######## block 1 ########
Block 1, clock wires, drivers and flops:
Scale: 6 px per µm.
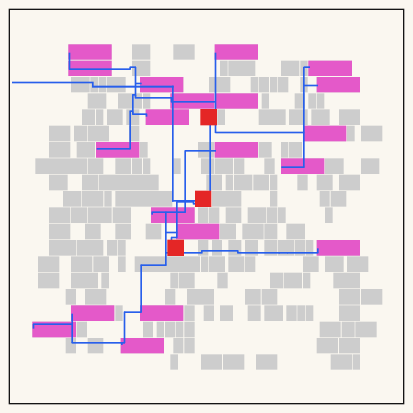

==> src/rtl/gate_pkg.sv <==
`default_nettype none
// ============================================================================
// Module   : gate_pkg
// Brief    : Shared state encoding and output-decode constants for the gate FSM.
// Revision : 1.0 - initial release
// ============================================================================
package gate_pkg;

    localparam int C_STATE_W = 4;

    // One-hot state encoding
    localparam logic [C_STATE_W-1:0] C_ST_CERRADA    = 4'b0001;
    localparam logic [C_STATE_W-1:0] C_ST_ABIERTA    = 4'b0010;
    localparam logic [C_STATE_W-1:0] C_ST_BLOQUEADA  = 4'b0100;
    localparam logic [C_STATE_W-1:0] C_ST_SUSPENDIDA = 4'b1000;

    typedef enum logic [C_STATE_W-1:0] {
        CERRADA    = C_ST_CERRADA,
        ABIERTA    = C_ST_ABIERTA,
        BLOQUEADA  = C_ST_BLOQUEADA,
        SUSPENDIDA = C_ST_SUSPENDIDA
    } gate_state_t;

    // Decoded outputs, packed as {cerrado, abierto, alarma, bloqueo}
    localparam logic [3:0] C_OUT_CERRADA    = 4'b1000;
    localparam logic [3:0] C_OUT_ABIERTA    = 4'b0100;
    localparam logic [3:0] C_OUT_BLOQUEADA  = 4'b0011;
    localparam logic [3:0] C_OUT_SUSPENDIDA = 4'b1010;

    function automatic logic [3:0] decode_outputs(input gate_state_t st);
        logic [3:0] v;
        v = C_OUT_CERRADA;
        case (st)
            CERRADA:    v = C_OUT_CERRADA;
            ABIERTA:    v = C_OUT_ABIERTA;
            BLOQUEADA:  v = C_OUT_BLOQUEADA;
            SUSPENDIDA: v = C_OUT_SUSPENDIDA;
            default:    v = C_OUT_CERRADA;
        endcase
        return v;
    endfunction

endpackage
`default_nettype wire

==> src/rtl/occupancy_counter.sv <==
`default_nettype none
// ============================================================================
// Module   : occupancy_counter
// Brief    : Saturating up/down vehicle counter with registered full flag.
// Revision : 1.0 - initial release
// ============================================================================
module occupancy_counter #(
    parameter int CAPACITY = 32
) (
    input  logic                          Clk,
    input  logic                          Reset,
    input  logic                          inc,
    input  logic                          dec,
    output logic [$clog2(CAPACITY+1)-1:0] count,
    output logic                          full
);
    import gate_pkg::*;

    localparam int                CNT_W = $clog2(CAPACITY+1);
    localparam logic [CNT_W-1:0]  C_CAP = CNT_W'(CAPACITY);

    logic [CNT_W-1:0] w_count_next;

    // Simultaneous inc and dec cancel out
    always_comb begin
        w_count_next = count;
        if (inc && !dec && (count != C_CAP)) begin
            w_count_next = count + CNT_W'(1);
        end else if (dec && !inc && (count != '0)) begin
            w_count_next = count - CNT_W'(1);
        end
    end

    always_ff @(posedge Clk) begin
        if (Reset) begin
            count <= '0;
            full  <= 1'b0;
        end else begin
            count <= w_count_next;
            full  <= (w_count_next == C_CAP);
        end
    end

endmodule
`default_nettype wire

==> src/rtl/gate_controller_param.sv <==
`default_nettype none
// ============================================================================
// Module   : gate_controller_param
// Brief    : Parametrised parking-gate FSM with PIN lockout, auto-close and occupancy.
// Revision : 1.0 - initial release
// ============================================================================
module gate_controller_param #(
    parameter int               PIN_W        = 8,
    parameter logic [PIN_W-1:0] PIN_CORRECTO = 8'h10,
    parameter int               MAX_TRIES    = 3,
    parameter int               OPEN_TIMEOUT = 16,
    parameter int               CAPACITY     = 32
) (
    input  logic                          Clk,
    input  logic                          Reset,
    input  logic                          Vehiculo,
    input  logic                          enterPin,
    input  logic [PIN_W-1:0]              Pin,
    input  logic                          Termino,
    input  logic                          Salida,
    output logic                          Cerrado,
    output logic                          Abierto,
    output logic                          Alarma,
    output logic                          Bloqueo,
    output logic                          Lleno,
    output logic                          Rechazo,
    output logic                          Expirado,
    output logic [$clog2(CAPACITY+1)-1:0] Ocupacion
);
    import gate_pkg::*;

    localparam int             AW          = $clog2(MAX_TRIES+1);
    localparam int             TW          = $clog2(OPEN_TIMEOUT+1);
    localparam logic [AW-1:0]  C_MAX_TRIES = AW'(MAX_TRIES);
    localparam logic [TW-1:0]  C_TIMEOUT   = TW'(OPEN_TIMEOUT);

    gate_state_t   r_state, w_state_next;
    logic [AW-1:0] r_attempts, w_attempts_next, w_attempts_inc;
    logic [TW-1:0] r_timer, w_timer_next;
    logic          r_rechazo, w_rechazo_next;
    logic          r_expirado, w_expirado_next;
    logic          w_occ_inc;
    logic          w_pin_ok;

    assign w_pin_ok       = (Pin == PIN_CORRECTO);
    assign w_attempts_inc = r_attempts + AW'(1);

    always_ff @(posedge Clk) begin
        if (Reset) begin
            r_state    <= CERRADA;
            r_attempts <= '0;
            r_timer    <= '0;
            r_rechazo  <= 1'b0;
            r_expirado <= 1'b0;
        end else begin
            r_state    <= w_state_next;
            r_attempts <= w_attempts_next;
            r_timer    <= w_timer_next;
            r_rechazo  <= w_rechazo_next;
            r_expirado <= w_expirado_next;
        end
    end

    always_comb begin
        w_state_next    = r_state;
        w_attempts_next = r_attempts;
        w_timer_next    = '0;
        w_rechazo_next  = 1'b0;
        w_expirado_next = 1'b0;
        w_occ_inc       = 1'b0;
        case (r_state)
            CERRADA: begin
                if (Vehiculo && enterPin) begin
                    if (w_pin_ok) begin
                        w_attempts_next = '0;
                        if (Lleno) begin
                            w_rechazo_next = 1'b1;
                        end else begin
                            w_state_next = ABIERTA;
                            w_timer_next = C_TIMEOUT;
                        end
                    end else begin
                        w_attempts_next = w_attempts_inc;
                        if (w_attempts_inc == C_MAX_TRIES) begin
                            w_state_next = SUSPENDIDA;
                        end
                    end
                end
            end
            SUSPENDIDA: begin
                if (enterPin && w_pin_ok) begin
                    w_attempts_next = '0;
                    if (Lleno) begin
                        w_state_next   = CERRADA;
                        w_rechazo_next = 1'b1;
                    end else begin
                        w_state_next = ABIERTA;
                        w_timer_next = C_TIMEOUT;
                    end
                end
            end
            ABIERTA: begin
                w_timer_next = r_timer - TW'(1);
                // Passage completion wins over a simultaneous timeout
                if (Termino) begin
                    w_occ_inc    = 1'b1;
                    w_timer_next = '0;
                    w_state_next = Vehiculo ? BLOQUEADA : CERRADA;
                end else if (r_timer <= TW'(1)) begin
                    w_timer_next    = '0;
                    w_expirado_next = 1'b1;
                    w_state_next    = CERRADA;
                end
            end
            BLOQUEADA: begin
                if (enterPin && w_pin_ok) begin
                    if (Lleno) begin
                        w_state_next   = CERRADA;
                        w_rechazo_next = 1'b1;
                    end else begin
                        w_state_next = ABIERTA;
                        w_timer_next = C_TIMEOUT;
                    end
                end
            end
            default: begin
                w_state_next = CERRADA;
            end
        endcase
    end

    occupancy_counter #(
        .CAPACITY (CAPACITY)
    ) u_occupancy (
        .Clk   (Clk),
        .Reset (Reset),
        .inc   (w_occ_inc),
        .dec   (Salida),
        .count (Ocupacion),
        .full  (Lleno)
    );

    assign {Cerrado, Abierto, Alarma, Bloqueo} = decode_outputs(r_state);
    assign Rechazo  = r_rechazo;
    assign Expirado = r_expirado;

endmodule
`default_nettype wire

==> config.mk <==
export PLATFORM = sky130hd
export DESIGN_NAME = gate_controller_param
export DESIGN_NICKNAME = d
export VERILOG_FILES = /design/src/rtl/gate_pkg.sv /design/src/rtl/occupancy_counter.sv /design/src/rtl/gate_controller_param.sv
export SDC_FILE = /design/constraint.sdc
export NUM_CORES = 1
export LEC_CHECK = 0
export CAP_MARGIN = 15
export CELL_PAD_IN_SITES_DETAIL_PLACEMENT = 0
export CELL_PAD_IN_SITES_GLOBAL_PLACEMENT = 1
export CORE_MARGIN = 3
export CORE_UTILIZATION = 37
export DETAILED_ROUTE_END_ITERATION = 16
export GPL_ROUTABILITY_DRIVEN = 0
export PLACE_DENSITY = 0.75
export SLEW_MARGIN = 0
export SYNTH_ARGS = -nofsm -noshare
export SYNTH_HDL_FRONTEND = slang
export SYNTH_SLANG_ARGS = --single-unit
==> constraint.sdc <==
create_clock -name Clk -period 2.6 [get_ports Clk]
set_input_delay 0.65 -clock Clk [delete_from_list [all_inputs] [get_ports Clk]]
set_output_delay 0.65 -clock Clk [all_outputs]
set_load 0.02 [all_outputs]
######## block 2 ########
==> config.mk <==
export PLATFORM = sky130hd
export DESIGN_NAME = mips_multicycle_ctrl
export DESIGN_NICKNAME = d
export VERILOG_FILES = /design/src/rtl/mips_pkg.sv /design/src/rtl/mips_ctrl_outdec.sv /design/src/rtl/mips_multicycle_ctrl.sv
export SDC_FILE = /design/constraint.sdc
export NUM_CORES = 1
export LEC_CHECK = 0
export CELL_PAD_IN_SITES_DETAIL_PLACEMENT = 0
export CELL_PAD_IN_SITES_GLOBAL_PLACEMENT = 1
export CORE_UTILIZATION = 21
export CTS_BUF_LIST = sky130_fd_sc_hd__clkbuf_16
export CTS_CLUSTER_SIZE = 14
export DETAILED_ROUTE_END_ITERATION = 8
export GPL_TIMING_DRIVEN = 0
export PLACE_DENSITY_LB_ADDON = 0.12
export SLEW_MARGIN = 15
export SYNTH_ARGS = -nofsm -noshare
export SYNTH_HDL_FRONTEND = slang
export SYNTH_SLANG_ARGS = --single-unit
==> constraint.sdc <==
create_clock -name Clk -period 1.3 [get_ports Clk]
set_input_delay 0.26 -clock Clk [delete_from_list [all_inputs] [get_ports Clk]]
set_output_delay 0.26 -clock Clk [all_outputs]
set_load 0.02 [all_outputs]
==> src/rtl/mips_pkg.sv <==
// Shared encodings for the multicycle MIPS controller: opcodes, FSM states,
// datapath mux selects and the packed control word.
package mips_pkg;

  localparam int unsigned STATE_W = 4;
  localparam int unsigned OP_W    = 6;

  localparam logic [OP_W-1:0] OP_RTYPE = 6'b000000;
  localparam logic [OP_W-1:0] OP_LW    = 6'b100011;
  localparam logic [OP_W-1:0] OP_SW    = 6'b101011;
  localparam logic [OP_W-1:0] OP_BEQ   = 6'b000100;
  localparam logic [OP_W-1:0] OP_ADDI  = 6'b001000;
  localparam logic [OP_W-1:0] OP_J     = 6'b000010;

  typedef enum logic [STATE_W-1:0] {
    S_FETCH    = 4'd0,
    S_DECODE   = 4'd1,
    S_MEMADR   = 4'd2,
    S_MEMRD    = 4'd3,
    S_MEMWB    = 4'd4,
    S_MEMWR    = 4'd5,
    S_EXECUTE  = 4'd6,
    S_ALUWB    = 4'd7,
    S_BRANCH   = 4'd8,
    S_ADDIEXEC = 4'd9,
    S_ADDIWB   = 4'd10,
    S_JUMP     = 4'd11
  } state_e;

  localparam logic [1:0] ALUOP_ADD    = 2'b00;
  localparam logic [1:0] ALUOP_SUB    = 2'b01;
  localparam logic [1:0] ALUOP_FUNCT  = 2'b10;

  localparam logic [1:0] SRCB_B       = 2'b00;
  localparam logic [1:0] SRCB_FOUR    = 2'b01;
  localparam logic [1:0] SRCB_IMM     = 2'b10;
  localparam logic [1:0] SRCB_IMM_SH2 = 2'b11;

  localparam logic [1:0] PCSRC_ALU    = 2'b00;
  localparam logic [1:0] PCSRC_ALUOUT = 2'b01;
  localparam logic [1:0] PCSRC_JUMP   = 2'b10;

  typedef struct packed {
    logic       pc_write;
    logic       branch;
    logic       iord;
    logic       mem_write;
    logic       ir_write;
    logic       mem_to_reg;
    logic       reg_dst;
    logic       reg_write;
    logic       alu_src_a;
    logic [1:0] alu_src_b;
    logic [1:0] alu_op;
    logic [1:0] pc_src;
  } ctrl_t;

  localparam int unsigned CTRL_W = $bits(ctrl_t);

  function automatic logic op_supported(input logic [OP_W-1:0] op);
    return (op == OP_RTYPE) || (op == OP_LW) || (op == OP_SW) ||
           (op == OP_BEQ) || (op == OP_ADDI) || (op == OP_J);
  endfunction

endpackage

==> src/rtl/mips_ctrl_outdec.sv <==
// Purely combinational state -> control word decoder (Moore outputs).
module mips_ctrl_outdec
  import mips_pkg::*;
(
  input  logic [STATE_W-1:0] i_state,
  output logic [CTRL_W-1:0]  o_ctrl
);

  ctrl_t w_ctrl;

  always_comb begin
    w_ctrl = '0;
    case (state_e'(i_state))
      S_FETCH: begin
        w_ctrl.ir_write  = 1'b1;
        w_ctrl.pc_write  = 1'b1;
        w_ctrl.alu_src_b = SRCB_FOUR;
      end
      S_DECODE:   w_ctrl.alu_src_b = SRCB_IMM_SH2;
      S_MEMADR: begin
        w_ctrl.alu_src_a = 1'b1;
        w_ctrl.alu_src_b = SRCB_IMM;
      end
      S_MEMRD:    w_ctrl.iord = 1'b1;
      S_MEMWB: begin
        w_ctrl.mem_to_reg = 1'b1;
        w_ctrl.reg_write  = 1'b1;
      end
      S_MEMWR: begin
        w_ctrl.iord      = 1'b1;
        w_ctrl.mem_write = 1'b1;
      end
      S_EXECUTE: begin
        w_ctrl.alu_src_a = 1'b1;
        w_ctrl.alu_op    = ALUOP_FUNCT;
      end
      S_ALUWB: begin
        w_ctrl.reg_dst   = 1'b1;
        w_ctrl.reg_write = 1'b1;
      end
      S_BRANCH: begin
        w_ctrl.alu_src_a = 1'b1;
        w_ctrl.alu_op    = ALUOP_SUB;
        w_ctrl.pc_src    = PCSRC_ALUOUT;
        w_ctrl.branch    = 1'b1;
      end
      S_ADDIEXEC: begin
        w_ctrl.alu_src_a = 1'b1;
        w_ctrl.alu_src_b = SRCB_IMM;
      end
      S_ADDIWB:   w_ctrl.reg_write = 1'b1;
      S_JUMP: begin
        w_ctrl.pc_src   = PCSRC_JUMP;
        w_ctrl.pc_write = 1'b1;
      end
      default:    w_ctrl = '0;
    endcase
  end

  assign o_ctrl = w_ctrl;

endmodule

==> src/rtl/mips_multicycle_ctrl.sv <==
// Main control FSM of the multicycle MIPS core.
// Optional MIPS_CTRL_MEM_WAIT_EN adds MemReady wait states on memory accesses.
module mips_multicycle_ctrl
  import mips_pkg::*;
(
  input  logic               Clk,
  input  logic               Reset_n,
  input  logic [OP_W-1:0]    Opcode,
`ifdef MIPS_CTRL_MEM_WAIT_EN
  input  logic               MemReady,
`endif
  output logic               PCWrite,
  output logic               Branch,
  output logic               IorD,
  output logic               MemWrite,
  output logic               IRWrite,
  output logic               MemtoReg,
  output logic               RegDst,
  output logic               RegWrite,
  output logic               ALUSrcA,
  output logic [1:0]         ALUSrcB,
  output logic [1:0]         ALUOp,
  output logic [1:0]         PCSrc,
  output logic               IllegalOp,
  output logic [STATE_W-1:0] State
);

  state_e              r_state;
  state_e              w_next;
  logic                w_mem_ready;
  logic [CTRL_W-1:0]   w_ctrl_bits;
  ctrl_t               w_ctrl;

`ifdef MIPS_CTRL_MEM_WAIT_EN
  assign w_mem_ready = MemReady;
`else
  assign w_mem_ready = 1'b1;
`endif

  always_ff @(posedge Clk or negedge Reset_n) begin
    if (!Reset_n) r_state <= S_FETCH;
    else          r_state <= w_next;
  end

  // Memory-access states stall in place until the memory reports ready.
  always_comb begin
    w_next = S_FETCH;
    case (r_state)
      S_FETCH:    w_next = w_mem_ready ? S_DECODE : S_FETCH;
      S_DECODE: begin
        case (Opcode)
          OP_LW, OP_SW: w_next = S_MEMADR;
          OP_RTYPE:     w_next = S_EXECUTE;
          OP_BEQ:       w_next = S_BRANCH;
          OP_ADDI:      w_next = S_ADDIEXEC;
          OP_J:         w_next = S_JUMP;
          default:      w_next = S_FETCH;
        endcase
      end
      S_MEMADR:   w_next = (Opcode == OP_LW) ? S_MEMRD : S_MEMWR;
      S_MEMRD:    w_next = w_mem_ready ? S_MEMWB : S_MEMRD;
      S_MEMWB:    w_next = S_FETCH;
      S_MEMWR:    w_next = w_mem_ready ? S_FETCH : S_MEMWR;
      S_EXECUTE:  w_next = S_ALUWB;
      S_ALUWB:    w_next = S_FETCH;
      S_BRANCH:   w_next = S_FETCH;
      S_ADDIEXEC: w_next = S_ADDIWB;
      S_ADDIWB:   w_next = S_FETCH;
      S_JUMP:     w_next = S_FETCH;
      default:    w_next = S_FETCH;
    endcase
  end

  mips_ctrl_outdec u_outdec (
    .i_state (STATE_W'(r_state)),
    .o_ctrl  (w_ctrl_bits)
  );

  // Fetch strobes are held back until the instruction word is actually there,
  // so the PC advances exactly once per fetch.
  always_comb begin
    w_ctrl = ctrl_t'(w_ctrl_bits);
    if ((r_state == S_FETCH) && !w_mem_ready) begin
      w_ctrl.ir_write = 1'b0;
      w_ctrl.pc_write = 1'b0;
    end
    PCWrite   = w_ctrl.pc_write;
    Branch    = w_ctrl.branch;
    IorD      = w_ctrl.iord;
    MemWrite  = w_ctrl.mem_write;
    IRWrite   = w_ctrl.ir_write;
    MemtoReg  = w_ctrl.mem_to_reg;
    RegDst    = w_ctrl.reg_dst;
    RegWrite  = w_ctrl.reg_write;
    ALUSrcA   = w_ctrl.alu_src_a;
    ALUSrcB   = w_ctrl.alu_src_b;
    ALUOp     = w_ctrl.alu_op;
    PCSrc     = w_ctrl.pc_src;
    IllegalOp = (r_state == S_DECODE) && !op_supported(Opcode);
    State     = STATE_W'(r_state);
  end

endmodule

######## block 3 ########
## src/rtl/dq_ser8_wrpath.sv

```systemverilog
// dq_ser8_wrpath: write-path gearbox feeding per-lane OSER8 serializers.
// Accepts burst beats over valid/ready and presents one registered 8-bit word
// per lane per pclk. It also drives the shared OSER8 tristate control so the
// pads are only driven across preamble, data and postamble. Back-to-back
// bursts merge through the postamble without re-issuing a preamble.
module dq_ser8_wrpath #(
  parameter int         LANES       = 8,
  parameter int         PRE_CYCLES  = 1,
  parameter int         POST_CYCLES = 1,
  parameter int         MAX_BEATS   = 16,
  parameter logic [7:0] IDLE_VAL    = 8'h00
) (
  input  logic               pclk,
  input  logic               rst,
  input  logic               wr_valid,
  output logic               wr_ready,
  input  logic [LANES*8-1:0] wr_data,
  input  logic               wr_last,
  output logic [LANES*8-1:0] ser_d,
  output logic [3:0]         ser_oen,
  output logic               busy,
  output logic               err_underrun,
  output logic               err_overrun
);

  localparam int BW = $clog2(MAX_BEATS + 1);
  localparam logic [2:0]    PRE_LAST  = 3'((PRE_CYCLES  > 0) ? PRE_CYCLES  - 1 : 0);
  localparam logic [2:0]    POST_LAST = 3'((POST_CYCLES > 0) ? POST_CYCLES - 1 : 0);
  localparam logic [BW-1:0] BEAT_LAST = BW'(MAX_BEATS - 1);

  typedef enum logic [1:0] {
    S_IDLE = 2'd0,
    S_PRE  = 2'd1,
    S_DATA = 2'd2,
    S_POST = 2'd3
  } state_t;

  // Word driven on every lane whenever no beat is being transferred.
  function automatic logic [LANES*8-1:0] idle_word();
    return {LANES{IDLE_VAL}};
  endfunction

  state_t          state_p0;
  state_t          state_nxt;
  logic [2:0]      phase_cnt_p0;
  logic [BW-1:0]   beat_cnt_p0;
  logic            accept;
  logic            beat_max;
  logic            burst_end;

  logic [LANES*8-1:0] ser_d_nxt;
  logic [3:0]         ser_oen_nxt;
  logic               wr_ready_nxt;
  logic               busy_nxt;

  // wr_ready is registered as (next state == DATA), so it is high exactly
  // while the FSM sits in DATA.
  assign accept    = (state_p0 == S_DATA) && wr_valid;
  assign beat_max  = (beat_cnt_p0 == BEAT_LAST);
  assign burst_end = accept && (wr_last || beat_max);

  // State register.
  always_ff @(posedge pclk) begin
    if (rst) state_p0 <= S_IDLE;
    else     state_p0 <= state_nxt;
  end

  // Next-state decode; postamble merges straight into DATA when a beat waits.
  always_comb begin
    state_nxt = state_p0;
    unique case (state_p0)
      S_IDLE: begin
        if (wr_valid) state_nxt = (PRE_CYCLES > 0) ? S_PRE : S_DATA;
      end
      S_PRE: begin
        if (phase_cnt_p0 == PRE_LAST) state_nxt = S_DATA;
      end
      S_DATA: begin
        if (burst_end) state_nxt = (POST_CYCLES > 0) ? S_POST : S_IDLE;
      end
      S_POST: begin
        if (phase_cnt_p0 == POST_LAST) state_nxt = wr_valid ? S_DATA : S_IDLE;
      end
      default: state_nxt = S_IDLE;
    endcase
  end

  // Phase counter times PRE/POST; beat counter limits burst length, never wraps.
  always_ff @(posedge pclk) begin
    if (rst) begin
      phase_cnt_p0 <= '0;
      beat_cnt_p0  <= '0;
    end else begin
      if (state_nxt != state_p0)                       phase_cnt_p0 <= '0;
      else if (state_p0 == S_PRE || state_p0 == S_POST) phase_cnt_p0 <= phase_cnt_p0 + 3'd1;
      if (burst_end)   beat_cnt_p0 <= '0;
      else if (accept) beat_cnt_p0 <= beat_cnt_p0 + 1'b1;
    end
  end

  // Output decode: bus content and drive enable follow the current state, so
  // the pad view lags the FSM by one pclk like the data does.
  always_comb begin
    ser_d_nxt    = accept ? wr_data : idle_word();
    ser_oen_nxt  = (state_p0 == S_IDLE) ? 4'hF : 4'h0;
    wr_ready_nxt = (state_nxt == S_DATA);
    busy_nxt     = (state_nxt != S_IDLE);
  end

  // ---- output register stage (p1) ----
  // Registered outputs; reset puts the pads in high-Z with idle data.
  always_ff @(posedge pclk) begin
    if (rst) begin
      ser_d    <= idle_word();
      ser_oen  <= 4'hF;
      wr_ready <= 1'b0;
      busy     <= 1'b0;
    end else begin
      ser_d    <= ser_d_nxt;
      ser_oen  <= ser_oen_nxt;
      wr_ready <= wr_ready_nxt;
      busy     <= busy_nxt;
    end
  end

  // Sticky error flags: missing beat inside DATA, or burst hitting MAX_BEATS.
  always_ff @(posedge pclk) begin
    if (rst) begin
      err_underrun <= 1'b0;
      err_overrun  <= 1'b0;
    end else begin
      if ((state_p0 == S_DATA) && !wr_valid)    err_underrun <= 1'b1;
      if (accept && beat_max && !wr_last)       err_overrun  <= 1'b1;
    end
  end

endmodule

```

## config.mk

```make
export PLATFORM = sky130hd
export DESIGN_NAME = dq_ser8_wrpath
export DESIGN_NICKNAME = d
export VERILOG_FILES = /design/src/rtl/dq_ser8_wrpath.sv
export SDC_FILE = /design/constraint.sdc
export NUM_CORES = 1
export LEC_CHECK = 0
export ABC_AREA = 1
export CAP_MARGIN = 40
export CORE_MARGIN = 2
export CORE_UTILIZATION = 55
export DETAILED_ROUTE_END_ITERATION = 8
export DONT_BUFFER_PORTS = 1
export GPL_TIMING_DRIVEN = 0
export PLACE_DENSITY = 0.69
export SYNTH_ARGS = -nofsm -noshare
export SYNTH_HDL_FRONTEND = slang
export SYNTH_SLANG_ARGS = --single-unit
export TNS_END_PERCENT = 100
```

## constraint.sdc

```tcl
create_clock -name pclk -period 3.5 [get_ports pclk]
set_input_delay 0.35 -clock pclk [delete_from_list [all_inputs] [get_ports pclk]]
set_output_delay 0.35 -clock pclk [all_outputs]
set_load 0.03 [all_outputs]
```


## Gallery

Wiring heat map.
(a)
Scale: 8 px per µm. The die is cut into 10 by 10 equal tiles; white is low, dark blue is high, scaled to the fullest tile. Values are wire area over tile area, all layers added.
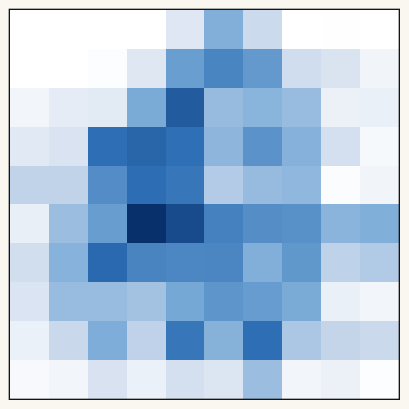
(b)
Scale: 6 px per µm. The die is cut into 13 by 13 equal tiles; white is low, dark blue is high, scaled to the fullest tile. Values are wire area over tile area, all layers added.
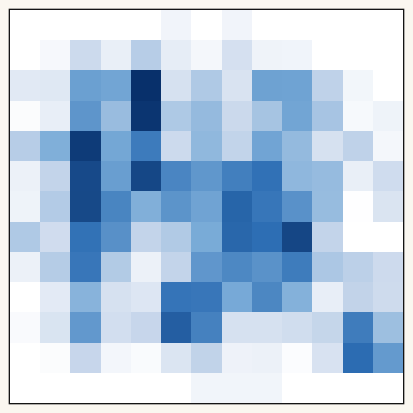
(c)
Scale: 4 px per µm. The die is cut into 15 by 15 equal tiles; white is low, dark blue is high, scaled to the fullest tile. Values are wire area over tile area, all layers added.
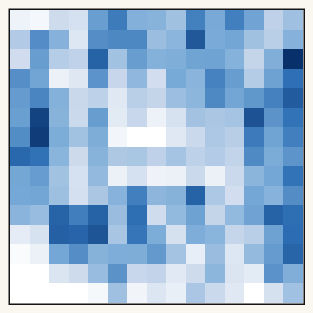
| picture | from |
|---|---|
| (a) | block 2 |
| (b) | block 1 |
| (c) | block 3 |

Block 2, clock wires, drivers and flops:
Scale: 8 px per µm.
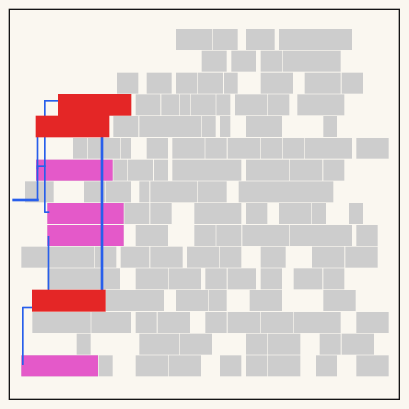
Blue shows clock wires, length 96.6 µm. Red shows cells driving clock nets, count 3. Magenta shows flip-flops, count 4.
There are 4 routed clock nets.
power share of the clock group: 22.3%
Layout Skew: 0.000474 ns
Clk Latency, worst-skew pair: 0.22 ns

==> Flow_metrics.wiki, block 2 <==
== Flow metrics ==
{| class="wikitable"
! Metric !! Value
|-
| Global-route layer with the greatest usage || met2
|-
| Hold buffer count at CTS || 0
|-
| Run status || finished, violations left
|-
| Post-synthesis instance total || around 60
|-
| Sw Share || a little over a third
|-
| Power, Total || between 2 and 2.5 mW
|-
| Die width || a little under 50 µm
|-
| Crit. Startpoint || State[3]
|-
| Finish-stage setup viols || 19
|-
| Netlist area before placement || around 460 µm²
|-
| Placed Cells || around 110
|-
| Violated checks || negative setup slack
|-
| Max Root-Sink Buffers || 2
|-
| Minimum setup slack in the final design || -0.417 ns
|-
| Cell total in the yosys stat output || approximately 60
|-
| Compound-Gate Fraction of Synth Area || 21.2%
|-
| Top area contributor share || a little over a fifth
|-
| Worst setup path end || IllegalOp
|-
| End-of-flow core utilization || 70.5%
|-
| Fraction of synthesis flops using an asynchronous set or reset pin || 100%
|-
| DRT Wirelength || about 2.2 mm
|-
| Vias per std cell || 4.80
|-
| Initial antenna violation count || 0
|-
| Met1 track demand over resource in global routing || between 20% and 30%
|-
| Routed len/inst || between 10 and 15 µm
|-
| Slew at the pin with the worst max-slew slack || 0.372 ns
|-
| Max stage delay on crit path || ~0.45 ns
|}
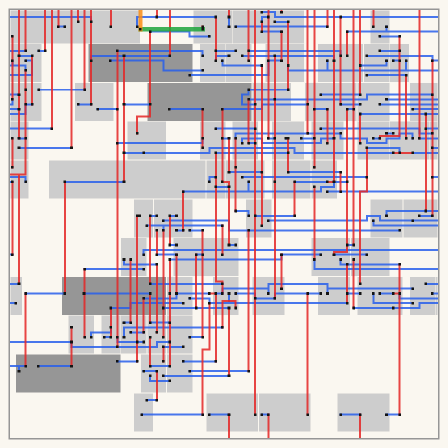
Block 1: a small window of the routed layout
Region (18, 5) to (48, 35) µm. Cells in gray, sequential cells in the stronger gray; small squares are vias.
Green shows met3. Red shows met2. Blue shows met1. Orange shows met4.
62 logic cells have their middle in the window. Most frequent: a21oi_1 (8), o21ai_0 (5), buf_4 (5). Netlist names of flops here include r_attempts (2), r_state (2). Sequential cells in the window: 4.

## Picture notes: 'clock wires, drivers and flops' of block 1
Red shows cells driving clock nets, count 3. Magenta shows flip-flops, count 20. Blue shows clock wires, length 282 µm.
Position of the flops: all over the die. There are 4 routed clock nets.
power share of the clock group: 20.3%
Layout Skew: 0.00124 ns

==> Flow_metrics.wiki, block 1 <==
== Flow metrics ==
{| class="wikitable"
! Metric !! Value
|-
| Run status || completed
|-
| Flops & latches, synth || 20
|-
| Sw Share || 36.9%
|-
| Hold Path End || r_attempts[0]
|-
| Fraction of synthesis flops using an asynchronous set or reset pin || 0%
|-
| Final antenna-violating net count || 0
|-
| Kind of launch point of the worst setup path || flop
|-
| Cell breakdown of the critical path || buf_4 > nor2_2 > and3_2 > clkdlybuf4s50_1
|-
| Peak ir drop on the vdd network || roughly 0.60 mV
|-
| Die width || around 65 µm
|-
| Multiplexer share of the synthesized area || 2.39%
|-
| Most repeated cell in the gate-level netlist after synthesis || sky130_fd_sc_hd__dfxtp_1
|-
| Simple logic cell fraction of the synthesized area || between 30% and 40%
|-
| Initial antenna violation count || 0
|-
| Max Root-Sink Buffers || 2
|-
| Hold/Removal Path Class || flop to flop
|-
| Minimum period implied by the final worst setup slack || between 2 and 2.5 ns
|-
| Tapcell Cnt || 44
|-
| Warnings from Yosys || 0
|-
| Sum of met2 wire segment lengths after detailed routing || about 1.6 mm
|-
| Finish-stage setup viols || 0
|-
| DRC violations left || 0
|-
| Cell total in the yosys stat output || 156
|-
| Synth Area per Inst || around 8.4 µm²
|-
| Logic area || around 830 µm²
|-
| Max stage delay cell, worst path || sky130_fd_sc_hd__clkdlybuf4s50_1
|-
| H-tree depth || 1
|}
Block 3, selected gate families:
Scale: 8 px per µm.
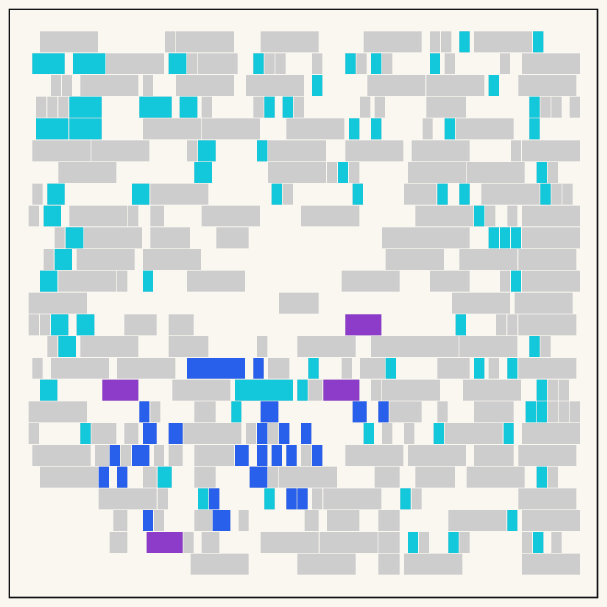
Cyan shows NOR gates, cells 74, most used nor2_1, where all over the die. Blue shows NAND gates, cells 26, most used nand2_1, where bottom middle. Purple shows adder and majority cells, cells 4, most used ha_1.
final instance count without filler cells: 358
multi-input logic portion of the cell area: 22.2%
leading cell type in the layout, fill and taps excluded: sky130_fd_sc_hd__inv_1

==> Flow_metrics.wiki, block 3 <==
== Flow metrics ==
{| class="wikitable"
! Metric !! Value
|-
| Run status || completed
|-
| Leading cell types in the layout, fill and taps excluded || 80 x sky130_fd_sc_hd__inv_1, 79 x sky130_fd_sc_hd__dfxtp_1, 52 x sky130_fd_sc_hd__nor2_1
|-
| Layout filler cell count || 418
|-
| Clock-cell share || 7.47%
|-
| Endpoint of the worst-slack reg-to-reg timing path || phase_cnt_p0[1]
|-
| Antenna cells || 0
|-
| Minimum period implied by the final worst setup slack || about 1.6 ns
|-
| Resized cells post-CTS || 0
|-
| Most common flop cell mapped by yosys || sky130_fd_sc_hd__dfxtp_1
|-
| Inserted Clock Buffers || 9
|-
| Worst setup path end || phase_cnt_p0[1]
|-
| Flip-flop count of the largest register after layout || ~64
|-
| Met3 routed wirelength || 485 µm
|-
| Vertical die dimension || between 70 and 80 µm
|-
| Main area contributors || sky130_fd_sc_hd__dfxtp_1 60%, sky130_fd_sc_hd__inv_1 11%, sky130_fd_sc_hd__nor2_1 7.4%
|-
| Placed Cells || between 300 and 400
|-
| Number of global-route vias before repair || 1,425
|-
| Global-route layer with the greatest usage || met2
|-
| Registers with the most flip-flops || ser_d (64), beat_cnt_p0 (5), phase_cnt_p0 (3)
|-
| Hold buffer count at CTS || 0
|-
| Worst setup slack for register-to-register paths || 1.91 ns
|-
| Clock root buffer || sky130_fd_sc_hd__clkbuf_8
|-
| Power density over cell area || ~620 nW/µm²
|-
| Synthesis-to-finish area growth || 10.8%
|-
| Non-clock buffer count in the final layout || 10
|-
| Placer Congestion || approximately 0.79
|-
| Power share of the clock group || 39.8%
|-
| Max-Slew Margin vs Limit || between 70 and 80%
|-
| Mi-comb count || roughly 120
|-
| Highest metal layer with signal wires || met4
|}

######## block 4 ########
## src/rtl/microcode_pkg.sv

```systemverilog
// Shared constants for the microcode sequencer: control-word field
// positions, widths, the CB prefix byte and FSM state encodings.
package microcode_pkg;

  localparam int UOP_ADDR_W = 9;
  localparam int CTRL_W     = 64;

  // Control-word bit positions
  localparam int UC_DONE      = 63;
  localparam int UC_NEXT_HI   = 62;
  localparam int UC_NEXT_LO   = 54;
  localparam int UC_FETCH_IMM = 53;
  localparam int UC_HALT      = 52;

  localparam logic [7:0] CB_PREFIX = 8'hCB;

  // Sequencer states
  localparam logic [2:0] S_FETCH_OP  = 3'd0;
  localparam logic [2:0] S_FETCH_CB  = 3'd1;
  localparam logic [2:0] S_EXEC      = 3'd2;
  localparam logic [2:0] S_FETCH_IMM = 3'd3;
  localparam logic [2:0] S_HALTED    = 3'd4;

  // Next micro-op address carried in a control word
  function automatic logic [UOP_ADDR_W-1:0] uc_next(input logic [CTRL_W-1:0] w);
    return w[UC_NEXT_HI:UC_NEXT_LO];
  endfunction

endpackage

```

## src/rtl/microcode_sequencer.sv

```systemverilog
// Microcode sequencer: fetches opcode / CB-prefixed opcode / immediate
// bytes, drives the ROM address and walks micro-op chains through the
// next-address field, presenting each micro-op with a valid/stall handshake.
module microcode_sequencer
  import microcode_pkg::*;
(
  input  logic        clk,
  input  logic        rst,
  output logic        fetch_valid,
  input  logic        fetch_ready,
  input  logic [7:0]  fetch_data,
  output logic [8:0]  uop_addr,
  input  logic [63:0] uop_ctrl,
  output logic        uop_valid,
  input  logic        stall,
  output logic [15:0] imm,
  output logic        instr_start,
  output logic        instr_done,
  input  logic        wake
);

  logic [2:0]  state_q, state_d;
  logic [8:0]  uop_addr_q, uop_addr_d;
  logic [15:0] imm_q, imm_d;
  logic        imm_taken_q, imm_taken_d;
  // Low while in reset and for the first clock after it, so no fetch is
  // requested before the core has seen a clean edge.
  logic        started_q, started_d;

  logic need_imm;
  assign need_imm = uop_ctrl[UC_FETCH_IMM] && !imm_taken_q;

  // Datapath-owned fields of the control word are not used here.
  logic unused_ctrl;
  assign unused_ctrl = ^uop_ctrl[UC_HALT-1:0];

  // Next-state, handshake outputs and byte capture
  always_comb begin
    state_d     = state_q;
    uop_addr_d  = uop_addr_q;
    imm_d       = imm_q;
    imm_taken_d = imm_taken_q;
    started_d   = 1'b1;
    fetch_valid = 1'b0;
    uop_valid   = 1'b0;
    instr_start = 1'b0;
    instr_done  = 1'b0;
    case (state_q)
      S_FETCH_OP: begin
        fetch_valid = started_q;
        if (started_q && fetch_ready) begin
          instr_start = 1'b1;
          imm_d       = 16'h0000;
          if (fetch_data == CB_PREFIX) begin
            state_d = S_FETCH_CB;
          end else begin
            uop_addr_d = {1'b0, fetch_data};
            state_d    = S_EXEC;
          end
        end
      end
      S_FETCH_CB: begin
        fetch_valid = 1'b1;
        // Any byte after the prefix, including another CB, is an opcode
        if (fetch_ready) begin
          uop_addr_d = {1'b1, fetch_data};
          state_d    = S_EXEC;
        end
      end
      S_EXEC: begin
        if (need_imm) begin
          state_d = S_FETCH_IMM;
        end else begin
          uop_valid = 1'b1;
          if (!stall) begin
            imm_taken_d = 1'b0;
            // HALT takes priority over DONE when both are set
            if (uop_ctrl[UC_HALT]) begin
              instr_done = 1'b1;
              state_d    = S_HALTED;
            end else if (uop_ctrl[UC_DONE]) begin
              instr_done = 1'b1;
              state_d    = S_FETCH_OP;
            end else begin
              uop_addr_d = uc_next(uop_ctrl);
            end
          end
        end
      end
      S_FETCH_IMM: begin
        fetch_valid = 1'b1;
        // Little-endian: bytes shift in from the top
        if (fetch_ready) begin
          imm_d       = {fetch_data, imm_q[15:8]};
          imm_taken_d = 1'b1;
          state_d     = S_EXEC;
        end
      end
      S_HALTED: begin
        if (wake) state_d = S_FETCH_OP;
      end
      default: state_d = S_FETCH_OP;
    endcase
  end

  // State registers with asynchronous reset
  always_ff @(posedge clk or posedge rst) begin
    if (rst) begin
      state_q     <= S_FETCH_OP;
      uop_addr_q  <= '0;
      imm_q       <= '0;
      imm_taken_q <= 1'b0;
      started_q   <= 1'b0;
    end else begin
      state_q     <= state_d;
      uop_addr_q  <= uop_addr_d;
      imm_q       <= imm_d;
      imm_taken_q <= imm_taken_d;
      started_q   <= started_d;
    end
  end

  assign uop_addr = uop_addr_q;
  assign imm      = imm_q;

endmodule

```

## config.mk

```make
export PLATFORM = sky130hd
export DESIGN_NAME = microcode_sequencer
export DESIGN_NICKNAME = d
export VERILOG_FILES = /design/src/rtl/microcode_pkg.sv /design/src/rtl/microcode_sequencer.sv
export SDC_FILE = /design/constraint.sdc
export NUM_CORES = 1
export LEC_CHECK = 0
export CORE_UTILIZATION = 35
export CTS_BUF_LIST = sky130_fd_sc_hd__clkbuf_8
export DETAILED_ROUTE_END_ITERATION = 6
export PLACE_DENSITY = 0.83
export SLEW_MARGIN = 20
export SYNTH_ARGS = -nofsm -noshare
export SYNTH_HDL_FRONTEND = slang
export SYNTH_SLANG_ARGS = --single-unit
```

## constraint.sdc

```tcl
create_clock -name clk -period 1.9 [get_ports clk]
set_input_delay 0.38 -clock clk [delete_from_list [all_inputs] [get_ports clk]]
set_output_delay 0.38 -clock clk [all_outputs]
set_load 0.005 [all_outputs]
```

######## block 5 ########
--- src/rtl/mem_arbiter_pkg.sv ---
// mem_arbiter_pkg: funct3 width codes, IO select default, FSM encodings and load helpers
package mem_arbiter_pkg;
    localparam logic [1:0] F3_BYTE    = 2'b00;
    localparam logic [1:0] F3_HALF    = 2'b01;
    localparam logic [1:0] IO_SEL_DEF = 2'b11;
    localparam logic [1:0] ST_IDLE    = 2'd0;
    localparam logic [1:0] ST_RD      = 2'd1;
    localparam logic [1:0] ST_WR      = 2'd2;
    function automatic logic [2:0] byte_cnt(input logic [2:0] f3);
        return f3[1:0] == F3_BYTE ? 3'd1 : f3[1:0] == F3_HALF ? 3'd2 : 3'd4;
    endfunction
    function automatic logic [31:0] extend(input logic [31:0] d, input logic [2:0] f3);
        return f3[1:0] == F3_BYTE ? {{24{~f3[2] & d[7]}}, d[7:0]} :
               f3[1:0] == F3_HALF ? {{16{~f3[2] & d[15]}}, d[15:0]} : d;
    endfunction
endpackage

--- src/rtl/mem_arbiter_rr_picker.sv ---
// mem_arbiter_rr_picker: first requesting channel at or after ptr (modulo N_CH), one-hot and index
module mem_arbiter_rr_picker #(
    parameter int N_CH = 2,
    parameter int IW   = 1
) (
    input  logic [N_CH-1:0] req,
    input  logic [IW-1:0]   ptr,
    output logic [N_CH-1:0] gnt,
    output logic [IW-1:0]   idx,
    output logic            any
);
    always_comb begin
        gnt = '0;
        idx = '0;
        any = 1'b0;
        for (int i = N_CH - 1; i >= 0; i--) begin
            if (req[(int'(ptr) + i) % N_CH]) begin
                gnt = '0;
                gnt[(int'(ptr) + i) % N_CH] = 1'b1;
                idx = IW'((int'(ptr) + i) % N_CH);
                any = 1'b1;
            end
        end
    end
endmodule

--- src/rtl/mem_arbiter.sv ---
// mem_arbiter: N_CH-channel arbiter onto the byte-serial memory/IO bus; rst_in is async active-low.
// Define ARB_FIXED_PRIO_EN for fixed lowest-index priority instead of round-robin.
module mem_arbiter
    import mem_arbiter_pkg::*;
#(
    parameter int              N_CH       = 2,
    parameter logic [N_CH-1:0] FLUSH_MASK = {N_CH{1'b1}},
    parameter logic [1:0]      IO_SEL     = IO_SEL_DEF
) (
    input  logic                 clk_in,
    input  logic                 rst_in,
    input  logic                 rdy_in,
    input  logic [N_CH-1:0]      req_valid,
    input  logic [N_CH-1:0]      req_we,
    input  logic [3*N_CH-1:0]    req_width,
    input  logic [32*N_CH-1:0]   req_addr,
    input  logic [32*N_CH-1:0]   req_wdata,
    output logic [N_CH-1:0]      req_ready,
    output logic [N_CH-1:0]      resp_valid,
    output logic [31:0]          resp_rdata,
    input  logic                 clear_all,
    input  logic                 halt_in,
    input  logic                 io_buffer_full,
    input  logic [7:0]           mem_din,
    output logic [7:0]           mem_dout,
    output logic [31:0]          mem_a,
    output logic                 mem_wr
);
    localparam int IW = N_CH > 1 ? $clog2(N_CH) : 1;
    logic [1:0]      state;
    logic [IW-1:0]   ch, ptr, idx;
    logic [31:0]     addr, wdata, rbuf, nbuf, cur_a;
    logic [2:0]      f3, cnt, nbytes;
    logic [N_CH-1:0] elig, gnt;
    logic            any, busy, io_stall, abort, prev_rdy;
    logic [7:0]      din_q, rbyte;
    logic [1:0]      lane;

    assign nbytes   = byte_cnt(f3);
    assign cur_a    = addr + 32'(cnt);
    assign busy     = state != ST_IDLE && cnt < nbytes;
    assign io_stall = state == ST_WR && busy && cur_a[17:16] == IO_SEL && io_buffer_full;
    assign abort    = state == ST_RD && clear_all && FLUSH_MASK[ch];
    assign elig     = halt_in ? '0 : req_valid & ~(clear_all ? FLUSH_MASK : '0);
    assign mem_a    = busy ? cur_a : '0;
    assign mem_wr   = rdy_in && state == ST_WR && busy && !io_stall;
    assign mem_dout = state == ST_WR && busy ? wdata[{cnt[1:0], 3'b000} +: 8] : '0;
    // after a freeze mem_din shows the held address, so use the byte parked on the first frozen edge
    assign rbyte    = prev_rdy ? mem_din : din_q;
    assign lane     = 2'(cnt - 3'd1);

    always_comb begin
        nbuf = rbuf;
        nbuf[{lane, 3'b000} +: 8] = rbyte;
    end

    mem_arbiter_rr_picker #(.N_CH(N_CH), .IW(IW)) u_pick (
        .req (elig),
        .ptr (ptr),
        .gnt (gnt),
        .idx (idx),
        .any (any)
    );

`ifdef ARB_FIXED_PRIO_EN
    assign ptr = '0;
`else
    always_ff @(posedge clk_in or negedge rst_in)
        if (!rst_in)
            ptr <= '0;
        else if (rdy_in && state == ST_IDLE && any)
            ptr <= idx == IW'(N_CH - 1) ? '0 : idx + 1'b1;
`endif

    always_ff @(posedge clk_in or negedge rst_in) begin
        if (!rst_in) begin
            prev_rdy <= 1'b1;
            din_q    <= '0;
        end else begin
            prev_rdy <= rdy_in;
            if (!rdy_in && prev_rdy)
                din_q <= mem_din;
        end
    end

    always_ff @(posedge clk_in or negedge rst_in) begin
        if (!rst_in) begin
            state      <= ST_IDLE;
            ch         <= '0;
            addr       <= '0;
            wdata      <= '0;
            f3         <= '0;
            cnt        <= '0;
            rbuf       <= '0;
            req_ready  <= '0;
            resp_valid <= '0;
            resp_rdata <= '0;
        end else if (rdy_in) begin
            req_ready  <= '0;
            resp_valid <= '0;
            if (state == ST_IDLE) begin
                if (any) begin
                    state     <= req_we[idx] ? ST_WR : ST_RD;
                    ch        <= idx;
                    addr      <= req_addr[32*idx +: 32];
                    wdata     <= req_wdata[32*idx +: 32];
                    f3        <= req_width[3*idx +: 3];
                    cnt       <= '0;
                    req_ready <= gnt;
                end
            end else if (abort) begin
                state <= ST_IDLE;
            end else if (cnt == nbytes) begin
                state          <= ST_IDLE;
                resp_valid[ch] <= 1'b1;
                if (state == ST_RD)
                    resp_rdata <= extend(nbuf, f3);
            end else if (!io_stall) begin
                cnt <= cnt + 3'd1;
            end
            if (state == ST_RD && cnt != '0)
                rbuf <= nbuf;
        end
    end
endmodule

--- config.mk ---
export PLATFORM = sky130hd
export DESIGN_NAME = mem_arbiter
export DESIGN_NICKNAME = d
export VERILOG_FILES = /design/src/rtl/mem_arbiter_pkg.sv /design/src/rtl/mem_arbiter_rr_picker.sv /design/src/rtl/mem_arbiter.sv
export SDC_FILE = /design/constraint.sdc
export NUM_CORES = 1
export LEC_CHECK = 0
export CAP_MARGIN = 20
export CORE_MARGIN = 2
export CORE_UTILIZATION = 40
export CTS_CLUSTER_DIAMETER = 50
export DETAILED_ROUTE_END_ITERATION = 6
export PLACE_DENSITY = 0.76
export SLEW_MARGIN = 20
export SYNTH_ARGS = -nofsm -noshare
export SYNTH_HDL_FRONTEND = slang
export SYNTH_HIERARCHICAL = 1
export SYNTH_SLANG_ARGS = --single-unit
--- constraint.sdc ---
create_clock -name clk_in -period 8.7 [get_ports clk_in]
set_input_delay 1.74 -clock clk_in [delete_from_list [all_inputs] [get_ports clk_in]]
set_output_delay 1.74 -clock clk_in [all_outputs]
set_load 0.1 [all_outputs]
######## block 6 ########
## src/rtl/down_counter_timer_if.sv

```systemverilog
`default_nettype none
// ============================================================================
//  Module      : down_counter_timer_if
//  Description : Control/status bundle for the down_counter_timer block.
//                master modport : drives LOAD/LOAD_VAL/EN, observes the status
//                slave  modport : the counter itself
//  Signals     : LOAD      load request (sampled on falling CLK edge)
//                LOAD_VAL  start value captured on an accepted LOAD
//                EN        count enable
//                NUM       current count (registered)
//                BUSY      1 while the counter is in RUN (registered)
//                ZERO      combinational NUM==0
//                TC        terminal-count pulse, one CLK period wide
//  Revision    : 1.0 - initial release
// ============================================================================
interface down_counter_timer_if #(
    parameter int WIDTH = 4
) ();
    logic             LOAD;
    logic [WIDTH-1:0] LOAD_VAL;
    logic             EN;
    logic [WIDTH-1:0] NUM;
    logic             BUSY;
    logic             ZERO;
    logic             TC;

    modport master (
        output LOAD, LOAD_VAL, EN,
        input  NUM, BUSY, ZERO, TC
    );

    modport slave (
        input  LOAD, LOAD_VAL, EN,
        output NUM, BUSY, ZERO, TC
    );
endinterface
`default_nettype wire

```

## src/rtl/down_counter_timer.sv

```systemverilog
`default_nettype none
// ============================================================================
//  Module      : down_counter_timer
//  Description : Loadable WIDTH-bit countdown timer with an IDLE/RUN/DONE
//                control FSM. All state changes on the FALLING edge of CLK so
//                it shares a clock domain with the ripple up-counter.
//                Priority at each falling edge: LOAD > EN > hold.
//  Ports       : CLK        clock, registers update on falling edge
//                CLEAR_BAR  asynchronous active-low reset
//                bus        down_counter_timer_if.slave
//                           (LOAD, LOAD_VAL, EN in; NUM, BUSY, ZERO, TC out)
//  Options     : DOWN_COUNTER_TIMER_AUTORELOAD_EN - when defined, reaching the
//                terminal count reloads NUM from the last loaded value and
//                stays in RUN, giving a periodic TC.
//  Parameters  : WIDTH - counter width, legal range 2..16
//  Revision    : 1.0 - initial release
// ============================================================================
module down_counter_timer #(
    parameter int WIDTH = 4
) (
    input  wire logic               CLK,
    input  wire logic               CLEAR_BAR,
    down_counter_timer_if.slave     bus
);

    localparam logic [WIDTH-1:0] c_ONE = {{(WIDTH-1){1'b0}}, 1'b1};

    typedef enum logic [1:0] {
        S_IDLE = 2'd0,
        S_RUN  = 2'd1,
        S_DONE = 2'd2
    } state_t;

    state_t           state_q, state_d;
    logic [WIDTH-1:0] num_q, num_d;
    logic             tc_q, tc_d;
    logic             busy_q;
`ifdef DOWN_COUNTER_TIMER_AUTORELOAD_EN
    logic [WIDTH-1:0] rld_q, rld_d;
`endif

    // Next-state logic. TC defaults low so it can only ever be a one-period
    // pulse unless re-asserted on the following edge.
    always_comb begin
        state_d = state_q;
        num_d   = num_q;
        tc_d    = 1'b0;
`ifdef DOWN_COUNTER_TIMER_AUTORELOAD_EN
        rld_d   = rld_q;
`endif
        if (bus.LOAD) begin
            // A load restarts from any state; a pending count is dropped
            // silently. A zero start value goes straight to DONE so RUN is
            // never entered with NUM==0.
            num_d   = bus.LOAD_VAL;
            state_d = (bus.LOAD_VAL != '0) ? S_RUN : S_DONE;
`ifdef DOWN_COUNTER_TIMER_AUTORELOAD_EN
            rld_d   = bus.LOAD_VAL;
`endif
        end else begin
            case (state_q)
                S_RUN: begin
                    if (bus.EN) begin
                        if (num_q > c_ONE) begin
                            num_d = num_q - c_ONE;
                        end else begin
                            // Terminal count: NUM==1 in RUN.
                            tc_d = 1'b1;
`ifdef DOWN_COUNTER_TIMER_AUTORELOAD_EN
                            num_d = rld_q;
`else
                            num_d   = '0;
                            state_d = S_DONE;
`endif
                        end
                    end
                end
                S_DONE: begin
                    num_d = '0;
                end
                S_IDLE: begin
                    num_d = num_q;
                end
                default: begin
                    state_d = S_IDLE;
                    num_d   = '0;
                end
            endcase
        end
    end

    // Single state register; BUSY is decoded from the next state so that it
    // is itself a flop and moves on the same edge as the state.
    always_ff @(negedge CLK or negedge CLEAR_BAR) begin
        if (!CLEAR_BAR) begin
            state_q <= S_IDLE;
            num_q   <= '0;
            tc_q    <= 1'b0;
            busy_q  <= 1'b0;
`ifdef DOWN_COUNTER_TIMER_AUTORELOAD_EN
            rld_q   <= '0;
`endif
        end else begin
            state_q <= state_d;
            num_q   <= num_d;
            tc_q    <= tc_d;
            busy_q  <= (state_d == S_RUN);
`ifdef DOWN_COUNTER_TIMER_AUTORELOAD_EN
            rld_q   <= rld_d;
`endif
        end
    end

    assign bus.NUM  = num_q;
    assign bus.BUSY = busy_q;
    assign bus.TC   = tc_q;
    assign bus.ZERO = (num_q == '0);

endmodule
`default_nettype wire

```

## src/flat_wrapper.sv

```systemverilog
// flat-port wrapper written by rule: the top's interface ports become plain ports
module down_counter_timer_flat 
#(
    parameter int WIDTH = 4
)
  (CLK, CLEAR_BAR, bus_LOAD, bus_LOAD_VAL, bus_EN, bus_NUM, bus_BUSY, bus_ZERO, bus_TC);
  down_counter_timer_if #(.WIDTH(WIDTH)) bus_i ();
  input  wire logic CLK;
  input  wire logic CLEAR_BAR;
  input wire logic [$bits(bus_i.LOAD)-1:0] bus_LOAD;
  input wire logic [$bits(bus_i.LOAD_VAL)-1:0] bus_LOAD_VAL;
  input wire logic [$bits(bus_i.EN)-1:0] bus_EN;
  output wire logic [$bits(bus_i.NUM)-1:0] bus_NUM;
  output wire logic [$bits(bus_i.BUSY)-1:0] bus_BUSY;
  output wire logic [$bits(bus_i.ZERO)-1:0] bus_ZERO;
  output wire logic [$bits(bus_i.TC)-1:0] bus_TC;
  assign bus_i.LOAD = bus_LOAD;
  assign bus_i.LOAD_VAL = bus_LOAD_VAL;
  assign bus_i.EN = bus_EN;
  assign bus_NUM = bus_i.NUM;
  assign bus_BUSY = bus_i.BUSY;
  assign bus_ZERO = bus_i.ZERO;
  assign bus_TC = bus_i.TC;
  down_counter_timer #(.WIDTH(WIDTH)) u_core (.CLK(CLK), .CLEAR_BAR(CLEAR_BAR), .bus(bus_i));
endmodule
```

## config.mk

```make
export PLATFORM = sky130hd
export DESIGN_NAME = down_counter_timer_flat
export DESIGN_NICKNAME = d
export VERILOG_FILES = /design/src/rtl/down_counter_timer_if.sv /design/src/rtl/down_counter_timer.sv /design/src/flat_wrapper.sv
export SDC_FILE = /design/constraint.sdc
export NUM_CORES = 1
export LEC_CHECK = 0
export ABC_CLOCK_PERIOD_IN_PS = 3000
export CAP_MARGIN = 20
export CORE_AREA = 4 4 41 43
export DETAILED_ROUTE_END_ITERATION = 16
export DIE_AREA = 0 0 45 47
export HOLD_SLACK_MARGIN = 0.06
export PLACE_DENSITY = 0.66
export SLEW_MARGIN = 25
export SYNTH_ARGS = -nofsm -noshare
export SYNTH_HDL_FRONTEND = slang
export SYNTH_SLANG_ARGS = --single-unit
export TNS_END_PERCENT = 5
```

## constraint.sdc

```tcl
create_clock -name CLK -period 3 [get_ports CLK]
set_input_delay 0.9 -clock CLK [delete_from_list [all_inputs] [get_ports CLK]]
set_output_delay 0.9 -clock CLK [all_outputs]
set_load 0.01 [all_outputs]
```

######## block 7 ########
**src/rtl/mux_rr_arbiter_if.sv**
```systemverilog
// rtl/mux_rr_arbiter_if.sv - requester and shared-mux signal bundle for mux_rr_arbiter
// slave is the arbiter side; master is the requesters plus the external mux.
interface mux_rr_arbiter_if #(parameter int N = 2);
  logic [3:0]     req;
  logic [4*N-1:0] c_in;
  logic [4*N-1:0] d_in;
  logic [7:0]     op_in;
  logic [3:0]     gnt;
  logic [N-1:0]   mux_C;
  logic [N-1:0]   mux_D;
  logic [1:0]     mux_opcode;
  logic [N-1:0]   mux_F;
  logic           res_valid;
  logic [1:0]     res_id;
  logic [N-1:0]   res_F;

  modport slave (
    input  req, c_in, d_in, op_in, mux_F,
    output gnt, mux_C, mux_D, mux_opcode, res_valid, res_id, res_F
  );

  modport master (
    output req, c_in, d_in, op_in, mux_F,
    input  gnt, mux_C, mux_D, mux_opcode, res_valid, res_id, res_F
  );
endinterface

```
**src/rtl/mux_rr_arbiter.sv**
```systemverilog
// rtl/mux_rr_arbiter.sv - round-robin arbiter sharing one combinational 4:1 opcode mux among four requesters
// MUX_ARB_FIXED_PRIO_EN: replace round-robin with fixed priority (requester 0 highest).
module mux_rr_arbiter #(
  parameter int N = 2
) (
  input  logic            clk,
  input  logic            rst,
  mux_rr_arbiter_if.slave bus
);
  typedef enum logic {IDLE, BUSY} state_t;

  state_t         state_q, state_d;
  logic [3:0]     gnt_q, gnt_d;
  logic [N-1:0]   mux_c_q, mux_c_d;
  logic [N-1:0]   mux_d_q, mux_d_d;
  logic [1:0]     mux_op_q, mux_op_d;
  logic [1:0]     w_q, w_d;
  logic           res_valid_q, res_valid_d;
  logic [1:0]     res_id_q, res_id_d;
  logic [N-1:0]   res_f_q, res_f_d;
  logic [1:0]     win;
  logic           win_vld;
`ifndef MUX_ARB_FIXED_PRIO_EN
  logic [1:0]     ptr_q, ptr_d;
`endif

  // Scan from lowest priority to highest so the last hit is the winner.
  always_comb begin
    win     = 2'd0;
    win_vld = |bus.req;
`ifdef MUX_ARB_FIXED_PRIO_EN
    for (int i = 3; i >= 0; i--) begin
      if (bus.req[i]) win = 2'(i);
    end
`else
    for (int k = 3; k >= 0; k--) begin
      if (bus.req[ptr_q + 2'(k)]) win = ptr_q + 2'(k);
    end
`endif
  end

  always_comb begin
    state_d     = state_q;
    gnt_d       = 4'd0;
    mux_c_d     = mux_c_q;
    mux_d_d     = mux_d_q;
    mux_op_d    = mux_op_q;
    w_d         = w_q;
    res_valid_d = 1'b0;
    res_id_d    = res_id_q;
    res_f_d     = res_f_q;
`ifndef MUX_ARB_FIXED_PRIO_EN
    ptr_d       = ptr_q;
`endif
    if (state_q == IDLE) begin
      if (win_vld) begin
        mux_c_d  = bus.c_in[win*N +: N];
        mux_d_d  = bus.d_in[win*N +: N];
        mux_op_d = bus.op_in[win*2 +: 2];
        gnt_d    = 4'd1 << win;
        w_d      = win;
`ifndef MUX_ARB_FIXED_PRIO_EN
        ptr_d    = win + 2'd1;
`endif
        state_d  = BUSY;
      end
    end else begin
      // req is ignored here; the shared mux has settled on the granted operands.
      res_f_d     = bus.mux_F;
      res_id_d    = w_q;
      res_valid_d = 1'b1;
      state_d     = IDLE;
    end
  end

  always_ff @(posedge clk or posedge rst) begin
    if (rst) begin
      state_q     <= IDLE;
      gnt_q       <= 4'd0;
      mux_c_q     <= '0;
      mux_d_q     <= '0;
      mux_op_q    <= 2'd0;
      w_q         <= 2'd0;
      res_valid_q <= 1'b0;
      res_id_q    <= 2'd0;
      res_f_q     <= '0;
`ifndef MUX_ARB_FIXED_PRIO_EN
      ptr_q       <= 2'd0;
`endif
    end else begin
      state_q     <= state_d;
      gnt_q       <= gnt_d;
      mux_c_q     <= mux_c_d;
      mux_d_q     <= mux_d_d;
      mux_op_q    <= mux_op_d;
      w_q         <= w_d;
      res_valid_q <= res_valid_d;
      res_id_q    <= res_id_d;
      res_f_q     <= res_f_d;
`ifndef MUX_ARB_FIXED_PRIO_EN
      ptr_q       <= ptr_d;
`endif
    end
  end

  assign bus.gnt        = gnt_q;
  assign bus.mux_C      = mux_c_q;
  assign bus.mux_D      = mux_d_q;
  assign bus.mux_opcode = mux_op_q;
  assign bus.res_valid  = res_valid_q;
  assign bus.res_id     = res_id_q;
  assign bus.res_F      = res_f_q;
endmodule

```
**src/flat_wrapper.sv**
```systemverilog
// flat-port wrapper written by rule: the top's interface ports become plain ports
module mux_rr_arbiter_flat 
#(
  parameter int N = 2
)
  (clk, rst, bus_req, bus_c_in, bus_d_in, bus_op_in, bus_mux_F, bus_gnt, bus_mux_C, bus_mux_D, bus_mux_opcode, bus_res_valid, bus_res_id, bus_res_F);
  mux_rr_arbiter_if #(.N(N)) bus_i ();
  input  logic clk;
  input  logic rst;
  input wire logic [$bits(bus_i.req)-1:0] bus_req;
  input wire logic [$bits(bus_i.c_in)-1:0] bus_c_in;
  input wire logic [$bits(bus_i.d_in)-1:0] bus_d_in;
  input wire logic [$bits(bus_i.op_in)-1:0] bus_op_in;
  input wire logic [$bits(bus_i.mux_F)-1:0] bus_mux_F;
  output wire logic [$bits(bus_i.gnt)-1:0] bus_gnt;
  output wire logic [$bits(bus_i.mux_C)-1:0] bus_mux_C;
  output wire logic [$bits(bus_i.mux_D)-1:0] bus_mux_D;
  output wire logic [$bits(bus_i.mux_opcode)-1:0] bus_mux_opcode;
  output wire logic [$bits(bus_i.res_valid)-1:0] bus_res_valid;
  output wire logic [$bits(bus_i.res_id)-1:0] bus_res_id;
  output wire logic [$bits(bus_i.res_F)-1:0] bus_res_F;
  assign bus_i.req = bus_req;
  assign bus_i.c_in = bus_c_in;
  assign bus_i.d_in = bus_d_in;
  assign bus_i.op_in = bus_op_in;
  assign bus_i.mux_F = bus_mux_F;
  assign bus_gnt = bus_i.gnt;
  assign bus_mux_C = bus_i.mux_C;
  assign bus_mux_D = bus_i.mux_D;
  assign bus_mux_opcode = bus_i.mux_opcode;
  assign bus_res_valid = bus_i.res_valid;
  assign bus_res_id = bus_i.res_id;
  assign bus_res_F = bus_i.res_F;
  mux_rr_arbiter #(.N(N)) u_core (.clk(clk), .rst(rst), .bus(bus_i));
endmodule
```
**config.mk**
```make
export PLATFORM = sky130hd
export DESIGN_NAME = mux_rr_arbiter_flat
export DESIGN_NICKNAME = d
export VERILOG_FILES = /design/src/rtl/mux_rr_arbiter_if.sv /design/src/rtl/mux_rr_arbiter.sv /design/src/flat_wrapper.sv
export SDC_FILE = /design/constraint.sdc
export NUM_CORES = 1
export LEC_CHECK = 0
export CAP_MARGIN = 10
export CORE_MARGIN = 3
export CORE_UTILIZATION = 40
export CTS_CLUSTER_SIZE = 14
export DETAILED_ROUTE_END_ITERATION = 7
export PLACE_DENSITY = 0.76
export SLEW_MARGIN = 40
export SYNTH_ARGS = -nofsm -noshare
export SYNTH_HDL_FRONTEND = slang
export SYNTH_SLANG_ARGS = --single-unit
```
**constraint.sdc**
```tcl
create_clock -name clk -period 4 [get_ports clk]
set_clock_uncertainty 0.05 [all_clocks]
set_input_delay 0.4 -clock clk [delete_from_list [all_inputs] [get_ports clk]]
set_output_delay 0.4 -clock clk [all_outputs]
set_load 0.02 [all_outputs]
```
Block 7, routing congestion:
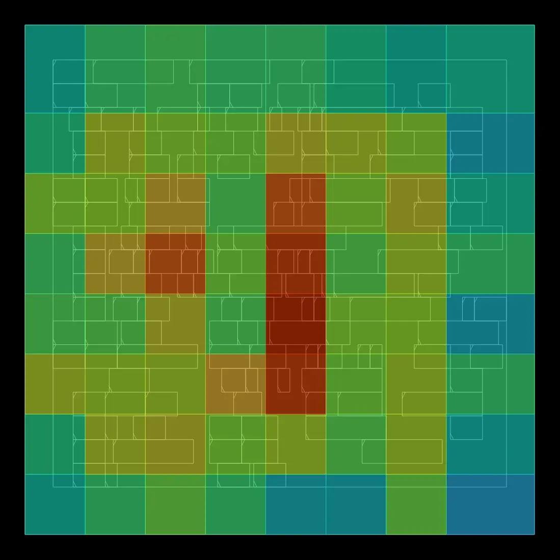
routed len/inst: 14.2 µm
end-of-flow core utilization: 62.4%
met2 capacity usage during global routing: 25.7%
global-route layer with the greatest usage: met2

==> Flow_metrics.wiki, block 7 <==
== Flow metrics ==
{| class="wikitable"
! Metric !! Value
|-
| Hold buffer count at CTS || 0
|-
| Vias per std cell || ~5.2
|-
| Clock-cell share || under 10%
|-
| Proportion of power drawn by flip-flops and latches || 36.8%
|-
| DRT Pass-1 Iters || 4
|-
| Run status || completed
|-
| Endpoint of the worst-slack reg-to-reg timing path || u_core.bus.mux_C[0]
|-
| Post-synthesis instance total || 93
|-
| Relative area of non-clock buffer cells in the final design || around 29%
|-
| Netlist area before placement || 1100 µm²
|-
| # nets final || about 170
|-
| Cell breakdown of the critical path || clkdlybuf4s50_1 > a21boi_1 > o22ai_2 > nor2_4 > mux2i_1 > o211ai_2
|-
| Adder-Cell Fraction of Synth Area || 0%
|-
| Sw Share || between 30% and 40%
|-
| Dominant delay contributor by cell family on the critical path || buffers and inverters
|-
| Antenna cells || 0
|}
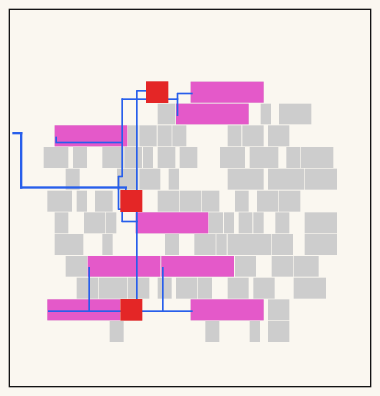
Block 6: clock wires, drivers and flops
Scale: 8 px per µm.
Blue shows clock wires, length 121 µm. Red shows cells driving clock nets, count 3. Magenta shows flip-flops, count 8.
There are 4 routed clock nets.

==> Flow_metrics.wiki, block 6 <==
== Flow metrics ==
{| class="wikitable"
! Metric !! Value
|-
| Run status || finished, violations left
|-
| Violated checks || negative setup slack
|-
| Total number of clock tree sinks || 8
|-
| Post-synthesis instance total || between 50 and 60
|-
| Hold buffer count at CTS || 0
|-
| Worst setup path end || bus_ZERO
|-
| Inverter count || 3
|-
| Netlist area before placement || around 460 µm²
|-
| Floorplan row count || 13
|-
| Minimum setup slack in the final design || -0.527 ns
|-
| Vias per std cell || ~4.8
|-
| Max Root-Sink Buffers || 2
|-
| Placed Cells || between 90 and 100
|-
| Number of design-rule violations left by the first detailed-router iteration || 6
|-
| Most repeated cell in the gate-level netlist after synthesis || sky130_fd_sc_hd__dfrtn_1
|-
| Synth Area per Inst || 8.98 µm²
|-
| Post-placement cell area || roughly 710 µm²
|-
| Worst setup slack for register-to-register paths || 1.35 ns
|-
| Remaining global-route overflow || 0
|-
| Simple logic cell fraction of the synthesized area || about 22%
|-
| Half-perimeter wire length of the detailed placement result || 871 µm
|-
| Finish-stage setup viols || 7
|-
| Met1 track demand over resource in global routing || between 10 and 15%
|-
| IO Port Bufs || 14
|-
| Final antenna-violating net count || 0
|}
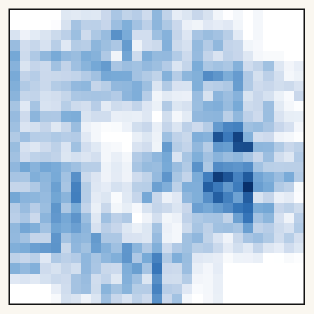
Block 5: wiring heat map
Scale: 2 px per µm. The die is cut into 29 by 29 equal tiles; white is low, dark blue is high, scaled to the fullest tile. Values are wire area over tile area, all layers added.
10% of the tiles are nearly empty. The mean over all tiles is 0.15. 11% of the tiles are over half the peak. The fullest tile reaches 0.55. The emptiest ninth of the die: bottom right.

==> Flow_metrics.wiki, block 5 <==
== Flow metrics ==
{| class="wikitable"
! Metric !! Value
|-
| Type of the worst setup path || flop to primary output
|-
| DRC violations left || 0
|-
| Met1 track demand over resource in global routing || 25.4%
|-
| Inverter count || 39
|-
| Post-route standard cell area excluding fillers || around 11,000 µm²
|-
| Non-clock buffer count in the final layout || 235
|-
| Yosys stat chip area || just over 8000 µm²
|-
| Run status || completed
|-
| Core region area || roughly 20,000 µm²
|-
| Layout filler cell count || around 1,800
|-
| Highest metal layer with signal wires || met4
|-
| Warnings from Yosys || 6
|-
| Fin. Hold Viols || 0
|-
| Max-Slew Margin vs Limit || a little under a third
|-
| Power density over cell area || ~340 nW/µm²
|-
| Final antenna-violating net count || 0
|-
| Kind of launch point of the worst setup path || flop
|-
| Crit. Startpoint || cnt[0]
|-
| Synthesis-to-finish area growth || 38.3%
|-
| Cell breakdown of the critical path || ha_1 > fa_1 > a21o_1 > and4_1 > nand4_1 > or3_1 > a21oi_1 > clkdlybuf4s50_1
|-
| Cell class ranked first by area || multi-input combinational cells
|-
| M1 wire length || approximately 9.0 mm
|-
| Fraction of synthesized cell area in xor and xnor cells || under 10%
|-
| Clock-cell share || around 5.6%
|-
| Resized cells post-CTS || 0
|-
| Synth Area per Inst || a little over 9 µm²
|-
| Met3 routed wirelength || 1.16 mm
|-
| Flop count || roughly 150
|-
| Mi-comb count || 636
|}
Block 4, routing congestion:
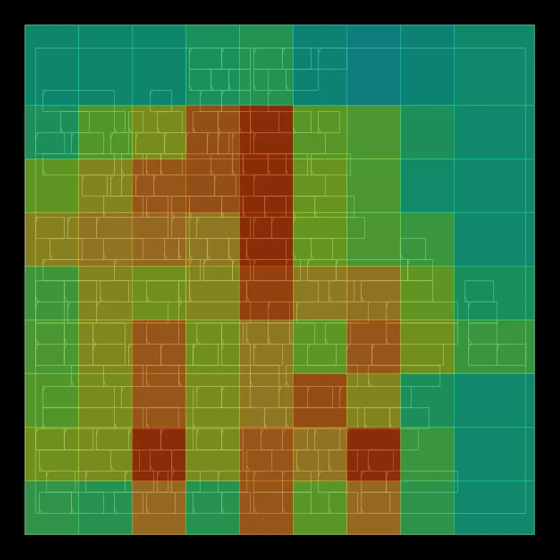
Total Routing Usage GR: 19.7%
end-of-flow core utilization: 61.1%
global-route layer with the greatest usage: met2

Block 4, selected gate families:
Scale: 8 px per µm.
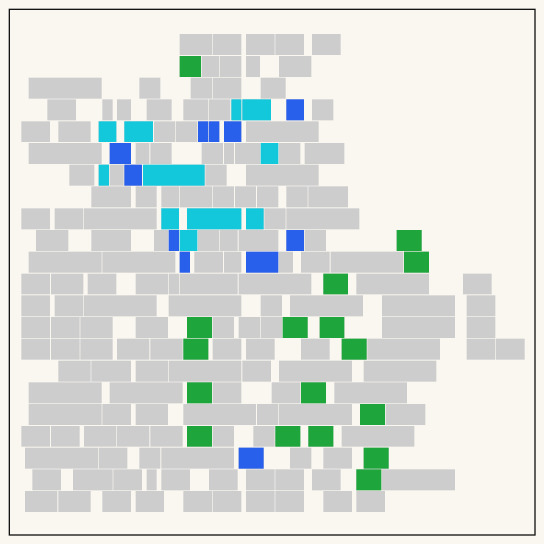
Blue shows NAND gates, cells 11, most used nand2_1. Green shows AND-OR and OR-AND gates, cells 17, most used a22o_1. Cyan shows NOR gates, cells 11, most used nor2b_1.

==> Flow_metrics.wiki, block 4 <==
== Flow metrics ==
{| class="wikitable"
! Metric !! Value
|-
| Simple logic cell fraction of the synthesized area || about an eighth
|-
| Leading cell types in the layout, fill and taps excluded || 49 x sky130_fd_sc_hd__clkdlybuf4s50_1, 30 x sky130_fd_sc_hd__dfrtp_1, 22 x sky130_fd_sc_hd__buf_4
|-
| Met3 routed wirelength || roughly 220 µm
|-
| Hold/Removal Path Class || input pin to asynchronous set/reset pin
|-
| Crit. Startpoint || fetch_data[2]
|-
| Hold buffer count at CTS || 0
|-
| Routed len/inst || about 16 µm
|-
| Proportion of power drawn by flip-flops and latches || between 30 and 40%
|-
| Sum of met2 wire segment lengths after detailed routing || 2.00 mm
|-
| Highest metal layer with signal wires || met4
|-
| Antenna cells || 0
|-
| Leakage power total || 1.01 nW
|-
| Final instance count without filler cells || 243
|-
| R2r worst-path depth || 6
|-
| Run status || completed
|-
| Main area contributors || sky130_fd_sc_hd__dfrtp_1 53%, sky130_fd_sc_hd__mux2_2 14%, sky130_fd_sc_hd__a22o_1 9.9%
|-
| Flip-flops with a built-in enable || 0
|-
| Data arrival time at the worst-slack endpoint || 2.05 ns
|-
| Psw || between 1 and 1.5 mW
|-
| Commonest cells post-synth || 30 x sky130_fd_sc_hd__dfrtp_1, 17 x sky130_fd_sc_hd__mux2_2, 16 x sky130_fd_sc_hd__a22o_1, 4 x sky130_fd_sc_hd__clkbuf_1, 4 x sky130_fd_sc_hd__nand2_1
|-
| Type of the worst setup path || input pin to flop
|-
| Combinational fraction of design power || about half
|-
| Largest net degree at the start of global routing || 31
|-
| Inserted Clock Buffers || 5
|-
| Remaining global-route overflow || 0
|}


==> layout pictures side by side <==
Clock wires, drivers and flops.
image #1
Scale: 6 px per µm.
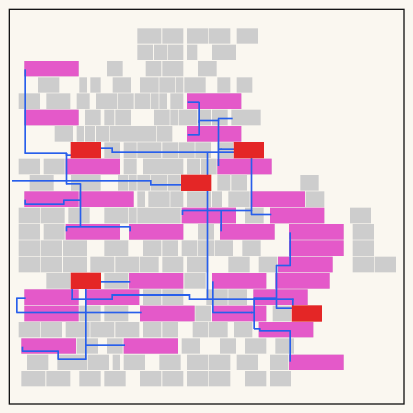
image #2
Scale: 4 px per µm.
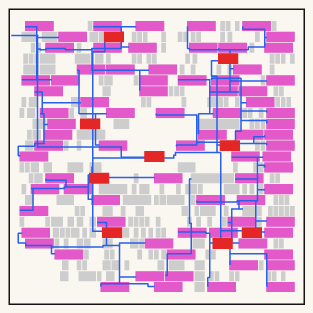
image #3
Scale: 6 px per µm.
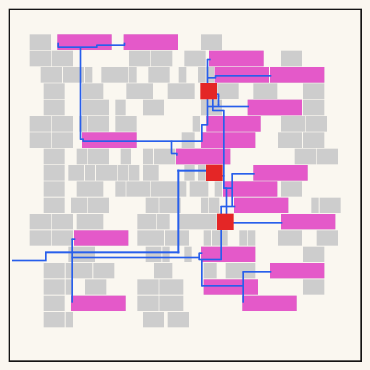
Image #3 comes from block 7.
Image #2 comes from block 3.
Image #1 comes from block 4.
The one with the most sequential cells is image #2.
The one with the largest die is image #2.

Key to image #2:
Blue shows clock wires, length 839 µm. Magenta shows flip-flops, count 79. Red shows cells driving clock nets, count 9.
Position of the flops: all over the die.


==> gallery <==
Wiring heat map.
picture 1
Scale: 6 px per µm. The die is cut into 13 by 13 equal tiles; white is low, dark blue is high, scaled to the fullest tile. Values are wire area over tile area, all layers added.
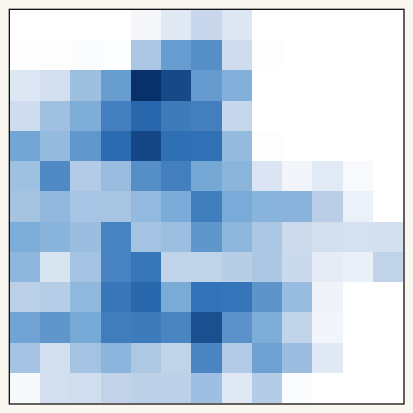
picture 2
Scale: 6 px per µm. The die is cut into 12 by 12 equal tiles; white is low, dark blue is high, scaled to the fullest tile. Values are wire area over tile area, all layers added.
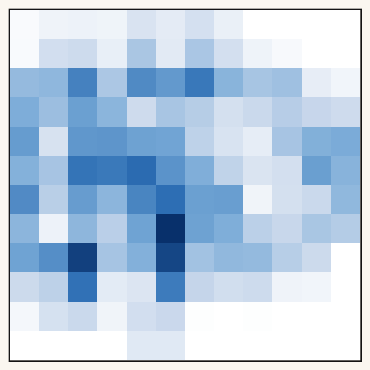
picture 3
Scale: 8 px per µm. The die is cut into 9 by 9 equal tiles; white is low, dark blue is high, scaled to the fullest tile. Values are wire area over tile area, all layers added.
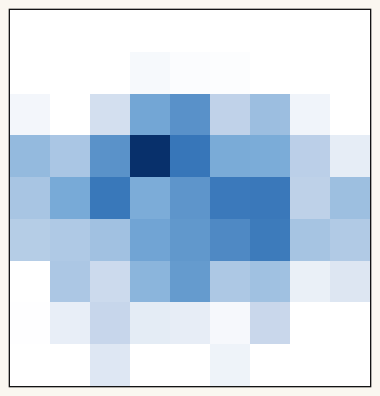
- picture 3 = block 6
- picture 1 = block 4
- picture 2 = block 7

Power and IR drop assume default switching activity.
